# ---- design 1 ----
==> design_1/registers.png <==
Other sequential cells in the stronger gray, the rest of the logic in the fainter gray.
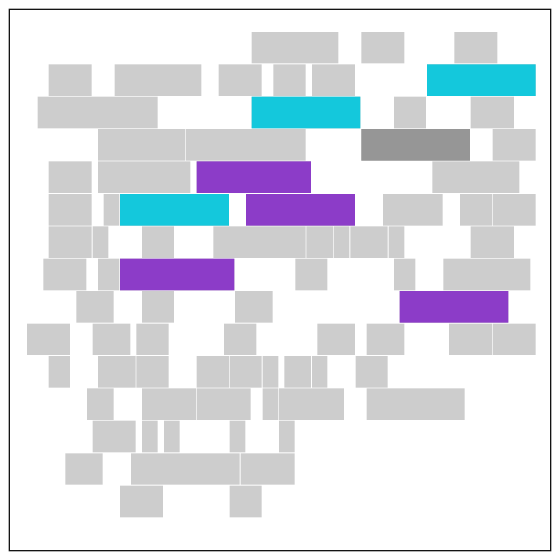

===== config.mk =====
export PLATFORM = sky130hd
export DESIGN_NAME = gray_ptr_counter
export DESIGN_NICKNAME = d
export VERILOG_FILES = /design/src/rtl/gray_pkg.sv /design/src/rtl/bin2gray_enc.sv /design/src/rtl/gray_ptr_counter.sv
export SDC_FILE = /design/constraint.sdc
export NUM_CORES = 1
export LEC_CHECK = 0
export CORE_UTILIZATION = 30
export CTS_BUF_LIST = sky130_fd_sc_hd__clkbuf_4 sky130_fd_sc_hd__clkbuf_8
export DETAILED_ROUTE_END_ITERATION = 10
export SYNTH_ARGS = -nofsm -noshare
export SYNTH_HDL_FRONTEND = slang
export SYNTH_SLANG_ARGS = --single-unit

===== constraint.sdc =====
create_clock -name clk -period 2.62 [get_ports clk]
set_input_delay 0.524 -clock clk [delete_from_list [all_inputs] [get_ports clk]]
set_output_delay 0.524 -clock clk [all_outputs]
set_load 0.05 [all_outputs]

===== src/rtl/gray_pkg.sv =====
// Gray-code helpers shared by the pointer encoder and the gray_to_binary decoder.
// Functions work on a fixed maximum width; narrower callers zero-extend and truncate.
package gray_pkg;

    localparam int GRAY_MIN_WIDTH = 2;
    localparam int GRAY_MAX_WIDTH = 32;

    function automatic logic [GRAY_MAX_WIDTH-1:0] bin2gray(input logic [GRAY_MAX_WIDTH-1:0] bin);
        return bin ^ (bin >> 1);
    endfunction

    // Leading zeros of a zero-extended code decode to zeros, so truncation is safe.
    function automatic logic [GRAY_MAX_WIDTH-1:0] gray2bin(input logic [GRAY_MAX_WIDTH-1:0] gray);
        logic [GRAY_MAX_WIDTH-1:0] bin;
        bin[GRAY_MAX_WIDTH-1] = gray[GRAY_MAX_WIDTH-1];
        for (int i = GRAY_MAX_WIDTH - 2; i >= 0; i--) begin
            bin[i] = bin[i+1] ^ gray[i];
        end
        return bin;
    endfunction

endpackage


===== src/rtl/bin2gray_enc.sv =====
// Pure combinational binary-to-Gray encoder, WIDTH bits.
module bin2gray_enc
    import gray_pkg::*;
#(
    parameter int WIDTH = 4
) (
    input  logic [WIDTH-1:0] bin,
    output logic [WIDTH-1:0] gray
);

    assign gray = WIDTH'(bin2gray(GRAY_MAX_WIDTH'(bin)));

endmodule


===== src/rtl/gray_ptr_counter.sv =====
// Up/down pointer counter with a registered Gray copy for clock-domain crossing.
// gray_o is loaded from the encoded next value, never decoded from bin_o, so it cannot glitch.
module gray_ptr_counter
    import gray_pkg::*;
#(
    parameter int WIDTH = 4
) (
    input  logic             clk,
    input  logic             rst_n,
    input  logic             inc,
    input  logic             dec,
    input  logic             load,
    input  logic [WIDTH-1:0] load_val,
    output logic [WIDTH-1:0] bin_o,
    output logic [WIDTH-1:0] gray_o,
    output logic [WIDTH-1:0] gray_next_o,
    output logic             wrap_o
);

    generate
        if (WIDTH < GRAY_MIN_WIDTH || WIDTH > GRAY_MAX_WIDTH) begin : g_width_check
            $error("gray_ptr_counter: WIDTH out of supported range");
        end
    endgenerate

    localparam logic [WIDTH-1:0] ALL_ONES = {WIDTH{1'b1}};
    localparam logic [WIDTH-1:0] ONE      = WIDTH'(1);

    logic [WIDTH-1:0] next_bin;
    logic [WIDTH-1:0] next_gray;
    logic             next_wrap;

    // Load wins over inc/dec and never counts as a wrap; inc and dec together hold.
    always_comb begin
        next_bin  = bin_o;
        next_wrap = 1'b0;
        if (load) begin
            next_bin = load_val;
        end else if (inc && !dec) begin
            next_bin  = bin_o + ONE;
            next_wrap = (bin_o == ALL_ONES);
        end else if (dec && !inc) begin
            next_bin  = bin_o - ONE;
            next_wrap = (bin_o == '0);
        end
    end

    bin2gray_enc #(
        .WIDTH(WIDTH)
    ) u_enc (
        .bin  (next_bin),
        .gray (next_gray)
    );

    assign gray_next_o = next_gray;

    always_ff @(posedge clk or negedge rst_n) begin
        if (!rst_n) begin
            bin_o  <= '0;
            gray_o <= '0;
            wrap_o <= 1'b0;
        end else begin
            bin_o  <= next_bin;
            gray_o <= next_gray;
            wrap_o <= next_wrap;
        end
    end

endmodule


# ---- design 2 ----
===== config.mk =====
export PLATFORM = sky130hd
export DESIGN_NAME = grid_ctrl
export DESIGN_NICKNAME = d
export VERILOG_FILES = /design/src/rtl/grid_ctrl.sv
export SDC_FILE = /design/constraint.sdc
export NUM_CORES = 1
export LEC_CHECK = 0
export ABC_AREA = 1
export CAP_MARGIN = 20
export CORE_UTILIZATION = 46
export CTS_CLUSTER_SIZE = 16
export DETAILED_ROUTE_END_ITERATION = 10
export GPL_TIMING_DRIVEN = 0
export PLACE_DENSITY = 0.66
export SLEW_MARGIN = 0
export SYNTH_ARGS = -nofsm -noshare
export SYNTH_HDL_FRONTEND = slang
export SYNTH_SLANG_ARGS = --single-unit

===== constraint.sdc =====
create_clock -name clock -period 3.65 [get_ports clock]
set_input_delay 0.5475 -clock clock [delete_from_list [all_inputs] [get_ports clock]]
set_output_delay 0.5475 -clock clock [all_outputs]
set_load 0.005 [all_outputs]

===== src/rtl/grid_ctrl.sv =====
// Run controller for the sudoku grid: clears the grid, launches the tile chain,
// times the run and holds the outcome until the host acknowledges it.
module grid_ctrl #(
  parameter int CNT_W        = 32,
  parameter int CLEAR_CYCLES = 2
) (
  input  logic             clock,
  input  logic             reset,
  input  logic             req,
  input  logic             abort,
  input  logic [CNT_W-1:0] timeout_limit,
  input  logic             grid_success,
  input  logic             grid_failure,
  output logic             grid_reset,
  output logic             grid_start,
  output logic             busy,
  output logic             result_valid,
  output logic             result_ok,
  output logic             result_timeout,
  output logic             result_abort,
  input  logic             result_ack,
  output logic [CNT_W-1:0] cycles
);

  typedef enum logic [2:0] {
    IDLE,
    CLEAR,
    LAUNCH,
    RUN,
    DONE
  } state_t;

  localparam logic [3:0]       CLR_LOAD = 4'(CLEAR_CYCLES - 1);
  localparam logic [CNT_W-1:0] CNT_MAX  = '1;

  state_t           state;
  logic [3:0]       clr_cnt;
  logic [CNT_W-1:0] limit;
  logic [CNT_W-1:0] cycles_plus1;
  logic [CNT_W-1:0] cycles_sat;
  logic             limit_hit;

  // The wrapped +1 never equals a nonzero limit once saturated, so a timeout
  // can only fire at or before the saturation point.
  assign cycles_plus1 = cycles + CNT_W'(1);
  assign cycles_sat   = (cycles == CNT_MAX) ? cycles : cycles_plus1;
  assign limit_hit    = (limit != '0) && (cycles_plus1 == limit);

  // Decoding from the state register lets async reset drop these at once.
  assign grid_reset   = (state == CLEAR);
  assign grid_start   = (state == LAUNCH);
  assign busy         = (state == CLEAR) || (state == LAUNCH) || (state == RUN);
  assign result_valid = (state == DONE);

  always_ff @(posedge clock or posedge reset) begin
    if (reset) begin
      state          <= IDLE;
      clr_cnt        <= '0;
      limit          <= '0;
      cycles         <= '0;
      result_ok      <= 1'b0;
      result_timeout <= 1'b0;
      result_abort   <= 1'b0;
    end else begin
      case (state)
        IDLE: begin
          if (req) begin
            state   <= CLEAR;
            clr_cnt <= CLR_LOAD;
          end
        end
        CLEAR: begin
          if (abort) begin
            state          <= DONE;
            cycles         <= '0;
            result_ok      <= 1'b0;
            result_timeout <= 1'b0;
            result_abort   <= 1'b1;
          end else if (clr_cnt == 4'd0) begin
            state <= LAUNCH;
          end else begin
            clr_cnt <= clr_cnt - 4'd1;
          end
        end
        LAUNCH: begin
          cycles         <= '0;
          limit          <= timeout_limit;
          result_ok      <= 1'b0;
          result_timeout <= 1'b0;
          result_abort   <= abort;
          state          <= abort ? DONE : RUN;
        end
        RUN: begin
          cycles <= cycles_sat;
          if (abort) begin
            state        <= DONE;
            result_abort <= 1'b1;
          end else if (grid_success) begin
            state     <= DONE;
            result_ok <= 1'b1;
          end else if (grid_failure) begin
            state <= DONE;
          end else if (limit_hit) begin
            state          <= DONE;
            result_timeout <= 1'b1;
          end
        end
        DONE: begin
          if (result_ack) begin
            state <= IDLE;
          end
        end
        default: state <= IDLE;
      endcase
    end
  end

endmodule

# ---- design 3 ----
<file path="src/rtl/thumb_fetch_buffer_pkg.sv">
`default_nettype none
// ============================================================================
// Module  : thumb_fetch_buffer_pkg
// Brief   : Shared Thumb-2 fetch definitions: halfword width, 32-bit prefix
//           constants, pop-amount encoding and the 32-bit length decoder.
// Revision: 1.0 - initial release
// ============================================================================
package thumb_fetch_buffer_pkg;

  localparam int HW_W = 16;

  // hw0[15:11] values that mark the first halfword of a 32-bit instruction
  localparam logic [4:0] T32_PFX_A = 5'b11101;
  localparam logic [4:0] T32_PFX_B = 5'b11110;
  localparam logic [4:0] T32_PFX_C = 5'b11111;

  // Number of halfwords retired from the queue head in one cycle
  typedef enum logic [1:0] {
    POP_NONE = 2'd0,
    POP_ONE  = 2'd1,
    POP_TWO  = 2'd2
  } pop_e;

  function automatic logic is_thumb32(input logic [HW_W-1:0] hw);
    logic [4:0] pfx;
    pfx = hw[HW_W-1 -: 5];
    return (pfx == T32_PFX_A) || (pfx == T32_PFX_B) || (pfx == T32_PFX_C);
  endfunction

endpackage
`default_nettype wire

</file>
<file path="src/rtl/thumb_fetch_buffer_hw_fifo.sv">
`default_nettype none
// ============================================================================
// Module  : thumb_fetch_buffer_hw_fifo
// Brief   : Circular DEPTH x 16 halfword queue. One push, zero/one/two pops
//           per cycle, peek of the two oldest entries, occupancy count and a
//           synchronous clear.
// Revision: 1.0 - initial release
// ============================================================================
module thumb_fetch_buffer_hw_fifo
  import thumb_fetch_buffer_pkg::*;
#(
  parameter int DEPTH = 4
) (
  input  logic                      clk_i,
  input  logic                      rst_ni,
  input  logic                      clear_i,
  input  logic                      push_i,
  input  logic [HW_W-1:0]           push_data_i,
  input  logic [1:0]                pop_i,
  output logic [HW_W-1:0]           peek0_o,
  output logic [HW_W-1:0]           peek1_o,
  output logic [$clog2(DEPTH):0]    count_o
);

  localparam int PW = $clog2(DEPTH);
  localparam int CW = PW + 1;

  logic [HW_W-1:0] mem_q [DEPTH];
  logic [PW-1:0]   rd_ptr_q, rd_ptr_d;
  logic [PW-1:0]   wr_ptr_q, wr_ptr_d;
  logic [CW-1:0]   count_q, count_d;
  logic [CW-1:0]   w_pop_n;
  logic [PW-1:0]   w_rd_ptr_p1;

  // Decode pop request into an entry count and advance pointers (pointers wrap)
  always_comb begin
    w_pop_n  = '0;
    if (pop_i == POP_TWO) begin
      w_pop_n = CW'(2);
    end else if (pop_i == POP_ONE) begin
      w_pop_n = CW'(1);
    end
    rd_ptr_d = rd_ptr_q;
    wr_ptr_d = wr_ptr_q;
    count_d  = count_q;
    if (clear_i) begin
      rd_ptr_d = '0;
      wr_ptr_d = '0;
      count_d  = '0;
    end else begin
      rd_ptr_d = rd_ptr_q + PW'(w_pop_n);
      wr_ptr_d = wr_ptr_q + PW'(push_i);
      count_d  = count_q + CW'(push_i) - w_pop_n;
    end
  end

  // Pointer and occupancy state
  always_ff @(posedge clk_i or negedge rst_ni) begin
    if (!rst_ni) begin
      rd_ptr_q <= '0;
      wr_ptr_q <= '0;
      count_q  <= '0;
    end else begin
      rd_ptr_q <= rd_ptr_d;
      wr_ptr_q <= wr_ptr_d;
      count_q  <= count_d;
    end
  end

  // Storage needs no reset: every read is qualified by the occupancy count
  always_ff @(posedge clk_i) begin
    if (push_i && !clear_i) begin
      mem_q[wr_ptr_q] <= push_data_i;
    end
  end

  // Peeks read as zero when the slot does not hold valid data
  always_comb begin
    w_rd_ptr_p1 = rd_ptr_q + PW'(1);
    peek0_o     = (count_q != '0)      ? mem_q[rd_ptr_q]    : '0;
    peek1_o     = (count_q >= CW'(2))  ? mem_q[w_rd_ptr_p1] : '0;
  end

  assign count_o = count_q;

endmodule
`default_nettype wire

</file>
<file path="src/rtl/thumb_fetch_buffer.sv">
`default_nettype none
// ============================================================================
// Module  : thumb_fetch_buffer
// Brief   : Pipelined Thumb-2 instruction fetch front end. Prefetches
//           halfwords over a latency-tolerant in-order memory port, assembles
//           16/32-bit instructions and hands them to pre-decode over
//           valid/ready. Supports branch flush and counts accepted
//           instructions.
// Revision: 1.0 - initial release
// ============================================================================
module thumb_fetch_buffer
  import thumb_fetch_buffer_pkg::*;
#(
  parameter int                ADDR_W   = 21,
  parameter int                DEPTH    = 4,
  parameter logic [ADDR_W-1:0] RESET_PC = '0
) (
  input  logic              clk_i,
  input  logic              rst_ni,
  output logic              mem_req_o,
  output logic [ADDR_W-1:0] mem_addr_o,
  input  logic              mem_rvalid_i,
  input  logic [15:0]       mem_rdata_i,
  input  logic              flush_i,
  input  logic [ADDR_W-1:0] flush_addr_i,
  output logic              inst_valid_o,
  input  logic              inst_ready_i,
  output logic [31:0]       inst_o,
  output logic              inst_is32_o,
  output logic [ADDR_W-1:0] inst_addr_o,
  output logic [31:0]       inst_count_o,
  output logic              err_o
);

  localparam int CW = $clog2(DEPTH) + 1;
  // Stale responses can pile up across chained flushes while older ones are
  // still in flight, so the drop counter gets headroom beyond one queue-full.
  localparam int DW = CW + 2;

  logic [ADDR_W-1:0] fetch_addr_q, fetch_addr_d;
  logic [ADDR_W-1:0] head_addr_q, head_addr_d;
  logic [CW-1:0]     outstanding_q, outstanding_d;
  logic [DW-1:0]     drop_cnt_q, drop_cnt_d;
  logic [31:0]       inst_count_q, inst_count_d;
  logic              err_q, err_d;

  logic [HW_W-1:0]   w_hw0, w_hw1;
  logic [CW-1:0]     w_fifo_count;
  logic              w_has1, w_has2, w_is32, w_inst_valid, w_accept;
  logic [1:0]        w_pop;
  logic [CW:0]       w_occupancy;
  logic              w_issue;
  logic [DW-1:0]     w_in_flight;
  logic              w_resp_live, w_resp_drop, w_resp_stray;

  thumb_fetch_buffer_hw_fifo #(
    .DEPTH (DEPTH)
  ) u_hw_fifo (
    .clk_i       (clk_i),
    .rst_ni      (rst_ni),
    .clear_i     (flush_i),
    .push_i      (w_resp_live),
    .push_data_i (mem_rdata_i),
    .pop_i       (w_pop),
    .peek0_o     (w_hw0),
    .peek1_o     (w_hw1),
    .count_o     (w_fifo_count)
  );

  // Head decode: a 32-bit instruction is only presented once both halves are queued
  always_comb begin
    w_has1       = (w_fifo_count != '0);
    w_has2       = (w_fifo_count >= CW'(2));
    w_is32       = w_has1 && is_thumb32(w_hw0);
    w_inst_valid = (w_has1 && !w_is32) || (w_has2 && w_is32);
    w_accept     = w_inst_valid && inst_ready_i && !flush_i;
    w_pop        = POP_NONE;
    if (w_accept) begin
      w_pop = w_is32 ? POP_TWO : POP_ONE;
    end
  end

  // Request and response classification; queued plus live in-flight never exceeds DEPTH
  always_comb begin
    w_occupancy  = {1'b0, w_fifo_count} + {1'b0, outstanding_q};
    w_issue      = (w_occupancy < (CW+1)'(DEPTH)) && !flush_i;
    w_in_flight  = DW'(outstanding_q) + drop_cnt_q;
    w_resp_stray = mem_rvalid_i && (outstanding_q == '0) && (drop_cnt_q == '0);
    w_resp_drop  = mem_rvalid_i && !flush_i && (drop_cnt_q != '0);
    w_resp_live  = mem_rvalid_i && !flush_i && (drop_cnt_q == '0) && (outstanding_q != '0);
  end

  // Next-state: flush redirects and turns every in-flight response into a drop
  always_comb begin
    fetch_addr_d  = fetch_addr_q;
    head_addr_d   = head_addr_q;
    outstanding_d = outstanding_q;
    drop_cnt_d    = drop_cnt_q;
    inst_count_d  = inst_count_q;
    err_d         = err_q | w_resp_stray;
    if (flush_i) begin
      fetch_addr_d  = flush_addr_i;
      head_addr_d   = flush_addr_i;
      outstanding_d = '0;
      // The response landing in the flush cycle is the oldest one and is discarded here
      drop_cnt_d    = w_in_flight - DW'(mem_rvalid_i && (w_in_flight != '0));
    end else begin
      fetch_addr_d  = fetch_addr_q + ADDR_W'(w_issue);
      outstanding_d = outstanding_q + CW'(w_issue) - CW'(w_resp_live);
      drop_cnt_d    = drop_cnt_q - DW'(w_resp_drop);
      if (w_accept) begin
        head_addr_d  = head_addr_q + (w_is32 ? ADDR_W'(2) : ADDR_W'(1));
        inst_count_d = inst_count_q + 32'd1;
      end
    end
  end

  // Control state registers
  always_ff @(posedge clk_i or negedge rst_ni) begin
    if (!rst_ni) begin
      fetch_addr_q  <= RESET_PC;
      head_addr_q   <= RESET_PC;
      outstanding_q <= '0;
      drop_cnt_q    <= '0;
      inst_count_q  <= '0;
      err_q         <= 1'b0;
    end else begin
      fetch_addr_q  <= fetch_addr_d;
      head_addr_q   <= head_addr_d;
      outstanding_q <= outstanding_d;
      drop_cnt_q    <= drop_cnt_d;
      inst_count_q  <= inst_count_d;
      err_q         <= err_d;
    end
  end

  // Output drive; request is held low while reset is asserted
  always_comb begin
    mem_req_o    = w_issue && rst_ni;
    mem_addr_o   = fetch_addr_q;
    inst_valid_o = w_inst_valid;
    inst_is32_o  = w_is32;
    inst_addr_o  = w_has1 ? head_addr_q : '0;
    inst_o       = '0;
    if (w_has1) begin
      inst_o = w_is32 ? {w_hw0, w_hw1} : {w_hw0, 16'h0000};
    end
    inst_count_o = inst_count_q;
    err_o        = err_q;
  end

endmodule
`default_nettype wire
</file>
<file path="config.mk">
export PLATFORM = sky130hd
export DESIGN_NAME = thumb_fetch_buffer
export DESIGN_NICKNAME = d
export VERILOG_FILES = /design/src/rtl/thumb_fetch_buffer_pkg.sv /design/src/rtl/thumb_fetch_buffer_hw_fifo.sv /design/src/rtl/thumb_fetch_buffer.sv
export SDC_FILE = /design/constraint.sdc
export NUM_CORES = 1
export LEC_CHECK = 0
export ABC_CLOCK_PERIOD_IN_PS = 3800
export CORE_MARGIN = 2
export CORE_UTILIZATION = 53
export DETAILED_ROUTE_END_ITERATION = 6
export HOLD_SLACK_MARGIN = 0.05
export PLACE_DENSITY = 0.91
export SYNTH_ARGS = -nofsm -noshare
export SYNTH_HDL_FRONTEND = slang
export SYNTH_SLANG_ARGS = --single-unit
export TNS_END_PERCENT = 5
</file>
<file path="constraint.sdc">
create_clock -name clk_i -period 3.8 [get_ports clk_i]
set_input_delay 0.38 -clock clk_i [delete_from_list [all_inputs] [get_ports clk_i]]
set_output_delay 0.38 -clock clk_i [all_outputs]
set_load 0.1 [all_outputs]
</file>
==> design_2/registers.png <==
Other sequential cells in the stronger gray, the rest of the logic in the fainter gray.
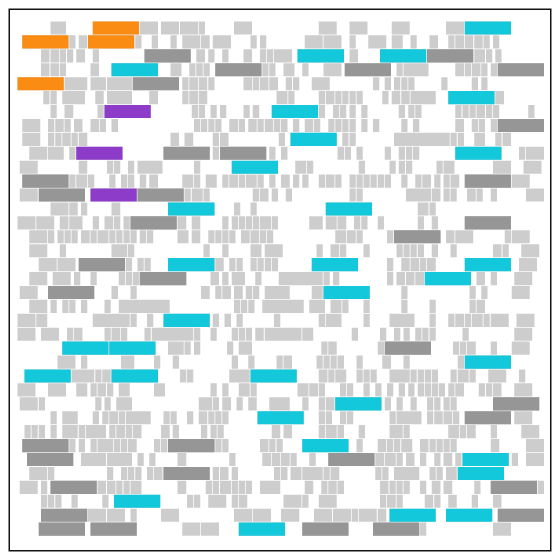
cyan -> cycles  # placed flops 32, where spread over the die
orange -> clr_cnt  # placed flops 4, where north-west
purple -> state  # placed flops 3
not colored = 35
Seq area share: 30.2%
Seq. pwr: 1.25 mW
Finished Core Util: 59.1%
sequential cell area: 0.00185 mm^2

==> impl_metrics.toml, design 2 <==
# generated from flow reports
[cells_and_area]
buffer_area_share_pct = 13.9
fillers = 1038
logic_area_mm2 = 0.00267

[power_and_ir_drop]
p_total_mw = 3.44
intPower_mw = 1.98
comb_cell_power_mw = 1.46
p_seq_share_pct = 36.4
p_sw_share_pct = 42.3
clk-power_mw = 0.726

[synthesis]
yosys_most_used_dff = "dfrtp_1"
muxShareOfSynthArea_pct = 0
ys_cells = 757
synth_flops = 74
top_cells_by_area = "dfrtp_1, nand2_1, nand3_1"
top_cell = "nand2_1"
synthTopCellsByCount = "nand2_1, nor2_1, inv_1"
ys_chip_area_mm2 = 0.00493

[drt]
wl_met2_um = 7140
viasPerCell = 5.27
met3_length_um = 974
drt-met1-wl_um = 7050

[cts]
cts_buffers = 9
postCtsSetupBuffers = 0
cts_sinks = 74

[setup_path]
end_kind = "primary output"
cp_slowest_cell = "clkdlybuf4s50_1"
critical-path-max-stage-delay_ns = 0.59
worstSetupPathDepth = 6
rr_endpoint = "state[0]$_DFFE_PP0P_"
reg2regPathDepth = 15

[placement]
dpl.cell_count = 971

[sta]
fin_crit_ns = 3.39
hold_viol_final = 0
fin_setup_tns_ns = 0
finalClockSkew_ns = 0.00816

[status]
status = "finished clean"

[grt]
met1_usage_pct = 39.6

[die]
floorplanUtilization_pct = 47.5
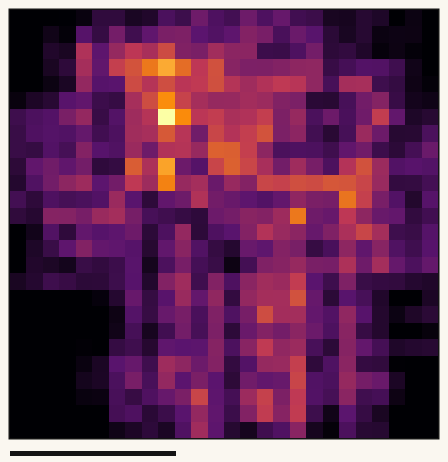
(design_3/wire_density.png)
Bar = 50 um. 26 x 26 tiles, from black (low) to pale yellow (high), scaled to the fullest tile. Values are wire area over tile area, all layers added.
emptiest ninth of the die = south-west
tiles over half the peak = 8.6%
nearly empty tiles = 13%
Tot GR Track Use: 24.9%
Routed WL: 19900 um

==> impl_metrics.toml, design 3 <==
# generated from flow reports
[synthesis]
ys_sh_aoi_pct = 3.79
syn_area_per_cell_um2 = 12.2

[power_and_ir_drop]
p_sw_share_pct = 47.7
p_seq_share_pct = 29.1

[cells_and_area]
mostFrequentLayoutCell = "clkdlybuf4s50_1"
buffers_excl_clock = 169
fillers = 1046
final_util_pct = 70.1

[grt]
met1_usage_pct = 31.9

[cts]
clock_path_buffers = 2

[die]
dieHeight_um = 129

[status]
status = "finished clean"

[sta]
hold_viol_final = 0

[setup_path]
critical-path-max-stage-delay_ns = 0.58

[drt]
top_layer = "met4"

[placement]
placed_cell_area_mm2 = 0.0101
==> design_1/wire_density.png <==
Bar = 10 um. 9 x 9 tiles, from black (low) to pale yellow (high), scaled to the fullest tile. Values are wire area over tile area, all layers added.
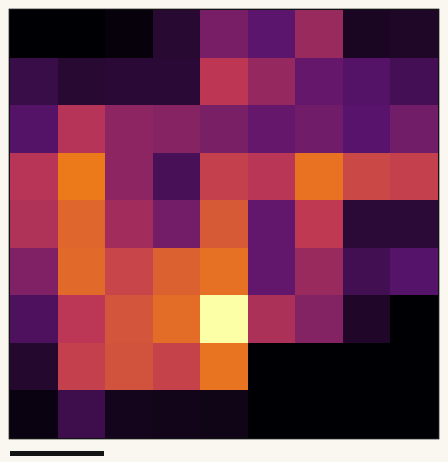
tiles over half the peak = 24%
nearly empty tiles = 15%
mean over tiles = 0.088
emptiest ninth of the die = south-east
densest ninth of the die = west
fullest tile = 0.29

## Picture notes: design_1/registers.png
purple -> bin_o  # placed flops 4, where center
cyan -> gray_o  # placed flops 3
not colored = 1

==> impl_metrics.toml, design 1 <==
# generated from flow reports
[cells_and_area]
largest_reg_flops = 4
logic_area_um2 = 394
comb_share_pct = 40.7
syn2layout_area_growth_pct = 72.0
nClkBuffers = 4

[job]
maxCapViolCount = 0

[cts]
clock_path_buffers = 2

[sta]
setup_ws_ns = 0.118
fin_setup_tns_ns = 0
worstMarginPinSlew_ns = 0.491

[synthesis]
synth_flops = 8
synth_seq_share_pct = 35.6
edf_count = 0
syn_area_per_cell_um2 = 10.6
async_reset_ff_share_pct = 100

[drt]
drtPass1Iterations = 4

[power_and_ir_drop]
powerDensity_mw_per_mm2 = 715
clk-power_mw = 0.114
p_sw_share_pct = 42.2
p_seq_share_pct = 23.7
p_total_mw = 0.693

[die]
floorplanUtilization_pct = 32.3
taps = 25

[status]
status = "finished clean"

[setup_path]
cp_cell_sequence = "clkdlybuf4s15_1 -> nand3b_1 -> a2bb2oi_2 -> xnor3_1 -> mux2i_2 -> buf_12"
required_ns = 2.10

[grt]
grt_pass1_vias = 444

[placement]
placed_cell_area_um2 = 893

# ---- design 4 ----
==> design_4/registers.png <==
Other sequential cells in the stronger gray, the rest of the logic in the fainter gray.
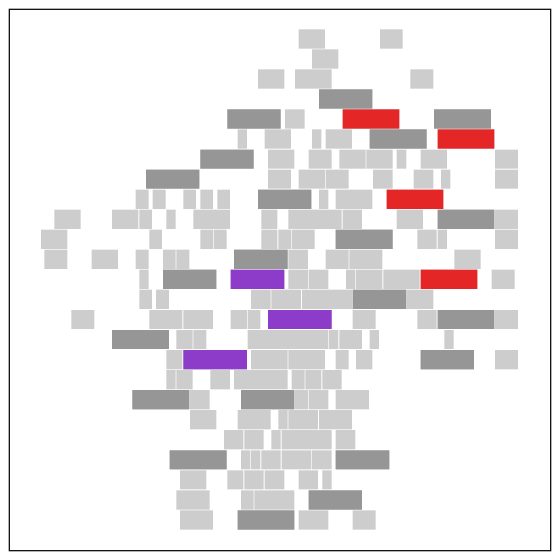

## src/rtl/jk_latch_driver_if.sv

```systemverilog
// Target handshake, JK latch-bank drive/readback and status bundle for jk_latch_driver.
// The driver binds to the slave modport; the requester/bank side binds to master.
interface jk_latch_driver_if #(
  parameter int WIDTH = 4
);
  logic             tgt_valid;
  logic [WIDTH-1:0] tgt_data;
  logic             tgt_ready;
  logic [WIDTH-1:0] j;
  logic [WIDTH-1:0] k;
  logic             e;
  logic [WIDTH-1:0] q_fb;
  logic             busy;
  logic             done;
  logic             mismatch;

  modport master (
    output tgt_valid, tgt_data, q_fb,
    input  tgt_ready, j, k, e, busy, done, mismatch
  );

  modport slave (
    input  tgt_valid, tgt_data, q_fb,
    output tgt_ready, j, k, e, busy, done, mismatch
  );
endinterface

```

## src/rtl/jk_latch_driver.sv

```systemverilog
// JK latch-bank initiator: capture target, drive J/K, pulse e, settle, read back (retry: JK_DRIVER_RETRY_EN).
// Latency: done is high SETTLE_CYCLES+3 edges after the handshake edge (per attempt with retry).
// Backpressure: tgt_ready is low for the whole transaction; tgt_valid is ignored while busy.
module jk_latch_driver #(
  parameter int WIDTH         = 4,
  parameter int SETTLE_CYCLES = 2,
  parameter int MAX_RETRY     = 3
) (
  input  logic              clk,
  input  logic              rst_n,
  jk_latch_driver_if.slave  bus
);

  typedef enum logic [2:0] {
    IDLE,
    CAPTURE,
    DRIVE,
    SETTLE,
    CHECK
  } state_t;

  localparam logic [3:0] SETTLE_LOAD = 4'(SETTLE_CYCLES - 1);

  state_t           state_q, state_d;
  logic [WIDTH-1:0] tgt_q, tgt_d;
  logic [WIDTH-1:0] cur_q, cur_d;
  logic [WIDTH-1:0] j_q, j_d;
  logic [WIDTH-1:0] k_q, k_d;
  logic             e_q, e_d;
  logic             tgt_ready_q, tgt_ready_d;
  logic             busy_q, busy_d;
  logic             done_q, done_d;
  logic             mismatch_q, mismatch_d;
  logic [3:0]       cnt_q, cnt_d;
  logic             miss;
  logic             finish;

`ifdef JK_DRIVER_RETRY_EN
  localparam logic [2:0] RETRY_MAX = 3'(MAX_RETRY);
  logic [2:0] retry_q, retry_d;
`endif

  // Outputs are registered one step behind the control state: CAPTURE sets up
  // j/k, DRIVE raises e, CHECK raises done, each visible on the following cycle.
  always_comb begin
    state_d     = state_q;
    tgt_d       = tgt_q;
    cur_d       = cur_q;
    j_d         = j_q;
    k_d         = k_q;
    e_d         = 1'b0;
    tgt_ready_d = tgt_ready_q;
    busy_d      = busy_q;
    done_d      = 1'b0;
    mismatch_d  = mismatch_q;
    cnt_d       = cnt_q;
    miss        = (bus.q_fb != tgt_q);
    finish      = 1'b0;
`ifdef JK_DRIVER_RETRY_EN
    retry_d     = retry_q;
`endif

    case (state_q)
      IDLE: begin
        tgt_ready_d = 1'b1;
        busy_d      = 1'b0;
        j_d         = '0;
        k_d         = '0;
        if (bus.tgt_valid && tgt_ready_q) begin
          tgt_d       = bus.tgt_data;
          tgt_ready_d = 1'b0;
          busy_d      = 1'b1;
          state_d     = CAPTURE;
`ifdef JK_DRIVER_RETRY_EN
          retry_d     = '0;
`endif
        end
      end

      CAPTURE: begin
        cur_d   = bus.q_fb;
        j_d     = tgt_q & ~bus.q_fb;
        k_d     = bus.q_fb & ~tgt_q;
        state_d = DRIVE;
      end

      DRIVE: begin
        // Set and reset masks are disjoint, so j=k=1 can never reach the bank.
        e_d     = 1'b1;
        j_d     = tgt_q & ~cur_q;
        k_d     = cur_q & ~tgt_q;
        cnt_d   = SETTLE_LOAD;
        state_d = SETTLE;
      end

      SETTLE: begin
        j_d = '0;
        k_d = '0;
        if (cnt_q == 4'd0) begin
          state_d = CHECK;
        end else begin
          cnt_d = cnt_q - 4'd1;
        end
      end

      CHECK: begin
`ifdef JK_DRIVER_RETRY_EN
        if (miss && (retry_q < RETRY_MAX)) begin
          retry_d = retry_q + 3'd1;
          state_d = CAPTURE;
        end else begin
          finish = 1'b1;
        end
`else
        finish = 1'b1;
`endif
        if (finish) begin
          done_d      = 1'b1;
          mismatch_d  = miss;
          tgt_ready_d = 1'b1;
          busy_d      = 1'b0;
          state_d     = IDLE;
        end
      end

      default: begin
        state_d = IDLE;
      end
    endcase
  end

  always_ff @(posedge clk) begin
    if (!rst_n) begin
      state_q     <= IDLE;
      tgt_q       <= '0;
      cur_q       <= '0;
      j_q         <= '0;
      k_q         <= '0;
      e_q         <= 1'b0;
      tgt_ready_q <= 1'b1;
      busy_q      <= 1'b0;
      done_q      <= 1'b0;
      mismatch_q  <= 1'b0;
      cnt_q       <= '0;
`ifdef JK_DRIVER_RETRY_EN
      retry_q     <= '0;
`endif
    end else begin
      state_q     <= state_d;
      tgt_q       <= tgt_d;
      cur_q       <= cur_d;
      j_q         <= j_d;
      k_q         <= k_d;
      e_q         <= e_d;
      tgt_ready_q <= tgt_ready_d;
      busy_q      <= busy_d;
      done_q      <= done_d;
      mismatch_q  <= mismatch_d;
      cnt_q       <= cnt_d;
`ifdef JK_DRIVER_RETRY_EN
      retry_q     <= retry_d;
`endif
    end
  end

  assign bus.tgt_ready = tgt_ready_q;
  assign bus.j         = j_q;
  assign bus.k         = k_q;
  assign bus.e         = e_q;
  assign bus.busy      = busy_q;
  assign bus.done      = done_q;
  assign bus.mismatch  = mismatch_q;

endmodule

```

## src/flat_wrapper.sv

```systemverilog
// flat-port wrapper written by rule: the top's interface ports become plain ports
module jk_latch_driver_flat 
#(
  parameter int WIDTH         = 4,
  parameter int SETTLE_CYCLES = 2,
  parameter int MAX_RETRY     = 3
)
  (clk, rst_n, bus_tgt_valid, bus_tgt_data, bus_q_fb, bus_tgt_ready, bus_j, bus_k, bus_e, bus_busy, bus_done, bus_mismatch);
  jk_latch_driver_if #(.WIDTH(WIDTH)) bus_i ();
  input  logic clk;
  input  logic rst_n;
  input wire logic [$bits(bus_i.tgt_valid)-1:0] bus_tgt_valid;
  input wire logic [$bits(bus_i.tgt_data)-1:0] bus_tgt_data;
  input wire logic [$bits(bus_i.q_fb)-1:0] bus_q_fb;
  output wire logic [$bits(bus_i.tgt_ready)-1:0] bus_tgt_ready;
  output wire logic [$bits(bus_i.j)-1:0] bus_j;
  output wire logic [$bits(bus_i.k)-1:0] bus_k;
  output wire logic [$bits(bus_i.e)-1:0] bus_e;
  output wire logic [$bits(bus_i.busy)-1:0] bus_busy;
  output wire logic [$bits(bus_i.done)-1:0] bus_done;
  output wire logic [$bits(bus_i.mismatch)-1:0] bus_mismatch;
  assign bus_i.tgt_valid = bus_tgt_valid;
  assign bus_i.tgt_data = bus_tgt_data;
  assign bus_i.q_fb = bus_q_fb;
  assign bus_tgt_ready = bus_i.tgt_ready;
  assign bus_j = bus_i.j;
  assign bus_k = bus_i.k;
  assign bus_e = bus_i.e;
  assign bus_busy = bus_i.busy;
  assign bus_done = bus_i.done;
  assign bus_mismatch = bus_i.mismatch;
  jk_latch_driver #(.WIDTH(WIDTH), .SETTLE_CYCLES(SETTLE_CYCLES), .MAX_RETRY(MAX_RETRY)) u_core (.clk(clk), .rst_n(rst_n), .bus(bus_i));
endmodule
```

## config.mk

```make
export PLATFORM = sky130hd
export DESIGN_NAME = jk_latch_driver_flat
export DESIGN_NICKNAME = d
export VERILOG_FILES = /design/src/rtl/jk_latch_driver_if.sv /design/src/rtl/jk_latch_driver.sv /design/src/flat_wrapper.sv
export SDC_FILE = /design/constraint.sdc
export NUM_CORES = 1
export LEC_CHECK = 0
export CAP_MARGIN = 10
export CORE_MARGIN = 2
export CORE_UTILIZATION = 25
export CTS_CLUSTER_DIAMETER = 60
export DETAILED_ROUTE_END_ITERATION = 8
export HOLD_SLACK_MARGIN = 0.05
export SETUP_SLACK_MARGIN = 0.4
export SYNTH_ARGS = -nofsm -noshare
export SYNTH_HDL_FRONTEND = slang
export SYNTH_SLANG_ARGS = --single-unit
```

## constraint.sdc

```tcl
create_clock -name clk -period 1.9 [get_ports clk]
set_clock_uncertainty 0.1 [all_clocks]
set_input_delay 0.38 -clock clk [delete_from_list [all_inputs] [get_ports clk]]
set_output_delay 0.38 -clock clk [all_outputs]
set_load 0.005 [all_outputs]
```

# ---- design 5 ----
**src/rtl/regfile_dump_if.sv**
```systemverilog
// ---------------------------------------------------------------------------
// regfile_dump_if
//   Bundle of every non-clock/reset signal of the register-file dump engine.
//
//   Control:
//     start       -> engine  begin a dump (sampled only while idle)
//     busy        <- engine  dump in progress
//     done        <- engine  one-cycle pulse after the final word handshake
//   Register-file read port (engine is the requester):
//     rf_addr     <- engine  read address, equals the current index
//     rf_data     -> engine  combinational read data
//   Output stream (valid/ready):
//     dump_valid  <- engine  word valid
//     dump_ready  -> engine  sink accepts the word
//     dump_addr   <- engine  register index of the word
//     dump_data   <- engine  captured register value (or checksum)
//     dump_last   <- engine  final word of the dump
//
//   master : the dump engine
//   slave  : the environment (register file + stream sink + controller)
// ---------------------------------------------------------------------------
interface regfile_dump_if #(
  parameter int ADDR_W = 5,
  parameter int DATA_W = 32
);
  logic              start;
  logic              busy;
  logic              done;
  logic [ADDR_W-1:0] rf_addr;
  logic [DATA_W-1:0] rf_data;
  logic              dump_valid;
  logic              dump_ready;
  logic [ADDR_W-1:0] dump_addr;
  logic [DATA_W-1:0] dump_data;
  logic              dump_last;

  modport master (
    input  start,
    input  rf_data,
    input  dump_ready,
    output busy,
    output done,
    output rf_addr,
    output dump_valid,
    output dump_addr,
    output dump_data,
    output dump_last
  );

  modport slave (
    output start,
    output rf_data,
    output dump_ready,
    input  busy,
    input  done,
    input  rf_addr,
    input  dump_valid,
    input  dump_addr,
    input  dump_data,
    input  dump_last
  );
endinterface

```
**src/rtl/regfile_dump.sv**
```systemverilog
// ---------------------------------------------------------------------------
// regfile_dump
//   Read-out engine that walks registers 0..NUM_REGS-1 of a register file
//   through a single combinational read port and streams each
//   (index, value) pair on a valid/ready interface.
//
//   Ports:
//     clk  - system clock, all state changes on posedge
//     rst  - asynchronous, active-high reset
//     bus  - regfile_dump_if.master: start/busy/done control, register-file
//            read port (rf_addr/rf_data) and the dump stream
//            (dump_valid/ready/addr/data/last)
//
//   Optional feature (macro REGFILE_DUMP_CHECKSUM_EN):
//     When defined, an XOR accumulator of all captured words is sent as an
//     extra final word (dump_addr=0, dump_last=1) after register NUM_REGS-1,
//     and register words never carry dump_last.
//
//   Per-word sequence: LOAD drives rf_addr=index and captures rf_data on the
//   next posedge, SEND holds the word until the handshake. With ready held
//   high a word is produced every two cycles.
// ---------------------------------------------------------------------------
module regfile_dump #(
  parameter int NUM_REGS = 32,
  parameter int ADDR_W   = 5,
  parameter int DATA_W   = 32
) (
  input  logic            clk,
  input  logic            rst,
  regfile_dump_if.master  bus
);

  localparam logic [ADDR_W-1:0] LAST_IDX = ADDR_W'(NUM_REGS - 1);

`ifdef REGFILE_DUMP_CHECKSUM_EN
  typedef enum logic [2:0] {
    S_IDLE  = 3'd0,
    S_LOAD  = 3'd1,
    S_SEND  = 3'd2,
    S_DONE  = 3'd3,
    S_CKSUM = 3'd4
  } state_t;
`else
  typedef enum logic [1:0] {
    S_IDLE = 2'd0,
    S_LOAD = 2'd1,
    S_SEND = 2'd2,
    S_DONE = 2'd3
  } state_t;
`endif

  state_t            state_q, state_d;
  logic [ADDR_W-1:0] index_q, index_d;
  logic              busy_q, busy_d;
  logic              done_q, done_d;
  logic              valid_q, valid_d;
  logic [ADDR_W-1:0] addr_q, addr_d;
  logic [DATA_W-1:0] data_q, data_d;
  logic              last_q, last_d;
`ifdef REGFILE_DUMP_CHECKSUM_EN
  logic [DATA_W-1:0] acc_q, acc_d;
`endif

  logic              handshake;
  logic              at_last_idx;

  assign handshake   = valid_q & bus.dump_ready;
  assign at_last_idx = (index_q == LAST_IDX);

  // -------------------------------------------------------------------------
  // State and datapath registers
  // -------------------------------------------------------------------------
  always_ff @(posedge clk or posedge rst) begin
    if (rst) begin
      state_q <= S_IDLE;
      index_q <= '0;
      busy_q  <= 1'b0;
      done_q  <= 1'b0;
      valid_q <= 1'b0;
      addr_q  <= '0;
      data_q  <= '0;
      last_q  <= 1'b0;
`ifdef REGFILE_DUMP_CHECKSUM_EN
      acc_q   <= '0;
`endif
    end else begin
      state_q <= state_d;
      index_q <= index_d;
      busy_q  <= busy_d;
      done_q  <= done_d;
      valid_q <= valid_d;
      addr_q  <= addr_d;
      data_q  <= data_d;
      last_q  <= last_d;
`ifdef REGFILE_DUMP_CHECKSUM_EN
      acc_q   <= acc_d;
`endif
    end
  end

  // -------------------------------------------------------------------------
  // Next-state and next-output logic
  // -------------------------------------------------------------------------
  always_comb begin
    state_d = state_q;
    index_d = index_q;
    busy_d  = busy_q;
    done_d  = 1'b0;          // done is a single-cycle pulse
    valid_d = valid_q;
    addr_d  = addr_q;
    data_d  = data_q;
    last_d  = last_q;
`ifdef REGFILE_DUMP_CHECKSUM_EN
    acc_d   = acc_q;
`endif

    case (state_q)
      S_IDLE: begin
        index_d = '0;
        if (bus.start) begin
          state_d = S_LOAD;
          busy_d  = 1'b1;
`ifdef REGFILE_DUMP_CHECKSUM_EN
          acc_d   = '0;
`endif
        end
      end

      S_LOAD: begin
        // rf_addr has been presenting index_q for this whole cycle, so the
        // read data at this edge belongs to the current index.
        state_d = S_SEND;
        valid_d = 1'b1;
        addr_d  = index_q;
        data_d  = bus.rf_data;
`ifdef REGFILE_DUMP_CHECKSUM_EN
        last_d  = 1'b0;
        acc_d   = acc_q ^ bus.rf_data;
`else
        last_d  = at_last_idx;
`endif
      end

      S_SEND: begin
        if (handshake) begin
          valid_d = 1'b0;
          last_d  = 1'b0;
          if (at_last_idx) begin
`ifdef REGFILE_DUMP_CHECKSUM_EN
            // Present the checksum word straight away; the accumulator
            // already includes the final register captured in LOAD.
            state_d = S_CKSUM;
            valid_d = 1'b1;
            addr_d  = '0;
            data_d  = acc_q;
            last_d  = 1'b1;
`else
            state_d = S_DONE;
            done_d  = 1'b1;
`endif
          end else begin
            // Index stops at the final register; it is only advanced here.
            index_d = index_q + ADDR_W'(1);
            state_d = S_LOAD;
          end
        end
      end

`ifdef REGFILE_DUMP_CHECKSUM_EN
      S_CKSUM: begin
        if (handshake) begin
          valid_d = 1'b0;
          last_d  = 1'b0;
          state_d = S_DONE;
          done_d  = 1'b1;
        end
      end
`endif

      S_DONE: begin
        // start is deliberately not looked at here; a request must be
        // presented again once the engine is back in IDLE.
        busy_d  = 1'b0;
        index_d = '0;
        state_d = S_IDLE;
      end

      default: begin
        state_d = S_IDLE;
        busy_d  = 1'b0;
        index_d = '0;
        valid_d = 1'b0;
        last_d  = 1'b0;
      end
    endcase
  end

  // -------------------------------------------------------------------------
  // Outputs are driven straight from registers
  // -------------------------------------------------------------------------
  assign bus.busy       = busy_q;
  assign bus.done       = done_q;
  assign bus.rf_addr    = index_q;
  assign bus.dump_valid = valid_q;
  assign bus.dump_addr  = addr_q;
  assign bus.dump_data  = data_q;
  assign bus.dump_last  = last_q;

endmodule

```
**src/flat_wrapper.sv**
```systemverilog
// flat-port wrapper written by rule: the top's interface ports become plain ports
module regfile_dump_flat 
#(
  parameter int NUM_REGS = 32,
  parameter int ADDR_W   = 5,
  parameter int DATA_W   = 32
)
  (clk, rst, bus_start, bus_rf_data, bus_dump_ready, bus_busy, bus_done, bus_rf_addr, bus_dump_valid, bus_dump_addr, bus_dump_data, bus_dump_last);
  regfile_dump_if #(.ADDR_W(ADDR_W), .DATA_W(DATA_W)) bus_i ();
  input  logic clk;
  input  logic rst;
  input wire logic [$bits(bus_i.start)-1:0] bus_start;
  input wire logic [$bits(bus_i.rf_data)-1:0] bus_rf_data;
  input wire logic [$bits(bus_i.dump_ready)-1:0] bus_dump_ready;
  output wire logic [$bits(bus_i.busy)-1:0] bus_busy;
  output wire logic [$bits(bus_i.done)-1:0] bus_done;
  output wire logic [$bits(bus_i.rf_addr)-1:0] bus_rf_addr;
  output wire logic [$bits(bus_i.dump_valid)-1:0] bus_dump_valid;
  output wire logic [$bits(bus_i.dump_addr)-1:0] bus_dump_addr;
  output wire logic [$bits(bus_i.dump_data)-1:0] bus_dump_data;
  output wire logic [$bits(bus_i.dump_last)-1:0] bus_dump_last;
  assign bus_i.start = bus_start;
  assign bus_i.rf_data = bus_rf_data;
  assign bus_i.dump_ready = bus_dump_ready;
  assign bus_busy = bus_i.busy;
  assign bus_done = bus_i.done;
  assign bus_rf_addr = bus_i.rf_addr;
  assign bus_dump_valid = bus_i.dump_valid;
  assign bus_dump_addr = bus_i.dump_addr;
  assign bus_dump_data = bus_i.dump_data;
  assign bus_dump_last = bus_i.dump_last;
  regfile_dump #(.NUM_REGS(NUM_REGS), .ADDR_W(ADDR_W), .DATA_W(DATA_W)) u_core (.clk(clk), .rst(rst), .bus(bus_i));
endmodule
```
**config.mk**
```make
export PLATFORM = sky130hd
export DESIGN_NAME = regfile_dump_flat
export DESIGN_NICKNAME = d
export VERILOG_FILES = /design/src/rtl/regfile_dump_if.sv /design/src/rtl/regfile_dump.sv /design/src/flat_wrapper.sv
export SDC_FILE = /design/constraint.sdc
export NUM_CORES = 1
export LEC_CHECK = 0
export ABC_AREA = 1
export CORE_MARGIN = 2
export CORE_UTILIZATION = 46
export CTS_CLUSTER_DIAMETER = 50
export CTS_CLUSTER_SIZE = 20
export DETAILED_ROUTE_END_ITERATION = 7
export PLACE_DENSITY = 0.9
export SLEW_MARGIN = 30
export SYNTH_ARGS = -nofsm -noshare
export SYNTH_HDL_FRONTEND = slang
export SYNTH_SLANG_ARGS = --single-unit
```
**constraint.sdc**
```tcl
create_clock -name clk -period 5.7 [get_ports clk]
set_clock_uncertainty 0.2 [all_clocks]
set_input_delay 1.71 -clock clk [delete_from_list [all_inputs] [get_ports clk]]
set_output_delay 1.71 -clock clk [all_outputs]
set_load 0.005 [all_outputs]
```
# ---- design 6 ----
### src/rtl/arb_pkg.sv
// arb_pkg: shared state encoding and width helper for the round-robin arbiter
package arb_pkg;
  typedef enum logic {ST_IDLE = 1'b0, ST_GRANT = 1'b1} state_t;
  function automatic int width_of(input int n);
    return (n > 1) ? $clog2(n) : 1;
  endfunction
endpackage

### src/rtl/rr_pick.sv
// rr_pick: combinational first-set-bit scan of mask starting at start, wrapping modulo N
module rr_pick
  import arb_pkg::*;
#(
  parameter int N   = 4,
  parameter int IDW = width_of(N)
) (
  input  logic [N-1:0]   mask,
  input  logic [IDW-1:0] start,
  output logic [N-1:0]   onehot,
  output logic [IDW-1:0] idx,
  output logic           any
);
  logic [IDW-1:0] c;
  always_comb begin
    onehot = '0;
    idx    = '0;
    any    = 1'b0;
    c      = '0;
    for (int k = 0; k < N; k++) begin
      c = IDW'((int'(start) + k) % N);
      if (!any && mask[c]) begin
        any       = 1'b1;
        idx       = c;
        onehot[c] = 1'b1;
      end
    end
  end
endmodule

### src/rtl/rr_arbiter.sv
// rr_arbiter: registered round-robin arbiter with grant hold and bounded contended hold time
module rr_arbiter
  import arb_pkg::*;
#(
  parameter int N        = 4,
  parameter int MAX_HOLD = 8,
  parameter int IDW      = width_of(N)
) (
  input  logic           clk,
  input  logic           rst,
  input  logic [N-1:0]   req,
  output logic [N-1:0]   gnt,
  output logic           gnt_valid,
  output logic [IDW-1:0] gnt_id
);
  localparam int CW = width_of(MAX_HOLD + 1);
  state_t         state;
  logic [IDW-1:0] ptr;
  logic [CW-1:0]  cnt;
  logic [N-1:0]   others, mask, pick_oh;
  logic [IDW-1:0] pick_idx;
  logic           pick_any, release_now, preempt, take;
  assign others      = req & ~gnt;
  assign mask        = (state == ST_GRANT) ? others : req;
  assign release_now = (state == ST_GRANT) && !(|(req & gnt));
  assign preempt     = (state == ST_GRANT) && !release_now && (MAX_HOLD != 0) && (cnt == CW'(MAX_HOLD)) && pick_any;
  assign take        = pick_any && ((state == ST_IDLE) || release_now || preempt);
  rr_pick #(.N(N), .IDW(IDW)) u_pick (
    .mask  (mask),
    .start (ptr),
    .onehot(pick_oh),
    .idx   (pick_idx),
    .any   (pick_any)
  );
  // a release with others pending hands over directly, so take is tested before release
  always_ff @(posedge clk or posedge rst) begin
    if (rst) begin
      state     <= ST_IDLE;
      gnt       <= '0;
      gnt_valid <= 1'b0;
      gnt_id    <= '0;
      ptr       <= '0;
      cnt       <= '0;
    end else if (take) begin
      state     <= ST_GRANT;
      gnt       <= pick_oh;
      gnt_valid <= 1'b1;
      gnt_id    <= pick_idx;
      ptr       <= (pick_idx == IDW'(N - 1)) ? '0 : pick_idx + 1'b1;
      cnt       <= CW'(1);
    end else if (release_now) begin
      state     <= ST_IDLE;
      gnt       <= '0;
      gnt_valid <= 1'b0;
      gnt_id    <= '0;
      cnt       <= '0;
    end else if (state == ST_GRANT && cnt < CW'(MAX_HOLD)) begin
      cnt <= cnt + 1'b1;
    end
  end
endmodule
### config.mk
export PLATFORM = sky130hd
export DESIGN_NAME = rr_arbiter
export DESIGN_NICKNAME = d
export VERILOG_FILES = /design/src/rtl/arb_pkg.sv /design/src/rtl/rr_pick.sv /design/src/rtl/rr_arbiter.sv
export SDC_FILE = /design/constraint.sdc
export NUM_CORES = 1
export LEC_CHECK = 0
export CAP_MARGIN = 0
export CORE_UTILIZATION = 43
export DETAILED_ROUTE_END_ITERATION = 6
export GPL_ROUTABILITY_DRIVEN = 0
export GPL_TIMING_DRIVEN = 0
export PLACE_DENSITY_LB_ADDON = 0.12
export SYNTH_ARGS = -nofsm -noshare
export SYNTH_HDL_FRONTEND = slang
export SYNTH_SLANG_ARGS = --single-unit
### constraint.sdc
create_clock -name clk -period 3.1 [get_ports clk]
set_input_delay 0.31 -clock clk [delete_from_list [all_inputs] [get_ports clk]]
set_output_delay 0.31 -clock clk [all_outputs]
set_load 0.01 [all_outputs]
# ---- design 7 ----
**config.mk**
```make
export PLATFORM = sky130hd
export DESIGN_NAME = rx_frame_timing_counter_flat
export DESIGN_NICKNAME = d
export VERILOG_FILES = /design/src/rtl/rx_frame_timing_counter_if.sv /design/src/rtl/rx_frame_timing_counter.sv /design/src/flat_wrapper.sv
export SDC_FILE = /design/constraint.sdc
export NUM_CORES = 1
export LEC_CHECK = 0
export CORE_ASPECT_RATIO = 1.1
export CORE_MARGIN = 4
export CORE_UTILIZATION = 30
export CTS_CLUSTER_DIAMETER = 30
export DETAILED_ROUTE_END_ITERATION = 12
export GPL_TIMING_DRIVEN = 0
export SLEW_MARGIN = 20
export SYNTH_ARGS = -nofsm -noshare
export SYNTH_HDL_FRONTEND = slang
export SYNTH_SLANG_ARGS = --single-unit
```
**constraint.sdc**
```tcl
create_clock -name CLK -period 3.3 [get_ports CLK]
set_input_delay 0.33 -clock CLK [delete_from_list [all_inputs] [get_ports CLK]]
set_output_delay 0.33 -clock CLK [all_outputs]
set_load 0.05 [all_outputs]
```
**src/rtl/rx_frame_timing_counter_if.sv**
```systemverilog
// Handshake between the RX FSM and the frame timing engine: config and
// enable flow toward the counter, while timing strobes and the field code flow back.
interface rx_frame_timing_counter_if #(
    parameter int PRESCALE_W = 6,
    parameter int BIT_CNT_W  = 4
);
    logic                  enable;
    logic [PRESCALE_W-1:0] prescale;
    logic [3:0]            data_len;
    logic                  PAR_EN;
    logic                  stop2;

    logic [BIT_CNT_W-1:0]  bit_cnt;
    logic [PRESCALE_W-1:0] edge_cnt;
    logic                  sample_stb;
    logic [1:0]            sample_idx;
    logic                  bit_done;
    logic                  frame_done;
    logic [2:0]            field;
    logic                  busy;
    logic                  cfg_err;

    modport master (
        output enable, prescale, data_len, PAR_EN, stop2,
        input  bit_cnt, edge_cnt, sample_stb, sample_idx, bit_done,
               frame_done, field, busy, cfg_err
    );

    modport slave (
        input  enable, prescale, data_len, PAR_EN, stop2,
        output bit_cnt, edge_cnt, sample_stb, sample_idx, bit_done,
               frame_done, field, busy, cfg_err
    );
endinterface

```
**src/rtl/rx_frame_timing_counter.sv**
```systemverilog
// Oversampling timing engine for the UART receiver: counts edges per bit and
// bits per frame, and emits mid-bit sample strobes, boundary pulses and the field code.
module rx_frame_timing_counter #(
    parameter int PRESCALE_W    = 6,
    parameter int MAX_DATA_BITS = 9,
    parameter int BIT_CNT_W     = 4
) (
    input  logic                    CLK,
    input  logic                    RST,
    rx_frame_timing_counter_if.slave tim
);

    typedef enum logic {
        ST_IDLE,
        ST_RUN
    } state_e;

    typedef enum logic [2:0] {
        FIELD_START  = 3'd0,
        FIELD_DATA   = 3'd1,
        FIELD_PARITY = 3'd2,
        FIELD_STOP1  = 3'd3,
        FIELD_STOP2  = 3'd4
    } field_e;

    state_e                state_q, state_d;
    logic [PRESCALE_W-1:0] edge_q, edge_d;
    logic [BIT_CNT_W-1:0]  bit_q, bit_d;
    logic [PRESCALE_W-1:0] p_q, p_d;
    logic [3:0]            len_q, len_d;
    logic                  pe_q, pe_d;
    logic                  s2_q, s2_d;
    logic                  bit_done_q, bit_done_d;
    logic                  frame_done_q, frame_done_d;
    logic                  cfg_err_q, cfg_err_d;

    logic                  clamp_p, clamp_len;
    logic [PRESCALE_W-1:0] p_in;
    logic [3:0]            len_in;
    logic [PRESCALE_W-1:0] p_eff, p_last, half_p;
    logic [3:0]            len_eff;
    logic                  pe_eff, s2_eff;
    logic [BIT_CNT_W-1:0]  n_last;
    logic                  edge_wrap, last_bit;
    logic                  stb_c;
    logic [1:0]            idx_c;
    field_e                field_c;
    logic [BIT_CNT_W-1:0]  len_b, par_idx, stop1_idx;

    // Sanitised config as it would be latched this cycle.
    always_comb begin
        clamp_p   = tim.prescale < PRESCALE_W'(4);
        clamp_len = (tim.data_len < 4'd5) || (int'(tim.data_len) > MAX_DATA_BITS);
        p_in      = clamp_p   ? PRESCALE_W'(4) : tim.prescale;
        len_in    = clamp_len ? 4'd8           : tim.data_len;
    end

    // The latch cycle already counts edge 0, so it must see the incoming config.
    always_comb begin
        p_eff   = (state_q == ST_IDLE) ? p_in       : p_q;
        len_eff = (state_q == ST_IDLE) ? len_in     : len_q;
        pe_eff  = (state_q == ST_IDLE) ? tim.PAR_EN : pe_q;
        s2_eff  = (state_q == ST_IDLE) ? tim.stop2  : s2_q;
        p_last  = p_eff - PRESCALE_W'(1);
        n_last  = BIT_CNT_W'(len_eff) + BIT_CNT_W'(pe_eff) + BIT_CNT_W'(s2_eff)
                + BIT_CNT_W'(1);
        edge_wrap = (edge_q == p_last);
        last_bit  = (bit_q == n_last);
    end

    always_comb begin
        state_d      = state_q;
        edge_d       = edge_q;
        bit_d        = bit_q;
        p_d          = p_q;
        len_d        = len_q;
        pe_d         = pe_q;
        s2_d         = s2_q;
        bit_done_d   = 1'b0;
        frame_done_d = 1'b0;
        cfg_err_d    = 1'b0;

        if (!tim.enable) begin
            state_d = ST_IDLE;
            edge_d  = '0;
            bit_d   = '0;
        end else begin
            if (state_q == ST_IDLE) begin
                p_d       = p_in;
                len_d     = len_in;
                pe_d      = tim.PAR_EN;
                s2_d      = tim.stop2;
                cfg_err_d = clamp_p | clamp_len;
                state_d   = ST_RUN;
            end
            if (edge_wrap) begin
                edge_d     = '0;
                bit_done_d = 1'b1;
                if (last_bit) begin
                    bit_d        = '0;
                    frame_done_d = 1'b1;
                    state_d      = ST_IDLE;
                end else begin
                    bit_d = bit_q + BIT_CNT_W'(1);
                end
            end else begin
                edge_d = edge_q + PRESCALE_W'(1);
            end
        end
    end

    always_ff @(posedge CLK) begin
        if (!RST) begin
            state_q      <= ST_IDLE;
            edge_q       <= '0;
            bit_q        <= '0;
            p_q          <= PRESCALE_W'(4);
            len_q        <= 4'd8;
            pe_q         <= 1'b0;
            s2_q         <= 1'b0;
            bit_done_q   <= 1'b0;
            frame_done_q <= 1'b0;
            cfg_err_q    <= 1'b0;
        end else begin
            state_q      <= state_d;
            edge_q       <= edge_d;
            bit_q        <= bit_d;
            p_q          <= p_d;
            len_q        <= len_d;
            pe_q         <= pe_d;
            s2_q         <= s2_d;
            bit_done_q   <= bit_done_d;
            frame_done_q <= frame_done_d;
            cfg_err_q    <= cfg_err_d;
        end
    end

    // Three samples centred on the middle edge; P >= 4 keeps half_p-2 non-negative.
    always_comb begin
        half_p = p_eff >> 1;
        stb_c  = 1'b0;
        idx_c  = 2'd0;
        if (tim.enable && (edge_q >= half_p - PRESCALE_W'(2)) && (edge_q <= half_p)) begin
            stb_c = 1'b1;
            idx_c = 2'(edge_q - (half_p - PRESCALE_W'(2)));
        end
    end

    always_comb begin
        len_b     = BIT_CNT_W'(len_q);
        par_idx   = len_b + BIT_CNT_W'(1);
        stop1_idx = len_b + BIT_CNT_W'(pe_q) + BIT_CNT_W'(1);
        field_c   = FIELD_START;
        if (bit_q == '0) begin
            field_c = FIELD_START;
        end else if (bit_q <= len_b) begin
            field_c = FIELD_DATA;
        end else if (pe_q && (bit_q == par_idx)) begin
            field_c = FIELD_PARITY;
        end else if (bit_q == stop1_idx) begin
            field_c = FIELD_STOP1;
        end else if (s2_q && (bit_q == stop1_idx + BIT_CNT_W'(1))) begin
            field_c = FIELD_STOP2;
        end
    end

    assign tim.bit_cnt    = bit_q;
    assign tim.edge_cnt   = edge_q;
    assign tim.sample_stb = stb_c;
    assign tim.sample_idx = idx_c;
    assign tim.bit_done   = bit_done_q;
    assign tim.frame_done = frame_done_q;
    assign tim.field      = field_c;
    assign tim.busy       = (state_q == ST_RUN);
    assign tim.cfg_err    = cfg_err_q;

endmodule

```
**src/flat_wrapper.sv**
```systemverilog
// flat-port wrapper written by rule: the top's interface ports become plain ports
module rx_frame_timing_counter_flat 
#(
    parameter int PRESCALE_W    = 6,
    parameter int MAX_DATA_BITS = 9,
    parameter int BIT_CNT_W     = 4
)
  (CLK, RST, tim_enable, tim_prescale, tim_data_len, tim_PAR_EN, tim_stop2, tim_bit_cnt, tim_edge_cnt, tim_sample_stb, tim_sample_idx, tim_bit_done, tim_frame_done, tim_field, tim_busy, tim_cfg_err);
  rx_frame_timing_counter_if #(.PRESCALE_W(PRESCALE_W), .BIT_CNT_W(BIT_CNT_W)) tim_i ();
  input  logic CLK;
  input  logic RST;
  input wire logic [$bits(tim_i.enable)-1:0] tim_enable;
  input wire logic [$bits(tim_i.prescale)-1:0] tim_prescale;
  input wire logic [$bits(tim_i.data_len)-1:0] tim_data_len;
  input wire logic [$bits(tim_i.PAR_EN)-1:0] tim_PAR_EN;
  input wire logic [$bits(tim_i.stop2)-1:0] tim_stop2;
  output wire logic [$bits(tim_i.bit_cnt)-1:0] tim_bit_cnt;
  output wire logic [$bits(tim_i.edge_cnt)-1:0] tim_edge_cnt;
  output wire logic [$bits(tim_i.sample_stb)-1:0] tim_sample_stb;
  output wire logic [$bits(tim_i.sample_idx)-1:0] tim_sample_idx;
  output wire logic [$bits(tim_i.bit_done)-1:0] tim_bit_done;
  output wire logic [$bits(tim_i.frame_done)-1:0] tim_frame_done;
  output wire logic [$bits(tim_i.field)-1:0] tim_field;
  output wire logic [$bits(tim_i.busy)-1:0] tim_busy;
  output wire logic [$bits(tim_i.cfg_err)-1:0] tim_cfg_err;
  assign tim_i.enable = tim_enable;
  assign tim_i.prescale = tim_prescale;
  assign tim_i.data_len = tim_data_len;
  assign tim_i.PAR_EN = tim_PAR_EN;
  assign tim_i.stop2 = tim_stop2;
  assign tim_bit_cnt = tim_i.bit_cnt;
  assign tim_edge_cnt = tim_i.edge_cnt;
  assign tim_sample_stb = tim_i.sample_stb;
  assign tim_sample_idx = tim_i.sample_idx;
  assign tim_bit_done = tim_i.bit_done;
  assign tim_frame_done = tim_i.frame_done;
  assign tim_field = tim_i.field;
  assign tim_busy = tim_i.busy;
  assign tim_cfg_err = tim_i.cfg_err;
  rx_frame_timing_counter #(.PRESCALE_W(PRESCALE_W), .MAX_DATA_BITS(MAX_DATA_BITS), .BIT_CNT_W(BIT_CNT_W)) u_core (.CLK(CLK), .RST(RST), .tim(tim_i));
endmodule
```
==> design_4/final_placement.png <==
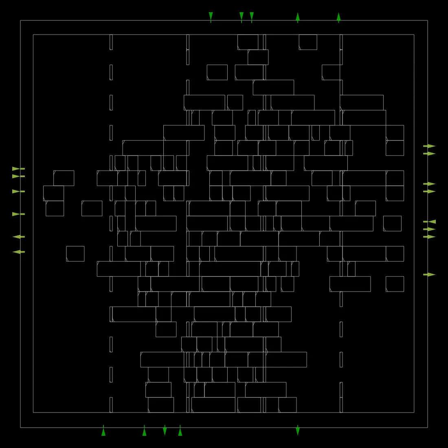
non-filler instance count after layout: 215
filler cell count: 456
Tapcells: 54
site row count: 25

About design_4/registers.png:
red -> u_core.bus.j  # placed flops 4
purple -> u_core.state_q  # placed flops 3
sequential cell area: 584 um^2
Finished Core Util: 37.8%
Seq. pwr: 0.663 mW
Seq area share: 33.2%

==> impl_metrics.toml, design 4 <==
# generated from flow reports
[status]
status = "finished clean"

[grt]
met3_usage_pct = 2.61
grt_max_degree = 17
antenna_found_initial = 0

[drt]
wl_um = 2930
antenna_left = 0
drtPass1Iterations = 4

[die]
dieArea_mm2 = 0.00537
ioPinCount = 24

[setup_path]
start_kind = "flop"
crit_end = "u_core.cnt_q[3]$_SDFFE_PN0P_"
required_ns = 2.01
cp_slowest_cell = "or4_4"
worstSetupPathDepth = 3
cp_cell_sequence = "or3_4 -> or4_4 -> a211oi_2"
worst-path-max-fanout = 2
critPathKind = "reg2reg"

[synthesis]
synth_seq_share_pct = 46.7
ys_chip_area_mm2 = 0.00120
edf_count = 0
synth.distinct_cells = 32
yosysWarnings = 0
ys_sh_aoi_pct = 18.4
synth_area_mm2 = 0.00120
muxShareOfSynthArea_pct = 6.67

[cells_and_area]
syn2layout_area_growth_pct = 46.8
n_all_inverters = 7

[power_and_ir_drop]
ir_worst_vdd_mv = 0.496
p_comb_share_pct = 21.2

[job]
maxCapViolCount = 0
warnings = 30

[hold_path]
hp-start = "u_core.bus.k[2]$_SDFFE_PN0P_"
hold_path_class = "reg2reg"

[sta]
drv_slew = 0
hold_ws_ns = 0.350
fmax_ghz = 0.628

[placement]
dp_hpwl_um = 1930
placed_cell_area_mm2 = 0.00151

[cts]
clk_pin_slew_worst_paths_ns = 0.10
cts_hold_buf = 0
cts_buffers = 3
clock_path_buffers = 2
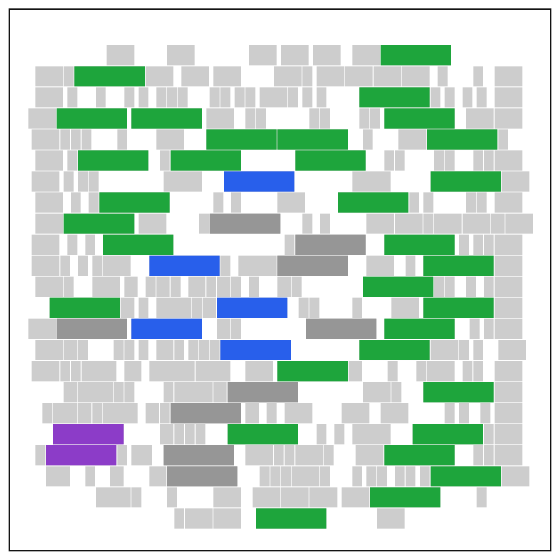
(design_5/registers.png)
Other sequential cells in the stronger gray, the rest of the logic in the fainter gray.
blue -> u_core.bus.rf_addr  # placed flops 5, where center
green -> u_core.bus.dump_data  # placed flops 32, where spread over the die
purple -> u_core.state_q  # placed flops 2
not colored = 9
Finished Core Util: 71.0%
Seq. pwr: 0.572 mW

==> design_5/final_placement.png <==
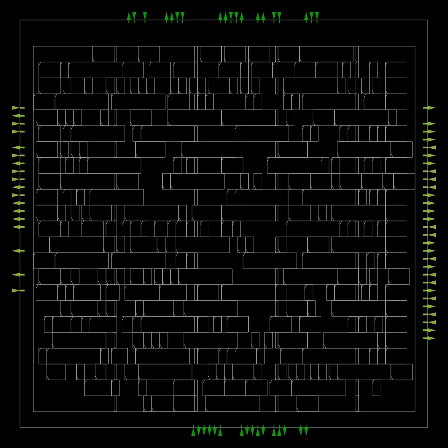
site row count: 23
filler cell count: 338

==> impl_metrics.toml, design 5 <==
# generated from flow reports
[cells_and_area]
nClkBuffers = 6
comb_share_pct = 24.3
buffers_excl_clock = 82

[placement]
dpl.cell_count = 350

[synthesis]
ys_sh_aoi_pct = 4.72
yosys_most_used_dff = "dfrtp_1"
synth_flops = 48
ys_sh_adder_pct = 3.77
fp_nets = 268

[die]
die_x_um = 69.8

[job]
maxCapViolCount = 0
warnings = 29

[power_and_ir_drop]
intPower_mw = 0.930
p_clk_share_pct = 12.7
power_leader = "combinational cells"
p_total_mw = 1.45

[drt]
top_layer = "met4"
drtPass1Iterations = 4

[status]
status = "finished clean"

[setup_path]
cp_cell_sequence = "clkdlybuf4s50_1"
critPathBufInv = 1

[sta]
fmax_ghz = 0.315
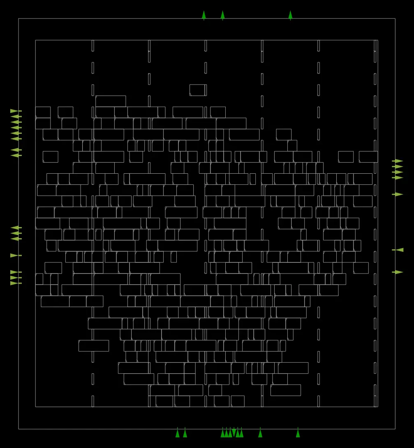
(design_7/final_placement.png)
filler cell count: 757
registers: 26
non-filler instance count after layout: 424
Tapcells: 105

==> impl_metrics.toml, design 7 <==
# generated from flow reports
[power_and_ir_drop]
p_clk_share_pct = 20.6
clk-power_mw = 0.177
intPower_mw = 0.566
p_seq_share_pct = 39.8
powerDensity_mw_per_mm2 = 268
p_leak_nw = 1.31
ir_worst_vdd_mv = 0.137

[setup_path]
end_kind = "primary output"
reg2regPathDepth = 15
critical_path.top_delay_family = "AND-OR/OR-AND gates"
required_ns = 2.97

[cells_and_area]
dominant_cells = "multi-input combinational cells"
nClkBuffers = 3
comb_share_pct = 58.3
buffers_excl_clock = 60
fin_nets = 364

[drt]
antenna_left = 0
drt-met1-wl_um = 2580
wl_met2_um = 2910
drc = 0

[synthesis]
synth_seq_share_pct = 22.3
ys_cells = 267
fp_nets = 310
top_area_cell = "dfxtp_1"
postSynthCellCount = 267
synth.distinct_cells = 57
yosysWarnings = 0
xor_share_pct = 12.6

[placement]
gp_congestion = 0.845
dpl_worst_slack_ns = -1.23
io_buffers = 33
dpl.cell_count = 405

[cts]
tritoncts = "built"
cts_max_level = 1
insertion_delay_ns = 0.27
clk_pin_slew_worst_paths_ns = 0.09

[die]
floorplanUtilization_pct = 31.1

[grt]
track_usage_pct = 13.0
grt_pass1_wl_um = 9870
met3_usage_pct = 1.72

[job]
maxCapViolCount = 0
warnings = 29

[sta]
hold_viol_final = 0

[status]
status = "finished clean"

[hold_path]
worstHoldPathCells = 2
==> design_6/registers.png <==
Other sequential cells in the stronger gray, the rest of the logic in the fainter gray.
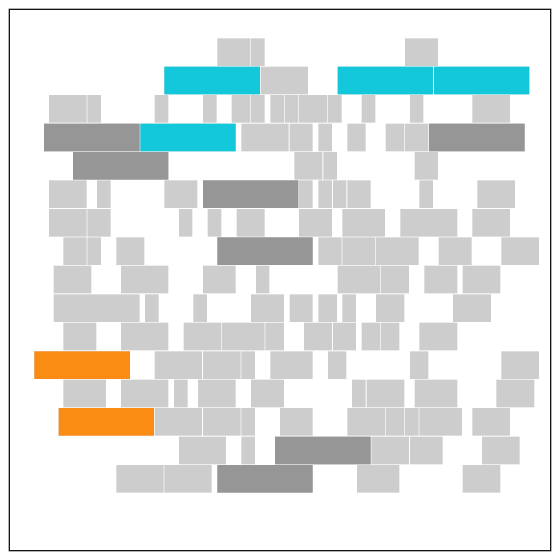
orange -> ptr  # placed flops 2
cyan -> cnt  # placed flops 4
not colored = 7

==> design_6/wire_density.png <==
Bar = 20 um. 10 x 10 tiles, from black (low) to pale yellow (high), scaled to the fullest tile. Values are wire area over tile area, all layers added.
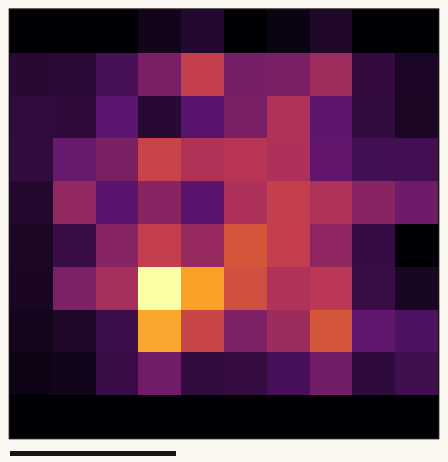
tiles over half the peak = 12%
mean over tiles = 0.13
nearly empty tiles = 17%
fullest tile = 0.54
densest ninth of the die = center
Tot GR Track Use: 19.2%
DR WL/cell: 14.5 um

==> impl_metrics.toml, design 6 <==
# generated from flow reports
[status]
status = "finished clean"

[synthesis]
top_cell_area_share_pct = 30.7
yosys_most_used_dff = "dfrtp_1"
synthTopLogicFamily = "AND-OR/OR-AND gates"
ys_sh_simple_pct = 12.3
synth_area_mm2 = 0.00106
top_cell = "inv_1"
ys_chip_area_mm2 = 0.00106
async_reset_ff_share_pct = 100

[setup_path]
required_ns = 3.29
crit_end = "gnt[0]$_DFFE_PP0P_"
critPathBufInv = 1
critPathKind = "reg2reg"
worst-path-max-fanout = 10

[power_and_ir_drop]
p_sw_share_pct = 45.0
pg_seq_mw = 0.324
switchingPower_mw = 0.628
p_seq_share_pct = 23.2

[grt]
met3_usage_pct = 5.26
use_met2_pct = 31.4
grt_pass1_wl_um = 3770

[cts]
cts-root-buf = "clkbuf_4"
cts_max_level = 1
clock_path_buffers = 2

[drt]
wl_met2_um = 1040
drc = 0
antenna_left = 0

[sta]
worstMarginPinSlew_ns = 0.611
hold_viol_final = 0
fin_setup_tns_ns = 0

[cells_and_area]
n_all_inverters = 14
mostFrequentLayoutCell = "inv_1"
dominant_cells = "multi-input combinational cells"
buffers_excl_clock = 15
logic_area_um2 = 654

[placement]
dp_hpwl_um = 1710
dpl_worst_slack_ns = 0.611

[die]
die_x_um = 51.6

## Gallery

Cell classes on the final placement.
Fill, decap, tap and diode cells in gray.
(a)
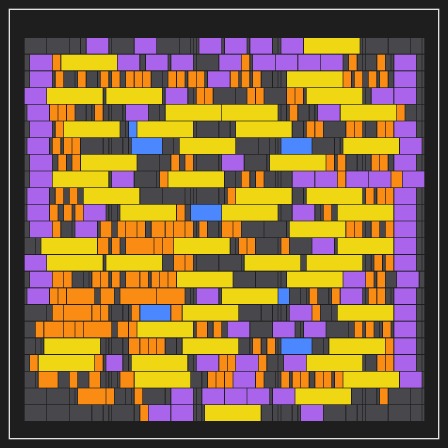
(b)
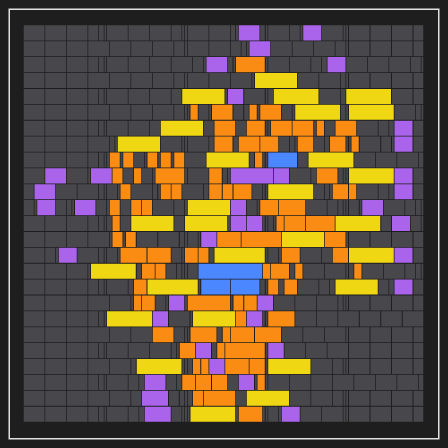
(c)
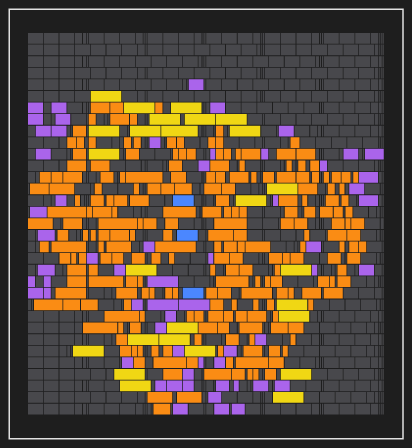
(d)
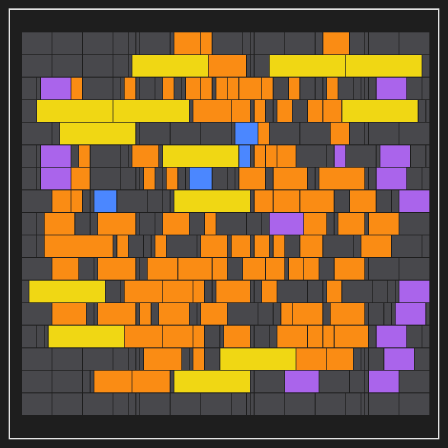
Design 7 is (c).
Design 6 is (d).
Design 4 is (b).
Design 5 is (a).
- fewest cells: (d)
- fewest sequential cells: (d)



==> notes/layouts.md <==
Pictures saved along the way, in no particular order.

Cell classes on the final placement.
Fill, decap, tap and diode cells in gray.
panel A
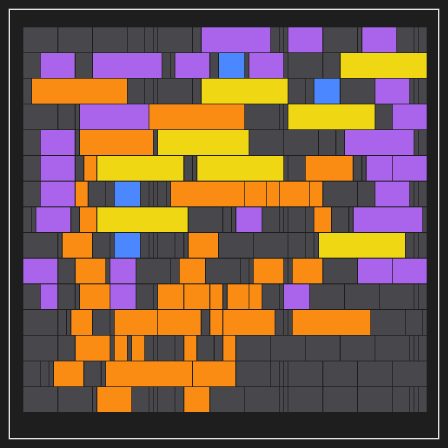
panel B
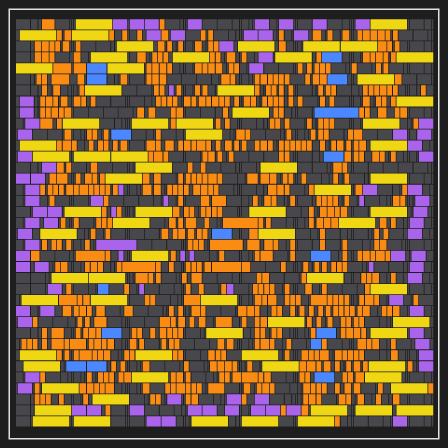
panel C
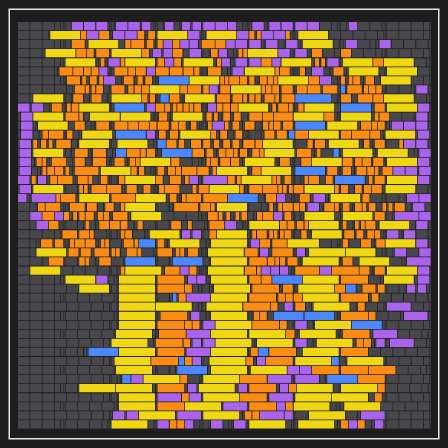
panel A: design 1
panel B: design 2
panel C: design 3
Of these, fewest sequential cells: panel A
Of these, highest utilization: panel C


==> layout pictures side by side <==
Wiring heat map.
shot_01.png
Bar = 20 um. 14 x 14 tiles, from black (low) to pale yellow (high), scaled to the fullest tile. Values are wire area over tile area, all layers added.
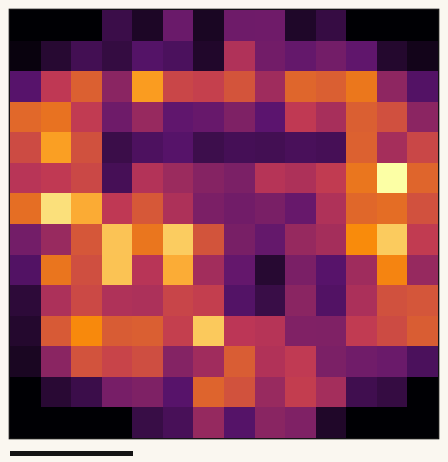
shot_02.png
Bar = 20 um. 18 x 20 tiles, from black (low) to pale yellow (high), scaled to the fullest tile. Values are wire area over tile area, all layers added.
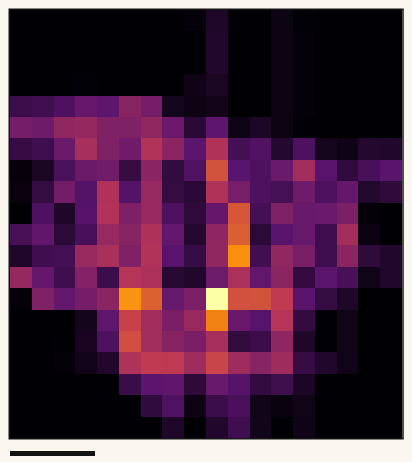
shot_03.png
Bar = 20 um. 15 x 15 tiles, from black (low) to pale yellow (high), scaled to the fullest tile. Values are wire area over tile area, all layers added.
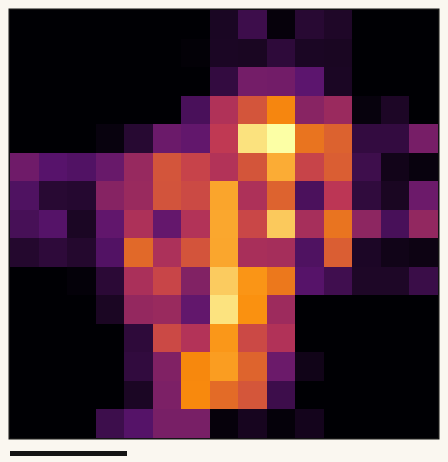
shot_04.png
Bar = 20 um. 21 x 21 tiles, from black (low) to pale yellow (high), scaled to the fullest tile. Values are wire area over tile area, all layers added.
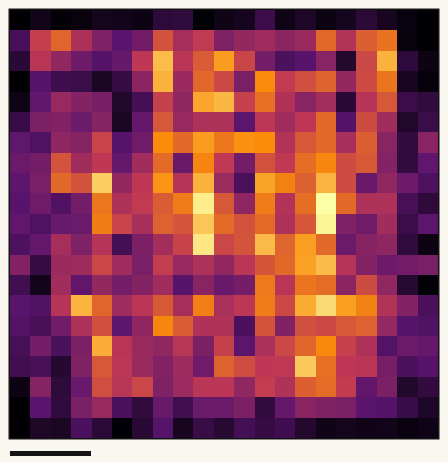
- design 7 = shot_02.png
- design 4 = shot_03.png
- design 5 = shot_01.png
- design 2 = shot_04.png
Of these, largest die: shot_04.png

Key to shot_01.png:
fullest tile = 0.37
nearly empty tiles = 7.7%
mean over tiles = 0.15
tiles over half the peak = 35%

Power is estimated from default activity; no workload was simulated.
